# design 1

Design 1, wires at chosen ports, followed through buffers:
Drawn at 10 px/µm.
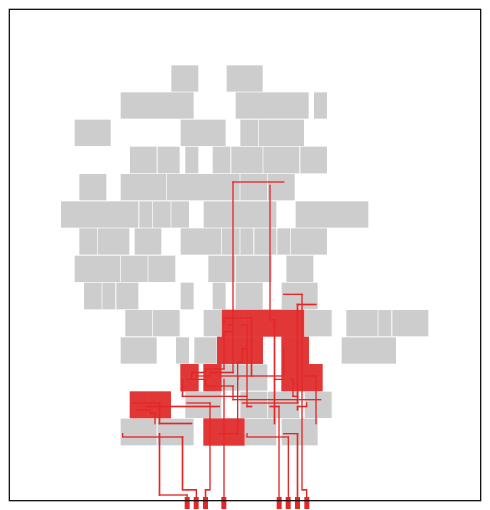

## src/rtl/fsm_pkg.sv

```systemverilog
// Shared types and default thresholds for the vehicle drive-mode controller.
// The state encoding and the state-to-command decode both live here.
package fsm_pkg;

  localparam int unsigned DEF_SPEED_W    = 8;
  localparam int unsigned DEF_START_SPD  = 10;
  localparam int unsigned DEF_MOTION_SPD = 30;
  localparam int unsigned DEF_DRIVE_SPD  = 20;
  localparam int unsigned DEF_PARK_HOLD  = 4;

  typedef enum logic [2:0] {
    IDLE      = 3'd0,
    START     = 3'd1,
    DRIVE     = 3'd2,
    MOTION    = 3'd3,
    EMERGENCY = 3'd4,
    PARKING   = 3'd5
  } state_t;

  typedef struct packed {
    logic accelerate;
    logic brake;
  } cmd_t;

  // Moore decode: accelerate and brake are never asserted together.
  function automatic cmd_t state_cmd(state_t s);
    cmd_t c;
    c = '{accelerate: 1'b0, brake: 1'b0};
    case (s)
      START, DRIVE:       c.accelerate = 1'b1;
      EMERGENCY, PARKING: c.brake      = 1'b1;
      default:            c = '{accelerate: 1'b0, brake: 1'b0};
    endcase
    return c;
  endfunction

endpackage

```

## src/rtl/fsm_if.sv

```systemverilog
// Sensor-in / actuator-out bundle of the drive-mode controller.
// The master side produces speed/obstacle; the slave side (controller) returns commands.
interface fsm_if
  import fsm_pkg::*;
#(
  parameter int unsigned SPEED_W = DEF_SPEED_W
);

  logic [SPEED_W-1:0] speed;
  logic               obstacle;
  logic               accelerate;
  logic               brake;

  modport master (output speed, obstacle, input accelerate, brake);
  modport slave  (input speed, obstacle, output accelerate, brake);

endinterface

```

## src/rtl/fsm.sv

```systemverilog
// Drive-mode controller: Moore FSM turning speed and obstacle into
// accelerate/brake commands, with hysteresis and a parking hold timer.
module fsm
  import fsm_pkg::*;
#(
  parameter int unsigned SPEED_W    = DEF_SPEED_W,
  parameter int unsigned START_SPD  = DEF_START_SPD,
  parameter int unsigned MOTION_SPD = DEF_MOTION_SPD,
  parameter int unsigned DRIVE_SPD  = DEF_DRIVE_SPD,
  parameter int unsigned PARK_HOLD  = DEF_PARK_HOLD
) (
  input  logic  clk,
  input  logic  reset,
  fsm_if.slave  bus
);

  localparam int unsigned          CNT_W    = $clog2(PARK_HOLD) + 1;
  localparam logic [CNT_W-1:0]     CNT_LAST = CNT_W'(PARK_HOLD - 1);

  state_t             state, state_nxt;
  logic [CNT_W-1:0]   park_cnt, park_cnt_nxt;
  logic [SPEED_W-1:0] speed_in;
  logic [31:0]        spd;
  logic               spd_zero;
  cmd_t               cmd;

  // Thresholds are compared against the zero-extended speed, never a truncated one.
  assign speed_in = bus.speed;
  assign spd      = 32'(speed_in);
  assign spd_zero = (speed_in == '0);

  always_ff @(posedge clk) begin
    // NOTE: non-blocking assignments so both registers update from pre-edge values.
    if (reset) begin
      state    <= IDLE;
      park_cnt <= '0;
    end else begin
      state    <= state_nxt;
      park_cnt <= park_cnt_nxt;
    end
  end

  always_comb begin
    // NOTE: defaults first so every path assigns both outputs and no latch is inferred.
    state_nxt    = state;
    park_cnt_nxt = '0;
    case (state)
      IDLE: begin
        if (!bus.obstacle && !spd_zero) state_nxt = START;
      end
      START: begin
        if (bus.obstacle)           state_nxt = EMERGENCY;
        else if (spd_zero)          state_nxt = IDLE;
        else if (spd >= START_SPD)  state_nxt = DRIVE;
      end
      DRIVE: begin
        if (bus.obstacle)           state_nxt = EMERGENCY;
        else if (spd_zero)          state_nxt = PARKING;
        else if (spd >= MOTION_SPD) state_nxt = MOTION;
      end
      MOTION: begin
        if (bus.obstacle)           state_nxt = EMERGENCY;
        else if (spd < DRIVE_SPD)   state_nxt = DRIVE;
      end
      EMERGENCY: begin
        if (!bus.obstacle)          state_nxt = spd_zero ? IDLE : START;
      end
      PARKING: begin
        // Counter tracks zero-speed cycles already spent here; leave on the last one.
        if (!spd_zero)                  state_nxt = START;
        else if (park_cnt == CNT_LAST)  state_nxt = IDLE;
        else                            park_cnt_nxt = park_cnt + 1'b1;
      end
      default: state_nxt = IDLE;
    endcase
  end

  assign cmd            = state_cmd(state);
  assign bus.accelerate = cmd.accelerate;
  assign bus.brake      = cmd.brake;

endmodule

```

## src/flat_wrapper.sv

```systemverilog
// flat-port wrapper written by rule: the top's interface ports become plain ports
module fsm_flat import fsm_pkg::*;
#(
  parameter int unsigned SPEED_W    = DEF_SPEED_W,
  parameter int unsigned START_SPD  = DEF_START_SPD,
  parameter int unsigned MOTION_SPD = DEF_MOTION_SPD,
  parameter int unsigned DRIVE_SPD  = DEF_DRIVE_SPD,
  parameter int unsigned PARK_HOLD  = DEF_PARK_HOLD
)
  (clk, reset, bus_speed, bus_obstacle, bus_accelerate, bus_brake);
  fsm_if #(.SPEED_W(SPEED_W)) bus_i ();
  input  logic clk;
  input  logic reset;
  input wire logic [$bits(bus_i.speed)-1:0] bus_speed;
  input wire logic [$bits(bus_i.obstacle)-1:0] bus_obstacle;
  output wire logic [$bits(bus_i.accelerate)-1:0] bus_accelerate;
  output wire logic [$bits(bus_i.brake)-1:0] bus_brake;
  assign bus_i.speed = bus_speed;
  assign bus_i.obstacle = bus_obstacle;
  assign bus_accelerate = bus_i.accelerate;
  assign bus_brake = bus_i.brake;
  fsm #(.SPEED_W(SPEED_W), .START_SPD(START_SPD), .MOTION_SPD(MOTION_SPD), .DRIVE_SPD(DRIVE_SPD), .PARK_HOLD(PARK_HOLD)) u_core (.clk(clk), .reset(reset), .bus(bus_i));
endmodule
```

## config.mk

```make
export PLATFORM = sky130hd
export DESIGN_NAME = fsm_flat
export DESIGN_NICKNAME = d
export VERILOG_FILES = /design/src/rtl/fsm_pkg.sv /design/src/rtl/fsm_if.sv /design/src/rtl/fsm.sv /design/src/flat_wrapper.sv
export SDC_FILE = /design/constraint.sdc
export NUM_CORES = 1
export LEC_CHECK = 0
export CORE_AREA = 5 5 42 44
export CTS_CLUSTER_DIAMETER = 80
export DETAILED_ROUTE_END_ITERATION = 8
export DIE_AREA = 0 0 47 49
export GPL_ROUTABILITY_DRIVEN = 0
export SYNTH_ARGS = -nofsm -noshare
export SYNTH_HDL_FRONTEND = slang
export SYNTH_SLANG_ARGS = --single-unit
export TNS_END_PERCENT = 10
```

## constraint.sdc

```tcl
create_clock -name clk -period 2.17 [get_ports clk]
set_clock_uncertainty 0.05 [all_clocks]
set_input_delay 0.434 -clock clk [delete_from_list [all_inputs] [get_ports clk]]
set_output_delay 0.434 -clock clk [all_outputs]
set_load 0.005 [all_outputs]
```

# design 2

File: src/rtl/lcd_pixel_streamer.sv
// ILI9341 4-wire SPI streamer: panel reset, init list, full-screen window, then
// pulls one RGB565 pixel per framebufferClk pulse from the renderer, frame after frame.
module lcd_pixel_streamer #(
    parameter int unsigned CLK_DIV   = 2,
    parameter int unsigned LCD_W     = 240,
    parameter int unsigned LCD_H     = 320,
    parameter int unsigned RST_CYC   = 100000,
    parameter int unsigned DELAY_CYC = 600000
) (
    input  logic        clk,
    input  logic        reset_n,
    input  logic [15:0] pixel_color,
    output logic        framebufferClk,
    output logic        frame_start,
    output logic        lcd_rst_n,
    output logic        lcd_cs_n,
    output logic        lcd_dc,
    output logic        lcd_sclk,
    output logic        lcd_mosi
);
    localparam int unsigned NPIX    = LCD_W * LCD_H;
    localparam int unsigned PIX_W   = (NPIX > 1) ? $clog2(NPIX) : 1;
    localparam int unsigned CNT_MAX = (RST_CYC > DELAY_CYC) ? RST_CYC : DELAY_CYC;
    localparam int unsigned CNT_W   = $clog2(CNT_MAX + 1);
    localparam int unsigned DIV_W   = (CLK_DIV > 1) ? $clog2(CLK_DIV) : 1;
    localparam int unsigned SEQ_W   = 5;
    localparam logic [15:0] W_MAX   = 16'(LCD_W - 1);
    localparam logic [15:0] H_MAX   = 16'(LCD_H - 1);

    typedef enum logic [2:0] {
        ST_HWRST,
        ST_INIT,
        ST_WAIT,
        ST_WINDOW,
        ST_PIXEL
    } state_t;

    // Command sequence: entries 0..6 are the init list, 7..17 the window preamble.
    function automatic logic [8:0] seq_entry(input logic [SEQ_W-1:0] idx);
        logic [8:0] e;
        case (idx)
            5'd0:    e = {1'b0, 8'h01};
            5'd1:    e = {1'b0, 8'h11};
            5'd2:    e = {1'b0, 8'h3A};
            5'd3:    e = {1'b1, 8'h55};
            5'd4:    e = {1'b0, 8'h36};
            5'd5:    e = {1'b1, 8'h48};
            5'd6:    e = {1'b0, 8'h29};
            5'd7:    e = {1'b0, 8'h2A};
            5'd8:    e = {1'b1, 8'h00};
            5'd9:    e = {1'b1, 8'h00};
            5'd10:   e = {1'b1, W_MAX[15:8]};
            5'd11:   e = {1'b1, W_MAX[7:0]};
            5'd12:   e = {1'b0, 8'h2B};
            5'd13:   e = {1'b1, 8'h00};
            5'd14:   e = {1'b1, 8'h00};
            5'd15:   e = {1'b1, H_MAX[15:8]};
            5'd16:   e = {1'b1, H_MAX[7:0]};
            5'd17:   e = {1'b0, 8'h2C};
            default: e = '0;
        endcase
        return e;
    endfunction

    state_t             state_q, state_d;
    logic               rst_phase_q, rst_phase_d;
    logic [CNT_W-1:0]   cnt_q, cnt_d;
    logic [SEQ_W-1:0]   seq_q, seq_d;
    logic [PIX_W-1:0]   pix_q, pix_d;
    logic [DIV_W-1:0]   div_q, div_d;
    logic [3:0]         bit_q, bit_d;
    logic [15:0]        shreg_q, shreg_d;
    logic               pix_ld_q, pix_ld_d;
    logic               fb_q, fb_d;
    logic               fs_q, fs_d;
    logic               rst_n_q, rst_n_d;
    logic               cs_n_q, cs_n_d;
    logic               dc_q, dc_d;
    logic               sclk_q, sclk_d;

    logic               load_seq;
    logic               load_pix;
    logic [8:0]         seq_ent;
    logic [3:0]         last_bit;

    always_comb begin
        state_d     = state_q;
        rst_phase_d = rst_phase_q;
        cnt_d       = cnt_q;
        seq_d       = seq_q;
        pix_d       = pix_q;
        div_d       = div_q;
        bit_d       = bit_q;
        shreg_d     = shreg_q;
        pix_ld_d    = 1'b0;
        fb_d        = pix_ld_q;
        fs_d        = 1'b0;
        rst_n_d     = rst_n_q;
        cs_n_d      = cs_n_q;
        dc_d        = dc_q;
        sclk_d      = sclk_q;
        load_seq    = 1'b0;
        load_pix    = 1'b0;
        seq_ent     = '0;
        last_bit    = (state_q == ST_PIXEL) ? 4'd15 : 4'd7;

        case (state_q)
            ST_HWRST: begin
                cnt_d = CNT_W'(cnt_q + 1'b1);
                if (cnt_q == CNT_W'(RST_CYC - 1)) begin
                    cnt_d = '0;
                    if (!rst_phase_q) begin
                        rst_phase_d = 1'b1;
                        rst_n_d     = 1'b1;
                    end else begin
                        cs_n_d   = 1'b0;
                        state_d  = ST_INIT;
                        seq_d    = '0;
                        load_seq = 1'b1;
                    end
                end
            end
            ST_WAIT: begin
                cnt_d = CNT_W'(cnt_q + 1'b1);
                if (cnt_q == CNT_W'(DELAY_CYC - 1)) begin
                    cnt_d    = '0;
                    state_d  = ST_INIT;
                    seq_d    = SEQ_W'(seq_q + 1'b1);
                    load_seq = 1'b1;
                end
            end
            default: begin
                // Bit engine: sclk toggles every CLK_DIV cycles, mosi shifts on the fall.
                if (div_q == DIV_W'(CLK_DIV - 1)) begin
                    div_d = '0;
                    if (!sclk_q) begin
                        sclk_d = 1'b1;
                    end else begin
                        sclk_d = 1'b0;
                        if (bit_q == last_bit) begin
                            bit_d = '0;
                            case (state_q)
                                ST_INIT: begin
                                    if (seq_q < SEQ_W'(2)) begin
                                        state_d = ST_WAIT;
                                        cnt_d   = '0;
                                    end else begin
                                        if (seq_q == SEQ_W'(6)) state_d = ST_WINDOW;
                                        seq_d    = SEQ_W'(seq_q + 1'b1);
                                        load_seq = 1'b1;
                                    end
                                end
                                ST_WINDOW: begin
                                    if (seq_q == SEQ_W'(17)) begin
                                        state_d  = ST_PIXEL;
                                        pix_d    = '0;
                                        load_pix = 1'b1;
                                    end else begin
                                        seq_d    = SEQ_W'(seq_q + 1'b1);
                                        load_seq = 1'b1;
                                    end
                                end
                                ST_PIXEL: begin
                                    if (pix_q == PIX_W'(NPIX - 1)) begin
                                        state_d  = ST_WINDOW;
                                        pix_d    = '0;
                                        seq_d    = SEQ_W'(7);
                                        load_seq = 1'b1;
                                    end else begin
                                        pix_d    = PIX_W'(pix_q + 1'b1);
                                        load_pix = 1'b1;
                                    end
                                end
                                default: ;
                            endcase
                        end else begin
                            bit_d   = 4'(bit_q + 1'b1);
                            shreg_d = {shreg_q[14:0], 1'b0};
                        end
                    end
                end else begin
                    div_d = DIV_W'(div_q + 1'b1);
                end
            end
        endcase

        if (load_seq) begin
            seq_ent = seq_entry(seq_d);
            dc_d    = seq_ent[8];
            shreg_d = {seq_ent[7:0], 8'h00};
        end
        if (load_pix) begin
            dc_d     = 1'b1;
            shreg_d  = pixel_color;
            pix_ld_d = 1'b1;
            fs_d     = (pix_d == '0);
        end
    end

    always_ff @(posedge clk) begin
        if (!reset_n) begin
            state_q     <= ST_HWRST;
            rst_phase_q <= 1'b0;
            cnt_q       <= '0;
            seq_q       <= '0;
            pix_q       <= '0;
            div_q       <= '0;
            bit_q       <= '0;
            shreg_q     <= '0;
            pix_ld_q    <= 1'b0;
            fb_q        <= 1'b0;
            fs_q        <= 1'b0;
            rst_n_q     <= 1'b0;
            cs_n_q      <= 1'b1;
            dc_q        <= 1'b0;
            sclk_q      <= 1'b0;
        end else begin
            state_q     <= state_d;
            rst_phase_q <= rst_phase_d;
            cnt_q       <= cnt_d;
            seq_q       <= seq_d;
            pix_q       <= pix_d;
            div_q       <= div_d;
            bit_q       <= bit_d;
            shreg_q     <= shreg_d;
            pix_ld_q    <= pix_ld_d;
            fb_q        <= fb_d;
            fs_q        <= fs_d;
            rst_n_q     <= rst_n_d;
            cs_n_q      <= cs_n_d;
            dc_q        <= dc_d;
            sclk_q      <= sclk_d;
        end
    end

    assign framebufferClk = fb_q;
    assign frame_start    = fs_q;
    assign lcd_rst_n      = rst_n_q;
    assign lcd_cs_n       = cs_n_q;
    assign lcd_dc         = dc_q;
    assign lcd_sclk       = sclk_q;
    assign lcd_mosi       = shreg_q[15];

endmodule
File: config.mk
export PLATFORM = sky130hd
export DESIGN_NAME = lcd_pixel_streamer
export DESIGN_NICKNAME = d
export VERILOG_FILES = /design/src/rtl/lcd_pixel_streamer.sv
export SDC_FILE = /design/constraint.sdc
export NUM_CORES = 1
export LEC_CHECK = 0
export CAP_MARGIN = 20
export CORE_MARGIN = 5
export CORE_UTILIZATION = 55
export DETAILED_ROUTE_END_ITERATION = 6
export GPL_ROUTABILITY_DRIVEN = 0
export PLACE_DENSITY = 0.72
export REMOVE_ABC_BUFFERS = 1
export SLEW_MARGIN = 5
export SYNTH_ARGS = -nofsm -noshare
export SYNTH_HDL_FRONTEND = slang
export SYNTH_SLANG_ARGS = --single-unit
File: constraint.sdc
create_clock -name clk -period 4.97 [get_ports clk]
set_clock_uncertainty 0.05 [all_clocks]
set_input_delay 0.7455 -clock clk [delete_from_list [all_inputs] [get_ports clk]]
set_output_delay 0.7455 -clock clk [all_outputs]
set_load 0.005 [all_outputs]
# design 3

<file path="src/rtl/piso_stream_if.sv">
// rtl/piso_stream_if.sv - load/serial handshake bundle for piso_stream
interface piso_stream_if #(
    parameter int N  = 8,
    parameter int CW = 4
);
    logic [N-1:0]  data_in;
    logic          load_valid;
    logic          load_ready;
    logic          msb_first;
    logic          shift_en;
    logic          q;
    logic          q_valid;
    logic          done;
    logic          busy;
    logic [CW-1:0] bit_cnt;

    modport master (
        output data_in, load_valid, msb_first, shift_en,
        input  load_ready, q, q_valid, done, busy, bit_cnt
    );

    modport slave (
        input  data_in, load_valid, msb_first, shift_en,
        output load_ready, q, q_valid, done, busy, bit_cnt
    );
endinterface

</file>
<file path="src/rtl/piso_stream.sv">
// rtl/piso_stream.sv - parallel-in/serial-out shifter with load handshake and per-frame direction
module piso_stream #(
    parameter int N  = 8,
    parameter int CW = 4
) (
    input  logic         clk,
    input  logic         rst,
    piso_stream_if.slave bus
);
    typedef enum logic {IDLE, SHIFT} state_t;

    state_t        state, state_next;
    logic [N-1:0]  shreg, shreg_next;
    logic          dir, dir_next;
    logic          q_r, q_next;
    logic          q_valid_r, q_valid_next;
    logic          done_r, done_next;
    logic [CW-1:0] cnt, cnt_next;
    logic          shift, last, ready, accept;

    always_ff @(posedge clk) begin
        if (rst) begin
            state     <= IDLE;
            shreg     <= '0;
            dir       <= 1'b0;
            q_r       <= 1'b0;
            q_valid_r <= 1'b0;
            done_r    <= 1'b0;
            cnt       <= '0;
        end else begin
            state     <= state_next;
            shreg     <= shreg_next;
            dir       <= dir_next;
            q_r       <= q_next;
            q_valid_r <= q_valid_next;
            done_r    <= done_next;
            cnt       <= cnt_next;
        end
    end

    always_comb begin
        state_next   = state;
        shreg_next   = shreg;
        dir_next     = dir;
        q_next       = q_r;
        q_valid_next = 1'b0;
        done_next    = 1'b0;
        cnt_next     = cnt;

        shift  = (state == SHIFT) && bus.shift_en;
        last   = shift && (cnt == CW'(N - 1));
        ready  = (state == IDLE) || last;
        accept = bus.load_valid && ready;

        if (shift) begin
            q_next       = dir ? shreg[N-1] : shreg[0];
            shreg_next   = dir ? (shreg << 1) : (shreg >> 1);
            q_valid_next = 1'b1;
            cnt_next     = cnt + CW'(1);
            if (last) begin
                done_next  = 1'b1;
                cnt_next   = '0;
                state_next = IDLE;
            end
        end

        // A load on the last-bit edge overrides the return to IDLE for a gapless handoff.
        if (accept) begin
            shreg_next = bus.data_in;
            dir_next   = bus.msb_first;
            cnt_next   = '0;
            state_next = SHIFT;
        end
    end

    assign bus.load_ready = ready;
    assign bus.q          = q_r;
    assign bus.q_valid    = q_valid_r;
    assign bus.done       = done_r;
    assign bus.busy       = (state == SHIFT);
    assign bus.bit_cnt    = cnt;
endmodule

</file>
<file path="src/flat_wrapper.sv">
// flat-port wrapper written by rule: the top's interface ports become plain ports
module piso_stream_flat 
#(
    parameter int N  = 8,
    parameter int CW = 4
)
  (clk, rst, bus_data_in, bus_load_valid, bus_msb_first, bus_shift_en, bus_load_ready, bus_q, bus_q_valid, bus_done, bus_busy, bus_bit_cnt);
  piso_stream_if #(.N(N), .CW(CW)) bus_i ();
  input  logic clk;
  input  logic rst;
  input wire logic [$bits(bus_i.data_in)-1:0] bus_data_in;
  input wire logic [$bits(bus_i.load_valid)-1:0] bus_load_valid;
  input wire logic [$bits(bus_i.msb_first)-1:0] bus_msb_first;
  input wire logic [$bits(bus_i.shift_en)-1:0] bus_shift_en;
  output wire logic [$bits(bus_i.load_ready)-1:0] bus_load_ready;
  output wire logic [$bits(bus_i.q)-1:0] bus_q;
  output wire logic [$bits(bus_i.q_valid)-1:0] bus_q_valid;
  output wire logic [$bits(bus_i.done)-1:0] bus_done;
  output wire logic [$bits(bus_i.busy)-1:0] bus_busy;
  output wire logic [$bits(bus_i.bit_cnt)-1:0] bus_bit_cnt;
  assign bus_i.data_in = bus_data_in;
  assign bus_i.load_valid = bus_load_valid;
  assign bus_i.msb_first = bus_msb_first;
  assign bus_i.shift_en = bus_shift_en;
  assign bus_load_ready = bus_i.load_ready;
  assign bus_q = bus_i.q;
  assign bus_q_valid = bus_i.q_valid;
  assign bus_done = bus_i.done;
  assign bus_busy = bus_i.busy;
  assign bus_bit_cnt = bus_i.bit_cnt;
  piso_stream #(.N(N), .CW(CW)) u_core (.clk(clk), .rst(rst), .bus(bus_i));
endmodule
</file>
<file path="config.mk">
export PLATFORM = sky130hd
export DESIGN_NAME = piso_stream_flat
export DESIGN_NICKNAME = d
export VERILOG_FILES = /design/src/rtl/piso_stream_if.sv /design/src/rtl/piso_stream.sv /design/src/flat_wrapper.sv
export SDC_FILE = /design/constraint.sdc
export NUM_CORES = 1
export LEC_CHECK = 0
export ABC_CLOCK_PERIOD_IN_PS = 1800
export CORE_ASPECT_RATIO = 1.4
export CORE_MARGIN = 5
export CORE_UTILIZATION = 40
export DETAILED_ROUTE_END_ITERATION = 16
export HOLD_SLACK_MARGIN = 0.15
export PLACE_DENSITY = 0.73
export SLEW_MARGIN = 20
export SYNTH_ARGS = -nofsm -noshare
export SYNTH_HDL_FRONTEND = slang
export SYNTH_SLANG_ARGS = --single-unit
</file>
<file path="constraint.sdc">
create_clock -name clk -period 1.8 [get_ports clk]
set_input_delay 0.36 -clock clk [delete_from_list [all_inputs] [get_ports clk]]
set_output_delay 0.36 -clock clk [all_outputs]
set_load 0.02 [all_outputs]
</file>
Design 2, placement view:
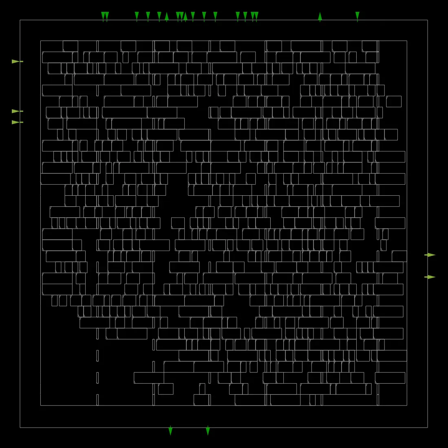
fin cells: 694
fill count: 755
Finished Core Util: 61.3%
site row count: 33

==> job_summary.md, design 2 <==
## Synthesis and layout report

| Metric | Value |
|---|---|
| Status | finished clean |
| Cts repair resizes | 0 |
| P_int | 0.855 mW |
| Worst-path cell with the longest stage delay | o31ai_1 |
| # H-tree levels | 3 |
| Comb pwr | 0.0321 mW |
| Final ANT Viol Nets | 0 |
| Xor+xnor area frac | 5.08% |
| Crit-path max FO | 8 |
| Dpl ws | 1.11 ns |
| Clock group | 0.469 mW |
| 1st-iter DRT viols | 295 |
| Unrepaired setup endpoints after global routing | false |
| Worst slew margin | 38.3% |
| Synthesized cell area | 4490 µm² |
| Wire length on met2 | 4950 µm |
| Area leader share | 33.0% |
| YS chip area | 4490 µm² |
| CTS buffer count | 9 |
| Clock buf count | 11 |
| Hold crit path type | flip-flop to flip-flop |
| Synth Instances | 576 |
| Reg power frac | 54.4% |
| Post-synth EDFFs | 0 |
| Tool Warnings | 33 |
| Worst slew pin tran | 0.918 ns |
| Die x size | 100 µm |
| Die Span Y | 100 µm |
| Vias in the first global route | 3876 |
| Design area | 4960 µm² |
| Count of plain and timing-repair buffers | 31 |
design 2: registers in the layout (all words and copies together) (netlist names):
name            flops
bit_q               4
cnt_q              20
div_q               1
fb_d                1
frame_start         1
framebufferClk      1
lcd_cs_n            1
lcd_dc              1
lcd_rst_n           1
lcd_sclk            1
pix_q              17
rst_phase_q         1
seq_q               5
shreg_q            16
state_q             3
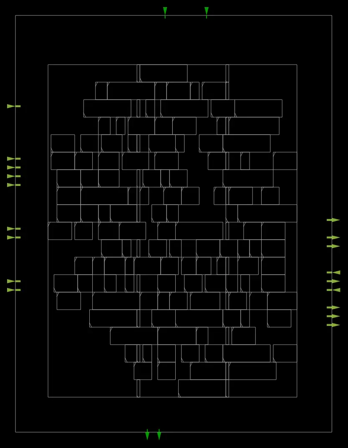
Design 3: placement view
fraction of area in registers: 27.8%
site row count: 19

==> job_summary.md, design 3 <==
## Synthesis and layout report

| Metric | Value |
|---|---|
| Status | finished clean |
| CP max stage delay | 0.60 ns |
| Mean area per synthesized cell | 9.42 µm² |
| Worst slew margin | 73.8% |
| Tool Warnings | 26 |
| Crit path arrival time | 1.38 ns |
| Main power group | registers |
| Seq share, synth | 39.7% |
| Final setup TNS | 0 ns |
| Asr flop ratio synth | 0% |
| FF-to-FF End | u_core.shreg[0] |
| Clock buf count | 3 |
| Combinational share of cell area | 39.5% |
| GRT met1 Usage | 13.4% |
| Grt ovf | 0 |
| Design area | 1230 µm² |
| Clock-pin slew of the registers on the worst-case setup and hold paths | 0.09 ns |
| Pleak | 0.488 nW |
| Max cap viols | 0 |
| Max Freq | 0.576 GHz |
| N_taps | 21 |
| Cell variety after synth | 33 |
| Dominant combinational family | AND-OR/OR-AND gates |
| # IOs | 22 |
| Total Wirelength | 1860 µm |
| Top sig layer | met4 |
| # setup viols final | 0 |
| Endpoint class of the critical path | output port |
| P_int | 0.574 mW |
| DR WL met3 | 105 µm |
| YS chip area | 857 µm² |
| Bufs and invs on worst path | 2 |
| Critical Path Start | u_core.bus.bit_cnt[2] |
| Core ar. | 2000 µm² |
| # nets final | 143 |
| Hold Fails Final Rpt | 0 |
| Fin cells | 149 |
| Period minus WS final | 1.74 ns |
| M3 GR Usage | 2.06% |
| Startpoint Class | flip-flop |
==> design 3: sequential cells by signal, indices dropped and copies added, names as in the netlist <==
| register | count |
|---|---|
| u_core.bus.bit_cnt | 4 |
| u_core.bus.q_valid | 1 |
| u_core.dir | 1 |
| u_core.bus.done | 1 |
| u_core.shreg | 8 |
| u_core.bus.busy | 1 |
| u_core.bus.q | 1 |
==> design 3: worst min-delay path, cell delays in order, from the launching register on <==
cell and delay, ns:
dfxtp_1 0.33, nand2_1 0.06, a21oi_1 0.05
Design 1, placement view:
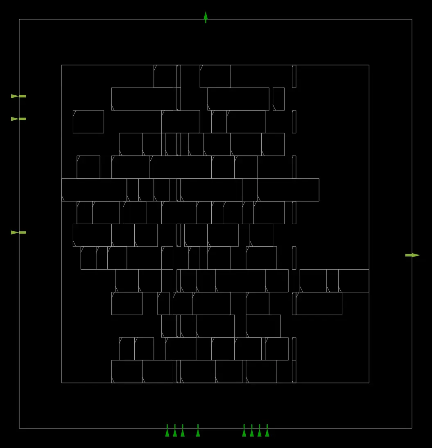
fill count: 144
Core ar.: 1400 µm²

Design 1, routed metal, one colour a layer:
Drawn at 8 px/µm. Two of the layers only.
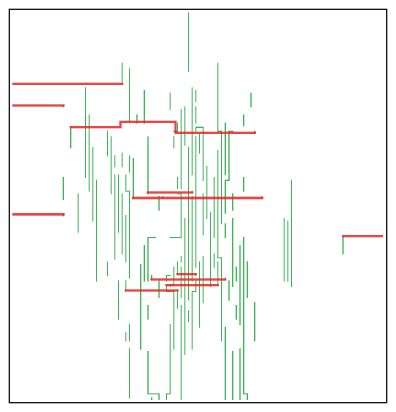
green -> M2  # wire length 591 µm
red -> M3  # wire length 102 µm
Total Wirelength: 1250 µm
Overall Global Routing Usage: 11.6%
via count: 507
routed wire length per instance: 13.1 µm

Notes on 'wires at chosen ports, followed through buffers' of design 1 above:
red -> bus_speed  # direction input, edge south, end cells 10, wire 268 µm

==> job_summary.md, design 1 <==
## Synthesis and layout report

| Metric | Value |
|---|---|
| Status | finished clean |
| Post-synth EDFFs | 0 |
| Clock buf count | 3 |
| Endpoint class of the critical path | flip-flop |
| Cell variety after synth | 31 |
| Final slew viol count | 0 |
| Synth Instances | 56 |
| Seq share, synth | 26.7% |
| Cells after DPL | 90 |
| Cell area power density | 543 nW/µm² |
| Die Area | 2300 µm² |
| # clock sinks | 6 |
| Hold path depth | 1 |
| Layer carrying the most global-route usage | met1 |
| Bufs and invs on worst path | 1 |
| Vias per inst | 5.34 |
| R2R setup slack | 0.21 ns |
| Design area | 711 µm² |
design 1: where the power goes:
part | internal, mW | total (mW) | switching [mW]
clock network | 0.0629 | 0.109 | 0.0458
logic | 0.0780 | 0.126 | 0.0481
registers | 0.120 | 0.151 | 0.0305
design 1: worst max path at each step:
stage | end | slack, ns | startpoint
floorplan | u_core.state[0] | 0.16 | bus_speed[1]
global placement | u_core.state[0] | -0.33 | bus_speed[1]
detailed placement | u_core.state[0] | -0.35 | bus_speed[1]
CTS | u_core.state[0] | 0.003 | bus_obstacle
global route | u_core.state[0] | -0.02 | bus_speed[5]
finish | u_core.state[0] | 0.04 | bus_speed[2]

# design 4

Design 4, placement view:
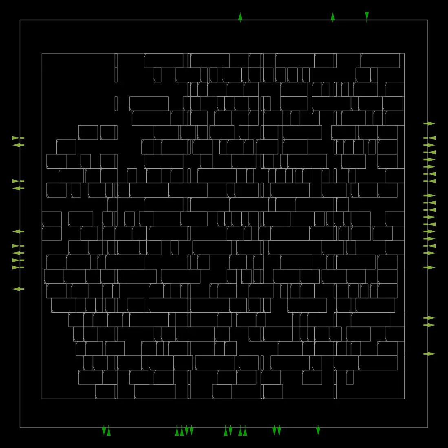

[src/rtl/game_control.sv]
// game_control -- number-guessing round controller.
//
// Picks a pseudo-random secret from a free-running LFSR, drives a downstream
// countdown timer (restart / timer_digit), scores correct guesses by the time
// remaining, and reports win / lose / timeout.
//
// Ports
//   clk          in   system clock, rising-edge
//   reset        in   synchronous active-high reset
//   start        in   pulse: begin a round (ignored while Max_digit == 0)
//   Max_digit    in   [1:0] difficulty 1..3
//   guess        in   [6:0] player guess
//   guess_valid  in   pulse qualifying guess
//   counter      in   [6:0] seconds remaining from the timer
//   restart      out  active-low timer reload, low only in LOAD
//   timer_digit  out  [1:0] latched difficulty for the timer
//   hint_hi/lo   out  last wrong guess was above / below the secret
//   win/lose     out  round result, decoded from state
//   timeout      out  round lost because the timer ran out
//   attempts     out  [3:0] wrong guesses this round
//   score        out  [7:0] saturating accumulated score
//   secret       out  [6:0] current secret
module game_control (
  input  logic       clk,
  input  logic       reset,
  input  logic       start,
  input  logic [1:0] Max_digit,
  input  logic [6:0] guess,
  input  logic       guess_valid,
  input  logic [6:0] counter,
  output logic       restart,
  output logic [1:0] timer_digit,
  output logic       hint_hi,
  output logic       hint_lo,
  output logic       win,
  output logic       lose,
  output logic       timeout,
  output logic [3:0] attempts,
  output logic [7:0] score,
  output logic [6:0] secret
);

  typedef enum logic [2:0] {IDLE, LOAD, PLAY, WIN, LOSE} state_t;

  state_t     state;
  state_t     state_next;
  logic [6:0] lfsr;
  logic [6:0] secret_pick;
  logic [3:0] attempts_inc;
  logic [8:0] score_sum;
  logic [7:0] score_sat;
  logic       begin_round;
  logic       hit;

  assign begin_round  = start && (Max_digit != 2'd0);
  assign hit          = (guess == secret);
  assign attempts_inc = attempts + 4'd1;
  assign score_sum    = {1'b0, score} + {2'b00, counter};
  assign score_sat    = score_sum[8] ? 8'hFF : score_sum[7:0];

  // Map the LFSR value onto the difficulty range; for the widest range,
  // values 100..127 fold down to 72..99.
  always_comb begin
    case (timer_digit)
      2'd1:    secret_pick = {3'b000, lfsr[3:0]};
      2'd2:    secret_pick = {1'b0, lfsr[5:0]};
      default: secret_pick = (lfsr > 7'd99) ? (lfsr - 7'd28) : lfsr;
    endcase
  end

  // Free-running LFSR; its value at the LOAD cycle seeds the secret.
  always_ff @(posedge clk) begin
    // NOTE: sequential state uses non-blocking assignments so every register
    // samples the pre-edge values of its neighbours.
    if (reset) lfsr <= 7'h01;
    else       lfsr <= {lfsr[5:0], lfsr[6] ^ lfsr[5]};
  end

  // State register.
  always_ff @(posedge clk) begin
    if (reset) state <= IDLE;
    else       state <= state_next;
  end

  // Next-state logic. A correct guess beats an expiring timer, and any
  // guess_valid cycle is judged on the guess rather than on the timer.
  always_comb begin
    // NOTE: default first so every path assigns state_next and no latch forms.
    state_next = state;
    case (state)
      IDLE:     if (begin_round) state_next = LOAD;
      LOAD:     state_next = PLAY;
      PLAY: begin
        if (guess_valid) begin
          if (hit)                        state_next = WIN;
          else if (attempts_inc == 4'd8)  state_next = LOSE;
        end else if (counter == 7'd0) begin
          state_next = LOSE;
        end
      end
      WIN, LOSE: if (begin_round) state_next = LOAD;
      default:  state_next = IDLE;
    endcase
  end

  // Outputs decoded purely from state.
  always_comb begin
    restart = (state != LOAD);
    win     = (state == WIN);
    lose    = (state == LOSE);
  end

  // Round datapath. Difficulty is captured on entry to LOAD so the timer
  // already sees it while restart is low; the secret is captured on exit.
  always_ff @(posedge clk) begin
    if (reset) begin
      timer_digit <= 2'd0;
      secret      <= 7'd0;
      attempts    <= 4'd0;
      score       <= 8'd0;
      hint_hi     <= 1'b0;
      hint_lo     <= 1'b0;
      timeout     <= 1'b0;
    end else begin
      case (state)
        IDLE, WIN, LOSE: begin
          if (begin_round) begin
            timer_digit <= Max_digit;
            attempts    <= 4'd0;
            hint_hi     <= 1'b0;
            hint_lo     <= 1'b0;
            timeout     <= 1'b0;
          end
        end
        LOAD: secret <= secret_pick;
        PLAY: begin
          if (guess_valid) begin
            if (hit) begin
              score <= score_sat;
            end else begin
              hint_hi  <= (guess > secret);
              hint_lo  <= (guess < secret);
              attempts <= attempts_inc;
            end
          end else if (counter == 7'd0) begin
            timeout <= 1'b1;
          end
        end
        default: ;
      endcase
    end
  end

endmodule

[config.mk]
export PLATFORM = sky130hd
export DESIGN_NAME = game_control
export DESIGN_NICKNAME = d
export VERILOG_FILES = /design/src/rtl/game_control.sv
export SDC_FILE = /design/constraint.sdc
export NUM_CORES = 1
export LEC_CHECK = 0
export CAP_MARGIN = 20
export CORE_MARGIN = 4
export CORE_UTILIZATION = 45
export CTS_CLUSTER_DIAMETER = 100
export CTS_CLUSTER_SIZE = 28
export DETAILED_ROUTE_END_ITERATION = 10
export PLACE_DENSITY = 0.72
export SLEW_MARGIN = 20
export SYNTH_ARGS = -nofsm -noshare
export SYNTH_HDL_FRONTEND = slang
export SYNTH_SLANG_ARGS = --single-unit
[constraint.sdc]
create_clock -name clk -period 5.8 [get_ports clk]
set_input_delay 1.16 -clock clk [delete_from_list [all_inputs] [get_ports clk]]
set_output_delay 1.16 -clock clk [all_outputs]
set_load 0.005 [all_outputs]
# design 5

## config.mk

```make
export PLATFORM = sky130hd
export DESIGN_NAME = dynode_event_ctrl
export DESIGN_NICKNAME = d
export VERILOG_FILES = /design/src/rtl/dynode_event_ctrl.sv
export SDC_FILE = /design/constraint.sdc
export NUM_CORES = 1
export LEC_CHECK = 0
export CAP_MARGIN = 0
export CORE_MARGIN = 10
export CORE_UTILIZATION = 58
export DETAILED_ROUTE_END_ITERATION = 8
export GPL_ROUTABILITY_DRIVEN = 1
export PLACE_DENSITY = 0.87
export SLEW_MARGIN = 20
export SYNTH_ARGS = -nofsm -noshare
export SYNTH_HDL_FRONTEND = slang
export SYNTH_SLANG_ARGS = --single-unit
```

## constraint.sdc

```tcl
create_clock -name clk -period 6.8 [get_ports clk]
set_input_delay 1.36 -clock clk [delete_from_list [all_inputs] [get_ports clk]]
set_output_delay 1.36 -clock clk [all_outputs]
set_load 0.02 [all_outputs]
```

## src/rtl/dynode_event_ctrl.sv

```systemverilog
// dynode_event_ctrl: event sequencer for one dynode channel.
// Watches the baseline-corrected ADC stream and drives the baseline
// hold inputs (dyn_indet/dyn_event/dyn_pileup/dyn_pudump), the energy
// integrator gate (int_gate), the end-of-window strobe (evt_done),
// the last event width (evt_width) and the clean event count
// (evt_count). All outputs are registered.
// Ports: clk, reset (async, active low), enable, dyn_blcor, thr_low,
//        thr_high in; dyn_indet, dyn_event, dyn_pileup, dyn_pudump,
//        int_gate, evt_done, evt_width[7:0], evt_count[15:0] out.
// Build option: DYN_PILEUP_EXTEND_EN reloads the window once on the
// first pileup crossing, extending the integration gate.
module dynode_event_ctrl #(
    parameter int INT_LEN   = 32,
    parameter int MAX_WIDTH = 24,
    parameter int ARM_TMO   = 8,
    parameter int REARM_LEN = 4
) (
    input  logic        clk,
    input  logic        reset,
    input  logic        enable,
    input  logic [11:0] dyn_blcor,
    input  logic [11:0] thr_low,
    input  logic [11:0] thr_high,
    output logic        dyn_indet,
    output logic        dyn_event,
    output logic        dyn_pileup,
    output logic        dyn_pudump,
    output logic        int_gate,
    output logic        evt_done,
    output logic [7:0]  evt_width,
    output logic [15:0] evt_count
);

    typedef enum logic [2:0] {
        S_IDLE,
        S_ARM,
        S_EVENT,
        S_INTEG,
        S_PUDUMP,
        S_REARM
    } state_t;

    state_t      state_q, state_d;
    logic [7:0]  cnt_q, cnt_d;
    logic [7:0]  win_q, win_d;
    logic [7:0]  width_q, width_d;
    logic        pileup_q, pileup_d;
    logic        indet_q, indet_d;
    logic        event_q, event_d;
    logic        pudump_q, pudump_d;
    logic        gate_q, gate_d;
    logic        done_q, done_d;
    logic [7:0]  evt_width_q, evt_width_d;
    logic [15:0] evt_count_q, evt_count_d;
`ifdef DYN_PILEUP_EXTEND_EN
    logic        ext_q, ext_d;
`endif

    logic        above_low;
    logic        above_high;
    logic [7:0]  width_inc;
    logic [7:0]  win_inc;
    logic [7:0]  width_ev;
    logic        pile_now;

    assign above_low  = dyn_blcor > thr_low;
    assign above_high = dyn_blcor > thr_high;
    // width saturates at 255
    assign width_inc  = (width_q == 8'hFF) ? width_q : width_q + 8'd1;
    assign win_inc    = win_q + 8'd1;
    // width including the current EVENT sample
    assign width_ev   = above_low ? width_inc : width_q;
    // pileup including a crossing in this very sample
    assign pile_now   = pileup_q | above_high;

    always_comb begin
        state_d     = state_q;
        cnt_d       = cnt_q;
        win_d       = win_q;
        width_d     = width_q;
        pileup_d    = pileup_q;
        done_d      = 1'b0;
        evt_width_d = evt_width_q;
        evt_count_d = evt_count_q;
`ifdef DYN_PILEUP_EXTEND_EN
        ext_d       = ext_q;
`endif
        unique case (state_q)
            S_IDLE: begin
                pileup_d = 1'b0;
`ifdef DYN_PILEUP_EXTEND_EN
                ext_d    = 1'b0;
`endif
                if (enable && above_low) begin
                    width_d = 8'd1;
                    cnt_d   = 8'd0;
                    if (above_high) begin
                        state_d = S_EVENT;
                        win_d   = 8'd1;
                    end else begin
                        state_d = S_ARM;
                    end
                end
            end
            S_ARM: begin
                if (above_high) begin
                    state_d = S_EVENT;
                    win_d   = 8'd1;
                    width_d = width_inc;
                end else if (!above_low) begin
                    state_d = S_IDLE;
                end else if (cnt_q == 8'(ARM_TMO - 1)) begin
                    state_d = S_IDLE;
                end else begin
                    cnt_d   = cnt_q + 8'd1;
                    width_d = width_inc;
                end
            end
            S_EVENT: begin
                width_d = width_ev;
                // over-wide pulse wins over window expiry
                if (above_low && width_inc == 8'(MAX_WIDTH)) begin
                    state_d = S_PUDUMP;
                    cnt_d   = 8'd0;
                end else if (win_q == 8'(INT_LEN)) begin
                    // truncated event: window ends while still above
                    state_d     = S_REARM;
                    cnt_d       = 8'd0;
                    done_d      = 1'b1;
                    evt_width_d = width_ev;
                    if (!pileup_q)
                        evt_count_d = evt_count_q + 16'd1;
                end else begin
                    win_d = win_inc;
                    if (!above_low)
                        state_d = S_INTEG;
                end
            end
            S_INTEG: begin
                if (above_high)
                    pileup_d = 1'b1;
`ifdef DYN_PILEUP_EXTEND_EN
                if (above_high && !ext_q) begin
                    ext_d = 1'b1;
                    win_d = 8'd1;
                end else
`endif
                if (win_q == 8'(INT_LEN)) begin
                    state_d     = S_REARM;
                    cnt_d       = 8'd0;
                    done_d      = 1'b1;
                    evt_width_d = width_q;
                    if (!pile_now)
                        evt_count_d = evt_count_q + 16'd1;
                end else begin
                    win_d = win_inc;
                end
            end
            S_PUDUMP: begin
                if (above_low) begin
                    cnt_d = 8'd0;
                end else if (cnt_q == 8'(REARM_LEN - 1)) begin
                    state_d = S_IDLE;
                end else begin
                    cnt_d = cnt_q + 8'd1;
                end
            end
            S_REARM: begin
                if (cnt_q == 8'(REARM_LEN - 1)) begin
                    state_d  = S_IDLE;
                    pileup_d = 1'b0;
                end else begin
                    cnt_d = cnt_q + 8'd1;
                end
            end
            default: state_d = S_IDLE;
        endcase
    end

    // outputs follow the next state so they settle with it
    always_comb begin
        indet_d  = state_d == S_ARM;
        event_d  = (state_d == S_EVENT) || (state_d == S_INTEG);
        gate_d   = event_d;
        pudump_d = state_d == S_PUDUMP;
    end

    always_ff @(posedge clk or negedge reset) begin
        if (!reset) begin
            state_q     <= S_IDLE;
            cnt_q       <= 8'd0;
            win_q       <= 8'd0;
            width_q     <= 8'd0;
            pileup_q    <= 1'b0;
            indet_q     <= 1'b0;
            event_q     <= 1'b0;
            pudump_q    <= 1'b0;
            gate_q      <= 1'b0;
            done_q      <= 1'b0;
            evt_width_q <= 8'd0;
            evt_count_q <= 16'd0;
`ifdef DYN_PILEUP_EXTEND_EN
            ext_q       <= 1'b0;
`endif
        end else begin
            state_q     <= state_d;
            cnt_q       <= cnt_d;
            win_q       <= win_d;
            width_q     <= width_d;
            pileup_q    <= pileup_d;
            indet_q     <= indet_d;
            event_q     <= event_d;
            pudump_q    <= pudump_d;
            gate_q      <= gate_d;
            done_q      <= done_d;
            evt_width_q <= evt_width_d;
            evt_count_q <= evt_count_d;
`ifdef DYN_PILEUP_EXTEND_EN
            ext_q       <= ext_d;
`endif
        end
    end

    assign dyn_indet  = indet_q;
    assign dyn_event  = event_q;
    assign dyn_pileup = pileup_q;
    assign dyn_pudump = pudump_q;
    assign int_gate   = gate_q;
    assign evt_done   = done_q;
    assign evt_width  = evt_width_q;
    assign evt_count  = evt_count_q;

endmodule

```

# design 6

`config.mk`:
```
export PLATFORM = sky130hd
export DESIGN_NAME = ramb4_byte_to_bit_streamer
export DESIGN_NICKNAME = d
export VERILOG_FILES = /design/src/rtl/ramb4_byte_to_bit_streamer.sv
export SDC_FILE = /design/constraint.sdc
export NUM_CORES = 1
export LEC_CHECK = 0
export ABC_AREA = 1
export CAP_MARGIN = 5
export CORE_ASPECT_RATIO = 0.9
export CORE_MARGIN = 10
export CORE_UTILIZATION = 28
export CTS_CLUSTER_DIAMETER = 100
export DETAILED_ROUTE_END_ITERATION = 12
export PLACE_DENSITY = 0.48
export SETUP_SLACK_MARGIN = 0.05
export SKIP_LAST_GASP = 1
export SYNTH_ARGS = -nofsm -noshare
export SYNTH_HDL_FRONTEND = slang
export SYNTH_SLANG_ARGS = --single-unit
```
`constraint.sdc`:
```
create_clock -name CLKA -period 13.1 [get_ports CLKA]
set_clock_uncertainty 0.15 [all_clocks]
set_input_delay 3.93 -clock CLKA [delete_from_list [all_inputs] [get_ports CLKA]]
set_output_delay 3.93 -clock CLKA [all_outputs]
set_load 0.02 [all_outputs]
```
`src/rtl/ramb4_byte_to_bit_streamer.sv`:
```
// Byte-in, bit-out FIFO built around an external 4096-bit dual-port RAM (512x8 write side, 4096x1 read side).
// Latency: a byte accepted at edge N shows its first bit on OUT_BIT after edge N+2; 1 bit/cycle sustained.
// Backpressure: IN_READY drops once a new byte could overwrite unread bits; OUT_READY=0 holds the buffer head.
module ramb4_byte_to_bit_streamer #(
  parameter int LSB_FIRST = 1
) (
  input  logic        CLKA,
  input  logic        RSTB,
  input  logic [7:0]  IN_DATA,
  input  logic        IN_VALID,
  output logic        IN_READY,
  output logic        OUT_BIT,
  output logic        OUT_VALID,
  input  logic        OUT_READY,
  output logic [12:0] COUNT,
  output logic [8:0]  RAM_ADDRB,
  output logic [7:0]  RAM_DIB,
  output logic        RAM_ENB,
  output logic        RAM_WEB,
  output logic [11:0] RAM_ADDRA,
  output logic        RAM_ENA,
  output logic        RAM_WEA,
  input  logic        RAM_DOA,
  output logic        RAM_RSTA,
  output logic        RAM_RSTB
);

  logic [8:0]  wr_ptr;
  logic [11:0] rd_ptr;
  logic [12:0] count_q;
  logic [12:0] unissued;
  logic [1:0]  occ;
  logic        inflight;
  logic        hold0;
  logic        hold1;
  logic        accept;
  logic        pop;
  logic        issue;
  logic [2:0]  pending;
  logic [2:0]  bit_sel;

  // A byte slot is safe to overwrite only while at most 511 bytes (4088 bits) are outstanding.
  assign IN_READY  = !RSTB && (count_q <= 13'd4088);
  assign accept    = IN_VALID && IN_READY;
  assign OUT_VALID = (occ != 2'd0);
  assign OUT_BIT   = hold0;
  assign pop       = OUT_VALID && OUT_READY;
  assign COUNT     = count_q;

  // Buffer slots that will be taken once the in-flight read lands, net of this cycle's pop.
  assign pending = {1'b0, occ} + {2'b00, inflight} - {2'b00, pop};
  assign issue   = !RSTB && (unissued != 13'd0) && (pending < 3'd2);

  // MSB-first streaming just mirrors the bit index within each byte.
  assign bit_sel   = (LSB_FIRST != 0) ? rd_ptr[2:0] : (3'd7 - rd_ptr[2:0]);
  assign RAM_ADDRA = {rd_ptr[11:3], bit_sel};
  assign RAM_ENA   = issue;
  assign RAM_WEA   = 1'b0;

  assign RAM_ADDRB = wr_ptr;
  assign RAM_DIB   = IN_DATA;
  assign RAM_ENB   = accept;
  assign RAM_WEB   = accept;

  // Reset never touches RAM contents or its output latches.
  assign RAM_RSTA  = 1'b0;
  assign RAM_RSTB  = 1'b0;

  // Pointers and occupancy counters; unissued only grows after the write edge, so reads never race writes.
  always_ff @(posedge CLKA) begin
    if (RSTB) begin
      wr_ptr   <= 9'd0;
      rd_ptr   <= 12'd0;
      count_q  <= 13'd0;
      unissued <= 13'd0;
      inflight <= 1'b0;
    end else begin
      wr_ptr   <= wr_ptr + {8'd0, accept};
      rd_ptr   <= rd_ptr + {11'd0, issue};
      count_q  <= count_q + (accept ? 13'd8 : 13'd0) - {12'd0, pop};
      unissued <= unissued + (accept ? 13'd8 : 13'd0) - {12'd0, issue};
      inflight <= issue;
    end
  end

  // Two-entry output buffer: RAM data is captured one edge after its read was issued.
  always_ff @(posedge CLKA) begin
    if (RSTB) begin
      occ   <= 2'd0;
      hold0 <= 1'b0;
      hold1 <= 1'b0;
    end else begin
      case ({inflight, pop})
        2'b10: begin
          if (occ == 2'd0) hold0 <= RAM_DOA;
          else             hold1 <= RAM_DOA;
          occ <= occ + 2'd1;
        end
        2'b01: begin
          hold0 <= hold1;
          occ   <= occ - 2'd1;
        end
        2'b11: begin
          if (occ == 2'd1) begin
            hold0 <= RAM_DOA;
          end else begin
            hold0 <= hold1;
            hold1 <= RAM_DOA;
          end
        end
        default: begin
        end
      endcase
    end
  end

endmodule

```
# design 7

==> src/rtl/game_round_ctrl.sv <==
// game_round_ctrl: round sequencer for the button guessing game.
// Gates the selected speed tick into the guess FSM, clears that FSM between
// rounds, holds each round result for HOLD_TICKS slow ticks, keeps a
// win/loss score over a MATCH_ROUNDS match and selects the difficulty.
// Optional feature macro: GAME_AUTO_HARD_EN (win-streak driven hard mode).
// state_dbg exposes the FSM state (0 IDLE, 1 PLAY, 2 RESULT, 3 DONE).
module game_round_ctrl #(
    parameter int SCORE_W      = 4,
    parameter int MATCH_ROUNDS = 9,
    parameter int HOLD_TICKS   = 3,
    parameter int WIN_STREAK   = 3
) (
    input  logic               clk,
    input  logic               rst_n,
    input  logic               start,
    input  logic               en_slow,
    input  logic               en_fast,
    input  logic               hard_sw,
    input  logic               win,
    input  logic               lose,
    output logic               fsm_en,
    output logic               fsm_clr,
    output logic               playing,
    output logic [1:0]         result,
    output logic               hard_mode,
    output logic [SCORE_W-1:0] wins,
    output logic [SCORE_W-1:0] losses,
    output logic [1:0]         state_dbg
);

    localparam int HOLD_W = $clog2(HOLD_TICKS + 1);

    typedef enum logic [1:0] {
        IDLE   = 2'd0,
        PLAY   = 2'd1,
        RESULT = 2'd2,
        DONE   = 2'd3
    } state_t;

    state_t             state_q, state_d;
    logic [HOLD_W-1:0]  hold_cnt_q;
    logic [SCORE_W-1:0] round_cnt_q;
    logic               auto_hard_nxt;

    // Decoded events for the current cycle
    logic start_match;   // new match begins (start in IDLE or DONE)
    logic lose_ev;       // round lost (lose wins over win)
    logic win_ev;        // round won
    logic hold_exp;      // hold finished (tick count reached or start)
    logic to_done;       // hold finished on the last round of the match

    // State register
    always_ff @(posedge clk or negedge rst_n) begin
        if (!rst_n) state_q <= IDLE;
        else        state_q <= state_d;
    end

    // Next-state and event decode
    always_comb begin
        state_d     = state_q;
        start_match = 1'b0;
        lose_ev     = 1'b0;
        win_ev      = 1'b0;
        hold_exp    = 1'b0;
        to_done     = 1'b0;
        case (state_q)
            IDLE, DONE: begin
                if (start) begin
                    start_match = 1'b1;
                    state_d     = PLAY;
                end
            end
            PLAY: begin
                // The guess FSM is being cleared while fsm_clr is high, so its
                // flags are stale in that cycle and are not looked at.
                if (!fsm_clr) begin
                    if (lose) begin
                        lose_ev = 1'b1;
                        state_d = RESULT;
                    end else if (win) begin
                        win_ev  = 1'b1;
                        state_d = RESULT;
                    end
                end
            end
            RESULT: begin
                if (start || (en_slow && hold_cnt_q == HOLD_W'(HOLD_TICKS - 1))) begin
                    hold_exp = 1'b1;
                    if (round_cnt_q == SCORE_W'(MATCH_ROUNDS)) begin
                        to_done = 1'b1;
                        state_d = DONE;
                    end else begin
                        state_d = PLAY;
                    end
                end
            end
            default: state_d = IDLE;
        endcase
    end

    // Scores, round counter, result and clear pulse
    always_ff @(posedge clk or negedge rst_n) begin
        if (!rst_n) begin
            wins        <= '0;
            losses      <= '0;
            round_cnt_q <= '0;
            result      <= 2'b00;
            fsm_clr     <= 1'b0;
        end else begin
            fsm_clr <= start_match | (hold_exp & ~to_done);
            if (start_match) begin
                wins        <= '0;
                losses      <= '0;
                round_cnt_q <= '0;
                result      <= 2'b00;
            end else if (lose_ev) begin
                losses      <= (losses == '1) ? losses : losses + 1'b1;
                round_cnt_q <= (round_cnt_q == '1) ? round_cnt_q : round_cnt_q + 1'b1;
                result      <= 2'b10;
            end else if (win_ev) begin
                wins        <= (wins == '1) ? wins : wins + 1'b1;
                round_cnt_q <= (round_cnt_q == '1) ? round_cnt_q : round_cnt_q + 1'b1;
                result      <= 2'b01;
            end else if (hold_exp) begin
                if (to_done) result <= (wins > losses) ? 2'b01 : 2'b10;
                else         result <= 2'b00;
            end
        end
    end

    // Hold counter: counts slow ticks only while a result is displayed
    always_ff @(posedge clk or negedge rst_n) begin
        if (!rst_n)                  hold_cnt_q <= '0;
        else if (state_q != RESULT)  hold_cnt_q <= '0;
        else if (en_slow)            hold_cnt_q <= hold_cnt_q + 1'b1;
    end

`ifdef GAME_AUTO_HARD_EN
    localparam int ST_W = $clog2(WIN_STREAK + 1);

    logic [ST_W-1:0] streak_q, streak_nxt;
    logic            auto_hard_q;

    // Streak and auto-hard next values (saturating streak)
    always_comb begin
        streak_nxt    = streak_q;
        auto_hard_nxt = auto_hard_q;
        if (start_match || lose_ev) begin
            streak_nxt    = '0;
            auto_hard_nxt = 1'b0;
        end else if (win_ev) begin
            if (streak_q != '1) streak_nxt = streak_q + 1'b1;
            if (int'(streak_nxt) >= WIN_STREAK) auto_hard_nxt = 1'b1;
        end
    end

    // Streak and auto-hard registers
    always_ff @(posedge clk or negedge rst_n) begin
        if (!rst_n) begin
            streak_q    <= '0;
            auto_hard_q <= 1'b0;
        end else begin
            streak_q    <= streak_nxt;
            auto_hard_q <= auto_hard_nxt;
        end
    end
`else
    // No streak logic in this build; the expression is a constant 0.
    assign auto_hard_nxt = (WIN_STREAK < 0);
`endif

    // Difficulty register; the tick mux below sees it one cycle later
    always_ff @(posedge clk or negedge rst_n) begin
        if (!rst_n) hard_mode <= 1'b0;
        else        hard_mode <= hard_sw | auto_hard_nxt;
    end

    // Speed tick gating and state decode
    always_comb begin
        fsm_en    = (state_q == PLAY) & (hard_mode ? en_fast : en_slow);
        playing   = (state_q == PLAY);
        state_dbg = state_q;
    end

endmodule
==> config.mk <==
export PLATFORM = sky130hd
export DESIGN_NAME = game_round_ctrl
export DESIGN_NICKNAME = d
export VERILOG_FILES = /design/src/rtl/game_round_ctrl.sv
export SDC_FILE = /design/constraint.sdc
export NUM_CORES = 1
export LEC_CHECK = 0
export ABC_AREA = 0
export CORE_MARGIN = 2
export CORE_UTILIZATION = 36
export DETAILED_ROUTE_END_ITERATION = 10
export GPL_TIMING_DRIVEN = 0
export PLACE_DENSITY = 0.69
export SLEW_MARGIN = 10
export SYNTH_ARGS = -nofsm -noshare
export SYNTH_HDL_FRONTEND = slang
export SYNTH_SLANG_ARGS = --single-unit
==> constraint.sdc <==
create_clock -name clk -period 3.7 [get_ports clk]
set_input_delay 0.555 -clock clk [delete_from_list [all_inputs] [get_ports clk]]
set_output_delay 0.555 -clock clk [all_outputs]
set_load 0.01 [all_outputs]

==> notes/layouts.md <==
Pictures saved along the way, in no particular order.

Sequential cells grouped by signal name.
picture 1
Drawn at 8 px/µm. Other sequential cells in the stronger grey, the rest of the logic in the fainter grey.
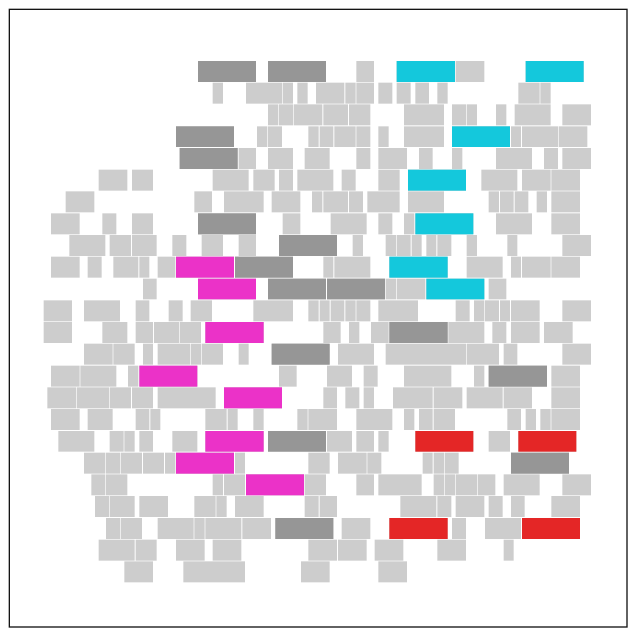
picture 2
Drawn at 6 px/µm. Other sequential cells in the stronger grey, the rest of the logic in the fainter grey.
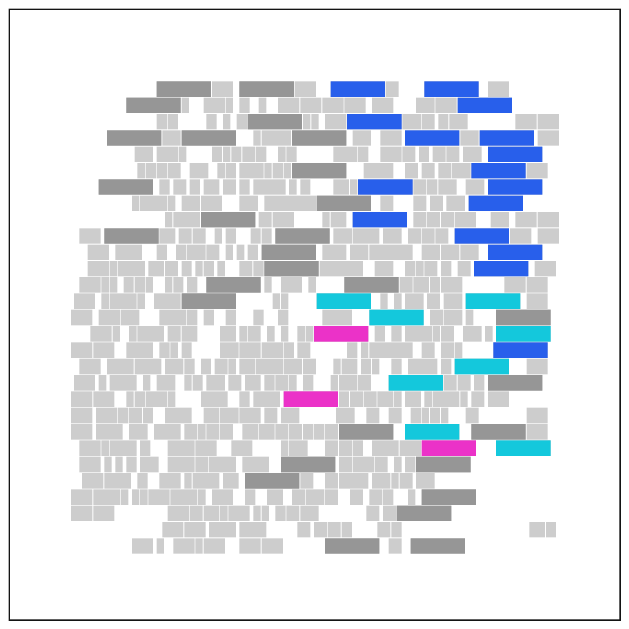
picture 3
Drawn at 10 px/µm. Other sequential cells in the stronger grey, the rest of the logic in the fainter grey.
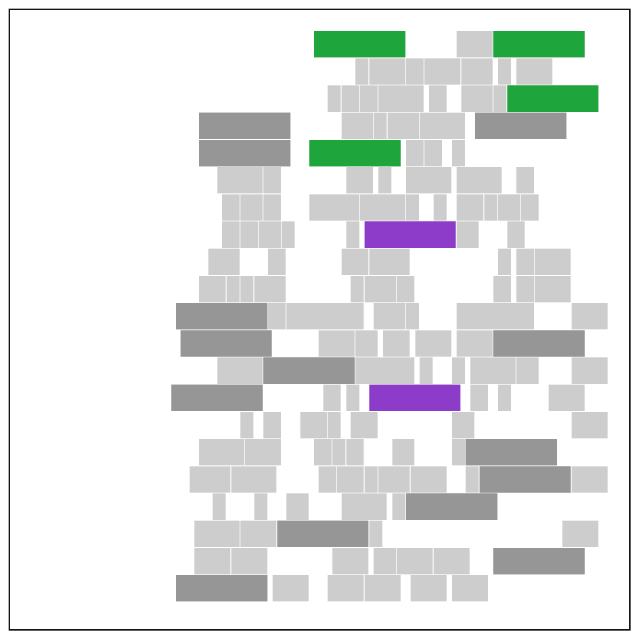
picture 4
Drawn at 4 px/µm. Other sequential cells in the stronger grey, the rest of the logic in the fainter grey.
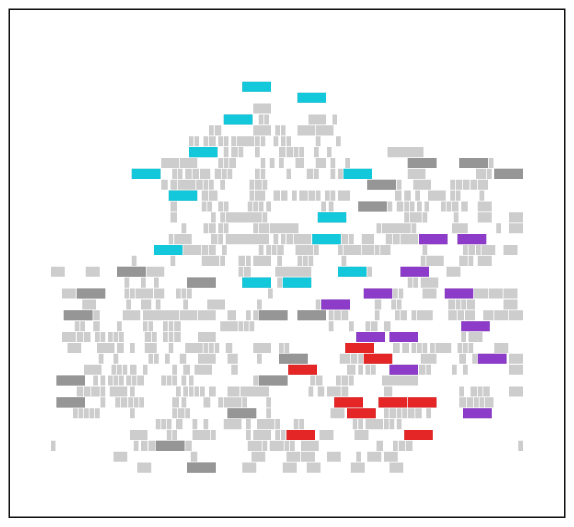
The one with the fewest sequential cells is picture 3.
The one with the most cells is picture 4.
design 6 -> picture 4
design 4 -> picture 1
design 7 -> picture 3
design 5 -> picture 2

Key to picture 3:
purple -> result  # sequential cells 2
green -> wins  # sequential cells 4

Design 4, routed metal, one colour a layer:
Drawn at 4 px/µm. Two of the layers only.
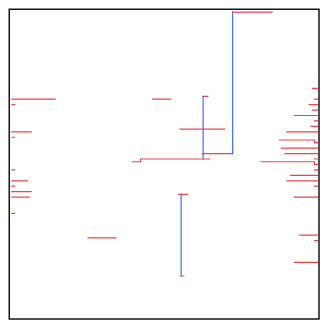
blue -> M4  # wire length 71.4 µm
red -> M3  # wire length 191 µm
via count: 1928
Total Wirelength: 4800 µm
Overall Global Routing Usage: 16.8%
routed wire length per instance: 13.8 µm

About 'placement view' of design 4:
site row count: 24
fraction of area in registers: 24.8%
n_taps: 52

==> job_summary.md, design 4 <==
## Synthesis and layout report

| Metric | Value |
|---|---|
| Final WS setup | 2.59 ns |
| Status | finished clean |
| Clock-pin slew of the registers on the worst-case setup and hold paths | 0.06 ns |
| Dpl cell area | 2650 µm² |
| Seq share, synth | 31.7% |
| DR WL met3 | 191 µm |
| Fill count | 424 |
| Startpoint Class | input pin |
| Total Power | 0.504 mW |
| Synth warn | 0 |
| Max IR drop VDD | 96.9 µV |
| Cell area power density | 184 nW/µm² |
| DR pass1 iterations | 4 |
| Critical Path Start | counter[0] |
| Root buffer cell | clkbuf_8 |
| Inverter count | 18 |
| # clock sinks | 34 |
| Final slew viol count | 0 |
| Setup CP Type | input pin to flip-flop |
| Cell variety after synth | 57 |
| Worst slew margin | 67.0% |
| Dominant combinational family | AND-OR/OR-AND gates |
| First-pass GRT wire length | 8250 µm |
| 1st-iter DRT viols | 51 |
| Top flop regs | score (8), lfsr (7), secret (7) |
| Synth Area in Simple Gates | 23.0% |
| Hold path depth | 2 |
| Largest class | combinational gates |
| Die Area | 5930 µm² |
| Mean area per synthesized cell | 8.65 µm² |
| Post-synth regs | 34 |
| Remaining DRCs | 0 |
| R2R Path Start | score[0] |
| Cell count in the Yosys report | 248 |
| Cts repair resizes | 0 |
| Placer Congestion | 0.866 |
| Worst slew pin tran | 0.492 ns |
| Hold Fails Final Rpt | 0 |
| Mux area share | 1.93% |
| Asr flop ratio synth | 0% |
| Die Span Y | 77.0 µm |
| Count of plain and timing-repair buffers | 47 |
| Commonest Layout Cell | clkdlybuf4s50_1 |
| FF-to-FF End | score[6] |
| CP required | 5.97 ns |
| Vias per inst | 5.54 |
| # diodes | 0 |
| CP endpoint | score[6] |
| Reg area | 681 µm² |
| Clock network power share | 34.7% |
| MI comb area | 1370 µm² |
| Comb pwr share | 16.4% |
| P_int | 0.377 mW |
| # setup viols final | 0 |
| GRT met1 Usage | 20.8% |
| Seq cells | 34 |
| Yosys adder share | 12.6% |
| Routing usage on met2 | 28.2% |
| Die x size | 77.0 µm |
| Largest net degree at the start of global routing | 36 |
| Sw Ratio | 25.2% |
| Layout cells sized above 1 | 9.12% |
| Synth Instances | 248 |
| Vias in the first global route | 1862 |
| Max FFs per register | 8 |
| Data buffer area share | 17.1% |
| Initial antenna violation count | 0 |
[design 4: power by group through the flow]
stage	Clock, mW	Combinational (mW)	Sequential (mW)
after detailed placement	0	0.0830	0.252
after CTS	0.182	0.0834	0.246
after global placement	0	0.0818	0.252
after floorplan	0	0.0487	0.251
final	0.175	0.0828	0.246
after global routing	0.193	0.0912	0.248
[design 4: critical path, cell delays in order]
cell and delay [ns]:
clkdlybuf4s50_1 0.46, ha_1 0.27, fa_1 0.44, a211oi_1 0.26, nor2_1 0.12, or4_1 0.41
a31oi_1 0.17, o21ai_1 0.08
Design 7, wires at chosen ports, followed through buffers:
Drawn at 8 px/µm.
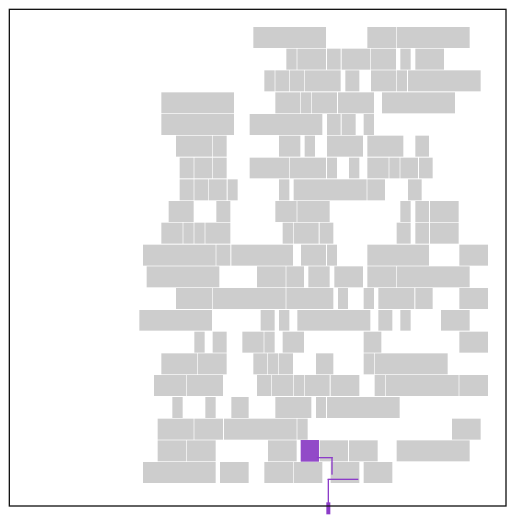
purple -> fsm_en  # direction output, edge south, end cells 1, wire 10.4 µm

==> job_summary.md, design 7 <==
## Synthesis and layout report

| Metric | Value |
|---|---|
| FF-to-FF End | result[1] |
| Layout cells sized above 1 | 8.00% |
| # setup viols final | 0 |
| Post-synth regs | 20 |
| Total setup buffers inserted after CTS | 0 |
| Endpoint class of the critical path | output port |
| Clock Path Buffers | 2 |
| Routed wire length per instance | 12.3 µm |
| # diodes | 0 |
| Hold endpoint | round_cnt_q[1] |
| MI comb area | 658 µm² |
| Cell area power density | 697 nW/µm² |
| CP max stage delay | 0.56 ns |
| Max Freq | 0.413 GHz |
| # IOs | 24 |
| Seq share, synth | 41.5% |
| Root buffer cell | clkbuf_4 |
| Cell count in the Yosys report | 123 |
| Seq group | 0.365 mW |
| Final cycle utilization of the critical path | 65.5% |
| Clock buf count | 4 |
| # nets final | 171 |
| Status | finished clean |
| Reg power frac | 34.2% |
| Core ar. | 3280 µm² |
| Reg area | 500 µm² |
| Fill count | 305 |
| Clock group | 0.130 mW |
| Die Area | 3830 µm² |
| Die Span Y | 61.9 µm |
| Worst slew margin | 38.0% |
| Seq cells | 20 |
| Multi-input gates | 90 |
| CP required | 3.14 ns |
| Clock network power share | 12.2% |
| Hold path depth | 2 |
[design 7: cell families (layout without fill, tap and decap cells)]
group / count (synthesis) / after routing / share of synthesized area [%]
compound gates: 28 / 28 / 16.8
flops: 20 / 20 / 41.5
simple gates: 42 / 42 / 19.0
buf+inv: 13 / 40 / 4.04
mux: 4 / 4 / 3.42
xor+xnor: 4 / 4 / 2.90
fa+ha+maj: 12 / 12 / 12.4
[design 7: routing by layer]
metal	vias to the layer above	GRT usage, %	routed length [µm]
li1	491	-	-
met1	484	16.1	1040
met2	13	27.5	1280
met3	4	2.48	38
met4	0	5.47	39
met5	-	0	0
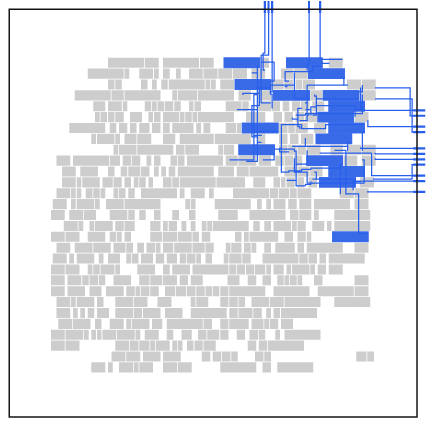
Design 5: wires at chosen ports, followed through buffers
Drawn at 4 px/µm.
blue -> evt_count  # direction output, edge 11 east, 5 north, end cells 16, wire 691 µm
# IOs: 69
Port Buffers: 68

==> job_summary.md, design 5 <==
## Synthesis and layout report

| Metric | Value |
|---|---|
| Clock group | 0.190 mW |
| Synth Area in Simple Gates | 23.0% |
| Asr flop ratio synth | 100% |
| Worst slew margin | 36.2% |
| Synth warn | 0 |
| P_int | 0.712 mW |
| Final slew viol count | 0 |
| # setup viols final | 0 |
| Finished Core Util | 72.4% |
| Area leader share | 36.3% |
| Net Count, Synth | 497 |
| N_taps | 77 |
| Pleak | 2.07 nW |
| Xor+xnor area frac | 4.99% |
| Site row count | 29 |
| Inverter count | 31 |
| Cell count in the Yosys report | 429 |
| Routed wire length per instance | 16.3 µm |
| Cells after DPL | 557 |
| Max Freq | 0.236 GHz |
| Worst-path cell with the longest stage delay | nor2_1 |
| Fill count | 489 |
| Vias in the first global route | 3352 |
| Bufs and invs on worst path | 2 |
| Comb pwr share | 43.0% |
| Final HPWL DP | 7160 µm |
| Commonest Layout Cell | clkdlybuf4s50_1 |
| Final cycle utilization of the critical path | 62.3% |
| DR pass1 iterations | 5 |
| Critical path depth in cells | 10 |
| Dpl cell area | 4560 µm² |
| # nets final | 555 |
| Most instantiated library cell after synthesis | dfrtp_1 |
| Final ANT Viol Nets | 0 |
| Top sig layer | met4 |
| Layer carrying the most global-route usage | met2 |
| R2R setup slack | 3.79 ns |
| Total Power | 1.23 mW |
| Count of plain and timing-repair buffers | 69 |
| FF-to-FF End | evt_count[1] |
| Psw | 0.521 mW |
| Sw Ratio | 42.3% |
| Dpl ws | 2.21 ns |
| Clock network power share | 15.4% |
| Status | finished clean |
| Clock Path Buffers | 2 |
| Unrepaired setup endpoints after global routing | false |
| Clock Skew | 0.00867 ns |
| Floorplan core density | 60.1% |
| Top Family by Delay on Critical Path | simple AND/OR/NAND/NOR gates |
| Clock buf/inv share | 1.94% |
| Reg power frac | 41.6% |
| Wire length on met2 | 4570 µm |
| Total setup buffers inserted after CTS | 0 |
| Clock buf count | 5 |
| Main power group | combinational logic |
| CP max stage delay | 0.72 ns |
| Reg area | 1400 µm² |
| TritonCTS clock tree | done |
| Die x size | 102 µm |
| Routing usage on met2 | 30.5% |
| Hold-fix buffers, CTS | 0 |
| R2R cell count | 8 |
| Largest class | combinational gates |
| Cell variety after synth | 63 |
==> design 5: worst max-delay path by stage <==
stage | start | to | slack, ns
after floorplan | thr_low[2] | evt_width[2] | 3.05
after global placement | thr_high[7] | evt_count[15] | 2.41
after detailed placement | thr_high[5] | evt_count[15] | 2.21
after CTS | thr_high[5] | evt_count[15] | 2.52
after global routing | dyn_blcor[7] | evt_count[15] | 2.19
final | thr_high[5] | evt_count[15] | 2.57
Design 6, wiring heat map:
Drawn at 3 px/µm. 28 x 25 tiles, from dark blue (low) to red (high), scaled to the fullest tile. Values are wire area over tile area, all layers added.
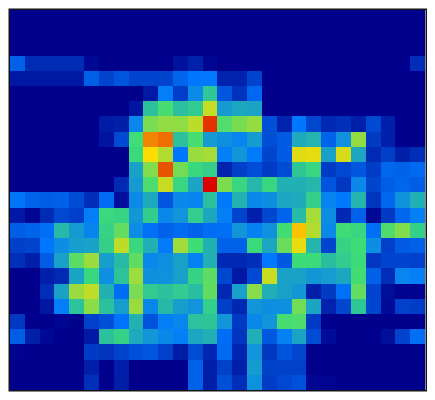
densest ninth of the die = centre
emptiest ninth of the die = north-east
mean over tiles = 0.076
nearly empty tiles = 38%

==> job_summary.md, design 6 <==
## Synthesis and layout report

| Metric | Value |
|---|---|
| Status | finished clean |
| R2R Path Start | occ[1] |
| Minimum hold slack | 0.311 ns |
| # clock sinks | 52 |
| Layer carrying the most global-route usage | met2 |
| CP required | 9.02 ns |
| Die Area | 17500 µm² |
| # nets final | 620 |
| Crit-path max FO | 5 |
| Final cycle utilization of the critical path | 83.8% |
| Fin cells | 720 |
| Hold-fix buffers, CTS | 0 |
| Critical Path Start | OUT_READY |
| Hold Fails Final Rpt | 0 |
| FF-to-FF End | unissued[9] |
| Final WS setup | 2.12 ns |
| Hold path depth | 2 |
| Vias per inst | 4.35 |
| Post-synth regs | 52 |
| R2R setup slack | 8.93 ns |
| Final HPWL DP | 6500 µm |
| Worst-path cell with the longest stage delay | clkdlybuf4s50_1 |
| Overall Global Routing Usage | 9.83% |
| Top cells excl fill/tap | 107 x nand2_1, 102 x inv_1, 66 x nor2_1 |
| Dpl ws | 2.11 ns |
| Mean area per synthesized cell | 6.79 µm² |
## design 6: final cells by class
class,count,area share [%]
well taps,160,4.70
clock inverters,2,0.911
inverters,105,9.26
clock buffers,6,3.03
flip-flops and latches,52,24.4
repair buffers,46,10.7
multi-input cells,349,47.0
## design 6: power groups by stage
stage	logic, mW	clock network [mW]	registers (mW)
2_1_floorplan	0.485	0	0.264
3_3_place_gp	0.675	0	0.251
3_5_place_dp	0.679	0	0.250
4_1_cts	0.687	0.166	0.247
5_1_grt	0.794	0.171	0.254
6_report	0.679	0.158	0.246


==> layout pictures side by side <==
Routed metal, one colour a layer.
Plate I
Drawn at 6 px/µm. Two of the layers only.
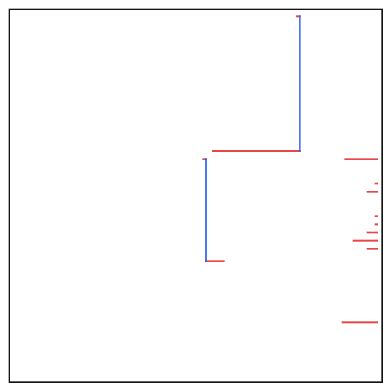
Plate II
Drawn at 4 px/µm. Two of the layers only.
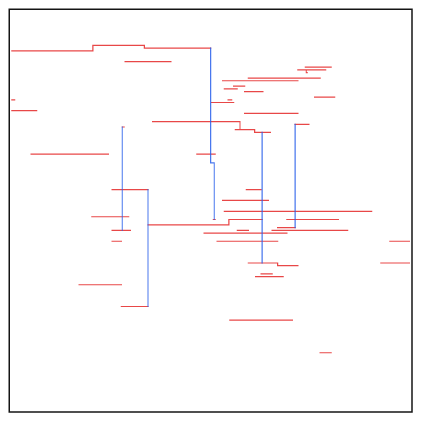
Plate III
Drawn at 3 px/µm. Two of the layers only.
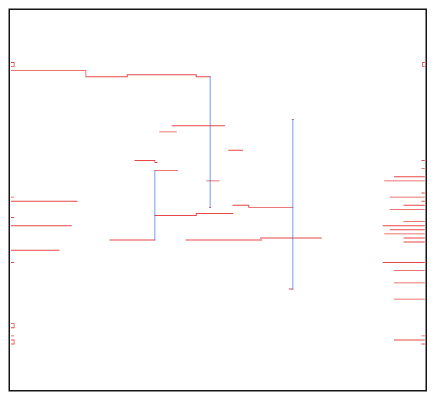
Plate IV
Drawn at 6 px/µm. Two of the layers only.
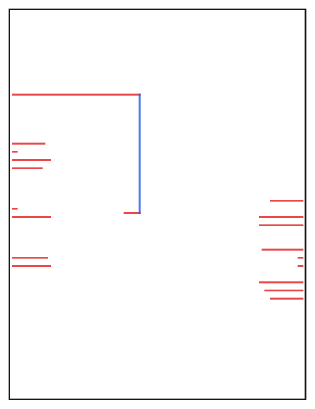
Plate V
Drawn at 4 px/µm. Two of the layers only.
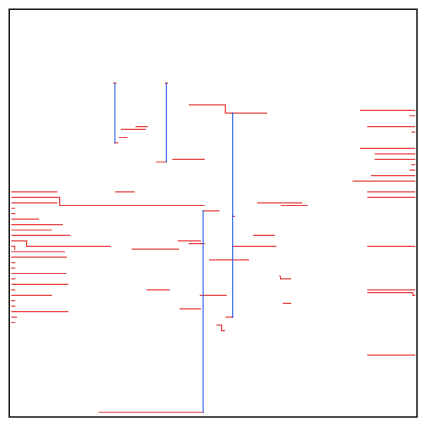
| from | picture |
|---|---|
| design 5 | Plate V |
| design 3 | Plate IV |
| design 6 | Plate III |
| design 2 | Plate II |
| design 7 | Plate I |
- least wire: Plate IV

Key to Plate IV:
red -> M3  # wire length 105 µm
blue -> M4  # wire length 19.7 µm


==> notes/layouts.md <==
Pictures saved along the way, in no particular order.

Wiring heat map.
image #1
Drawn at 6 px/µm. 12 x 12 tiles, from dark blue (low) to red (high), scaled to the fullest tile. Values are wire area over tile area, all layers added.
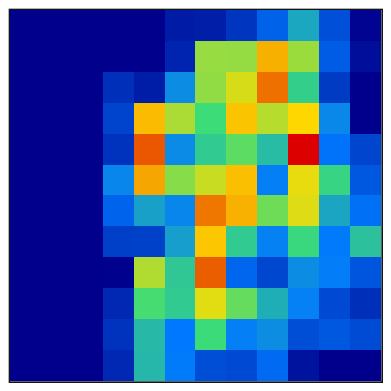
image #2
Drawn at 4 px/µm. 20 x 20 tiles, from dark blue (low) to red (high), scaled to the fullest tile. Values are wire area over tile area, all layers added.
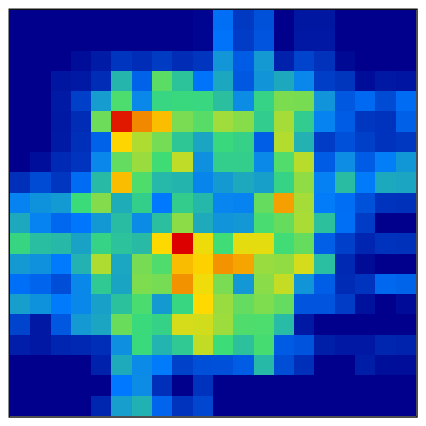
image #3
Drawn at 4 px/µm. 15 x 15 tiles, from dark blue (low) to red (high), scaled to the fullest tile. Values are wire area over tile area, all layers added.
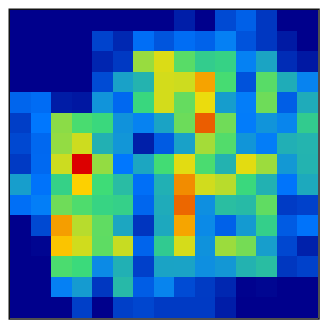
image #4
Drawn at 4 px/µm. 20 x 20 tiles, from dark blue (low) to red (high), scaled to the fullest tile. Values are wire area over tile area, all layers added.
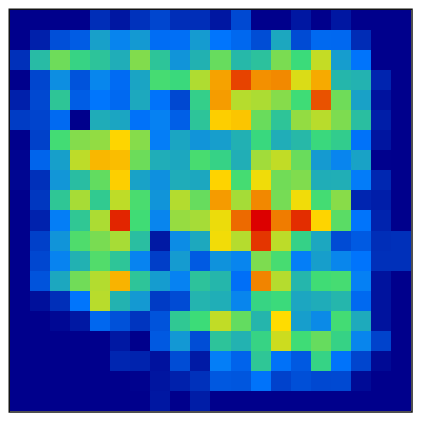
image #5
Drawn at 8 px/µm. 9 x 10 tiles, from dark blue (low) to red (high), scaled to the fullest tile. Values are wire area over tile area, all layers added.
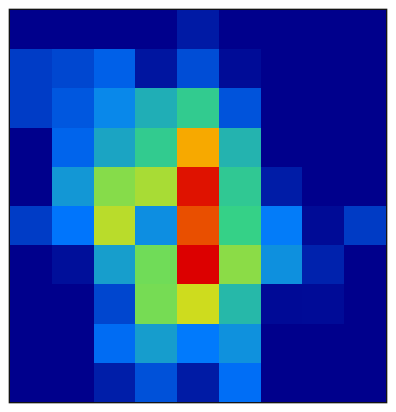
image #6
Drawn at 6 px/µm. 10 x 13 tiles, from dark blue (low) to red (high), scaled to the fullest tile. Values are wire area over tile area, all layers added.
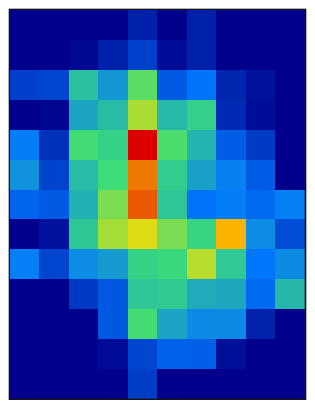
design 3: image #6
design 1: image #5
design 4: image #3
design 2: image #4
design 7: image #1
design 5: image #2
- smallest die: image #5

Key to image #3:
mean over tiles = 0.13
fullest tile = 0.42
nearly empty tiles = 19%
emptiest ninth of the die = north-west
tiles over half the peak = 22%

Power figures rest on the tool's default switching activity, not on a simulated workload.
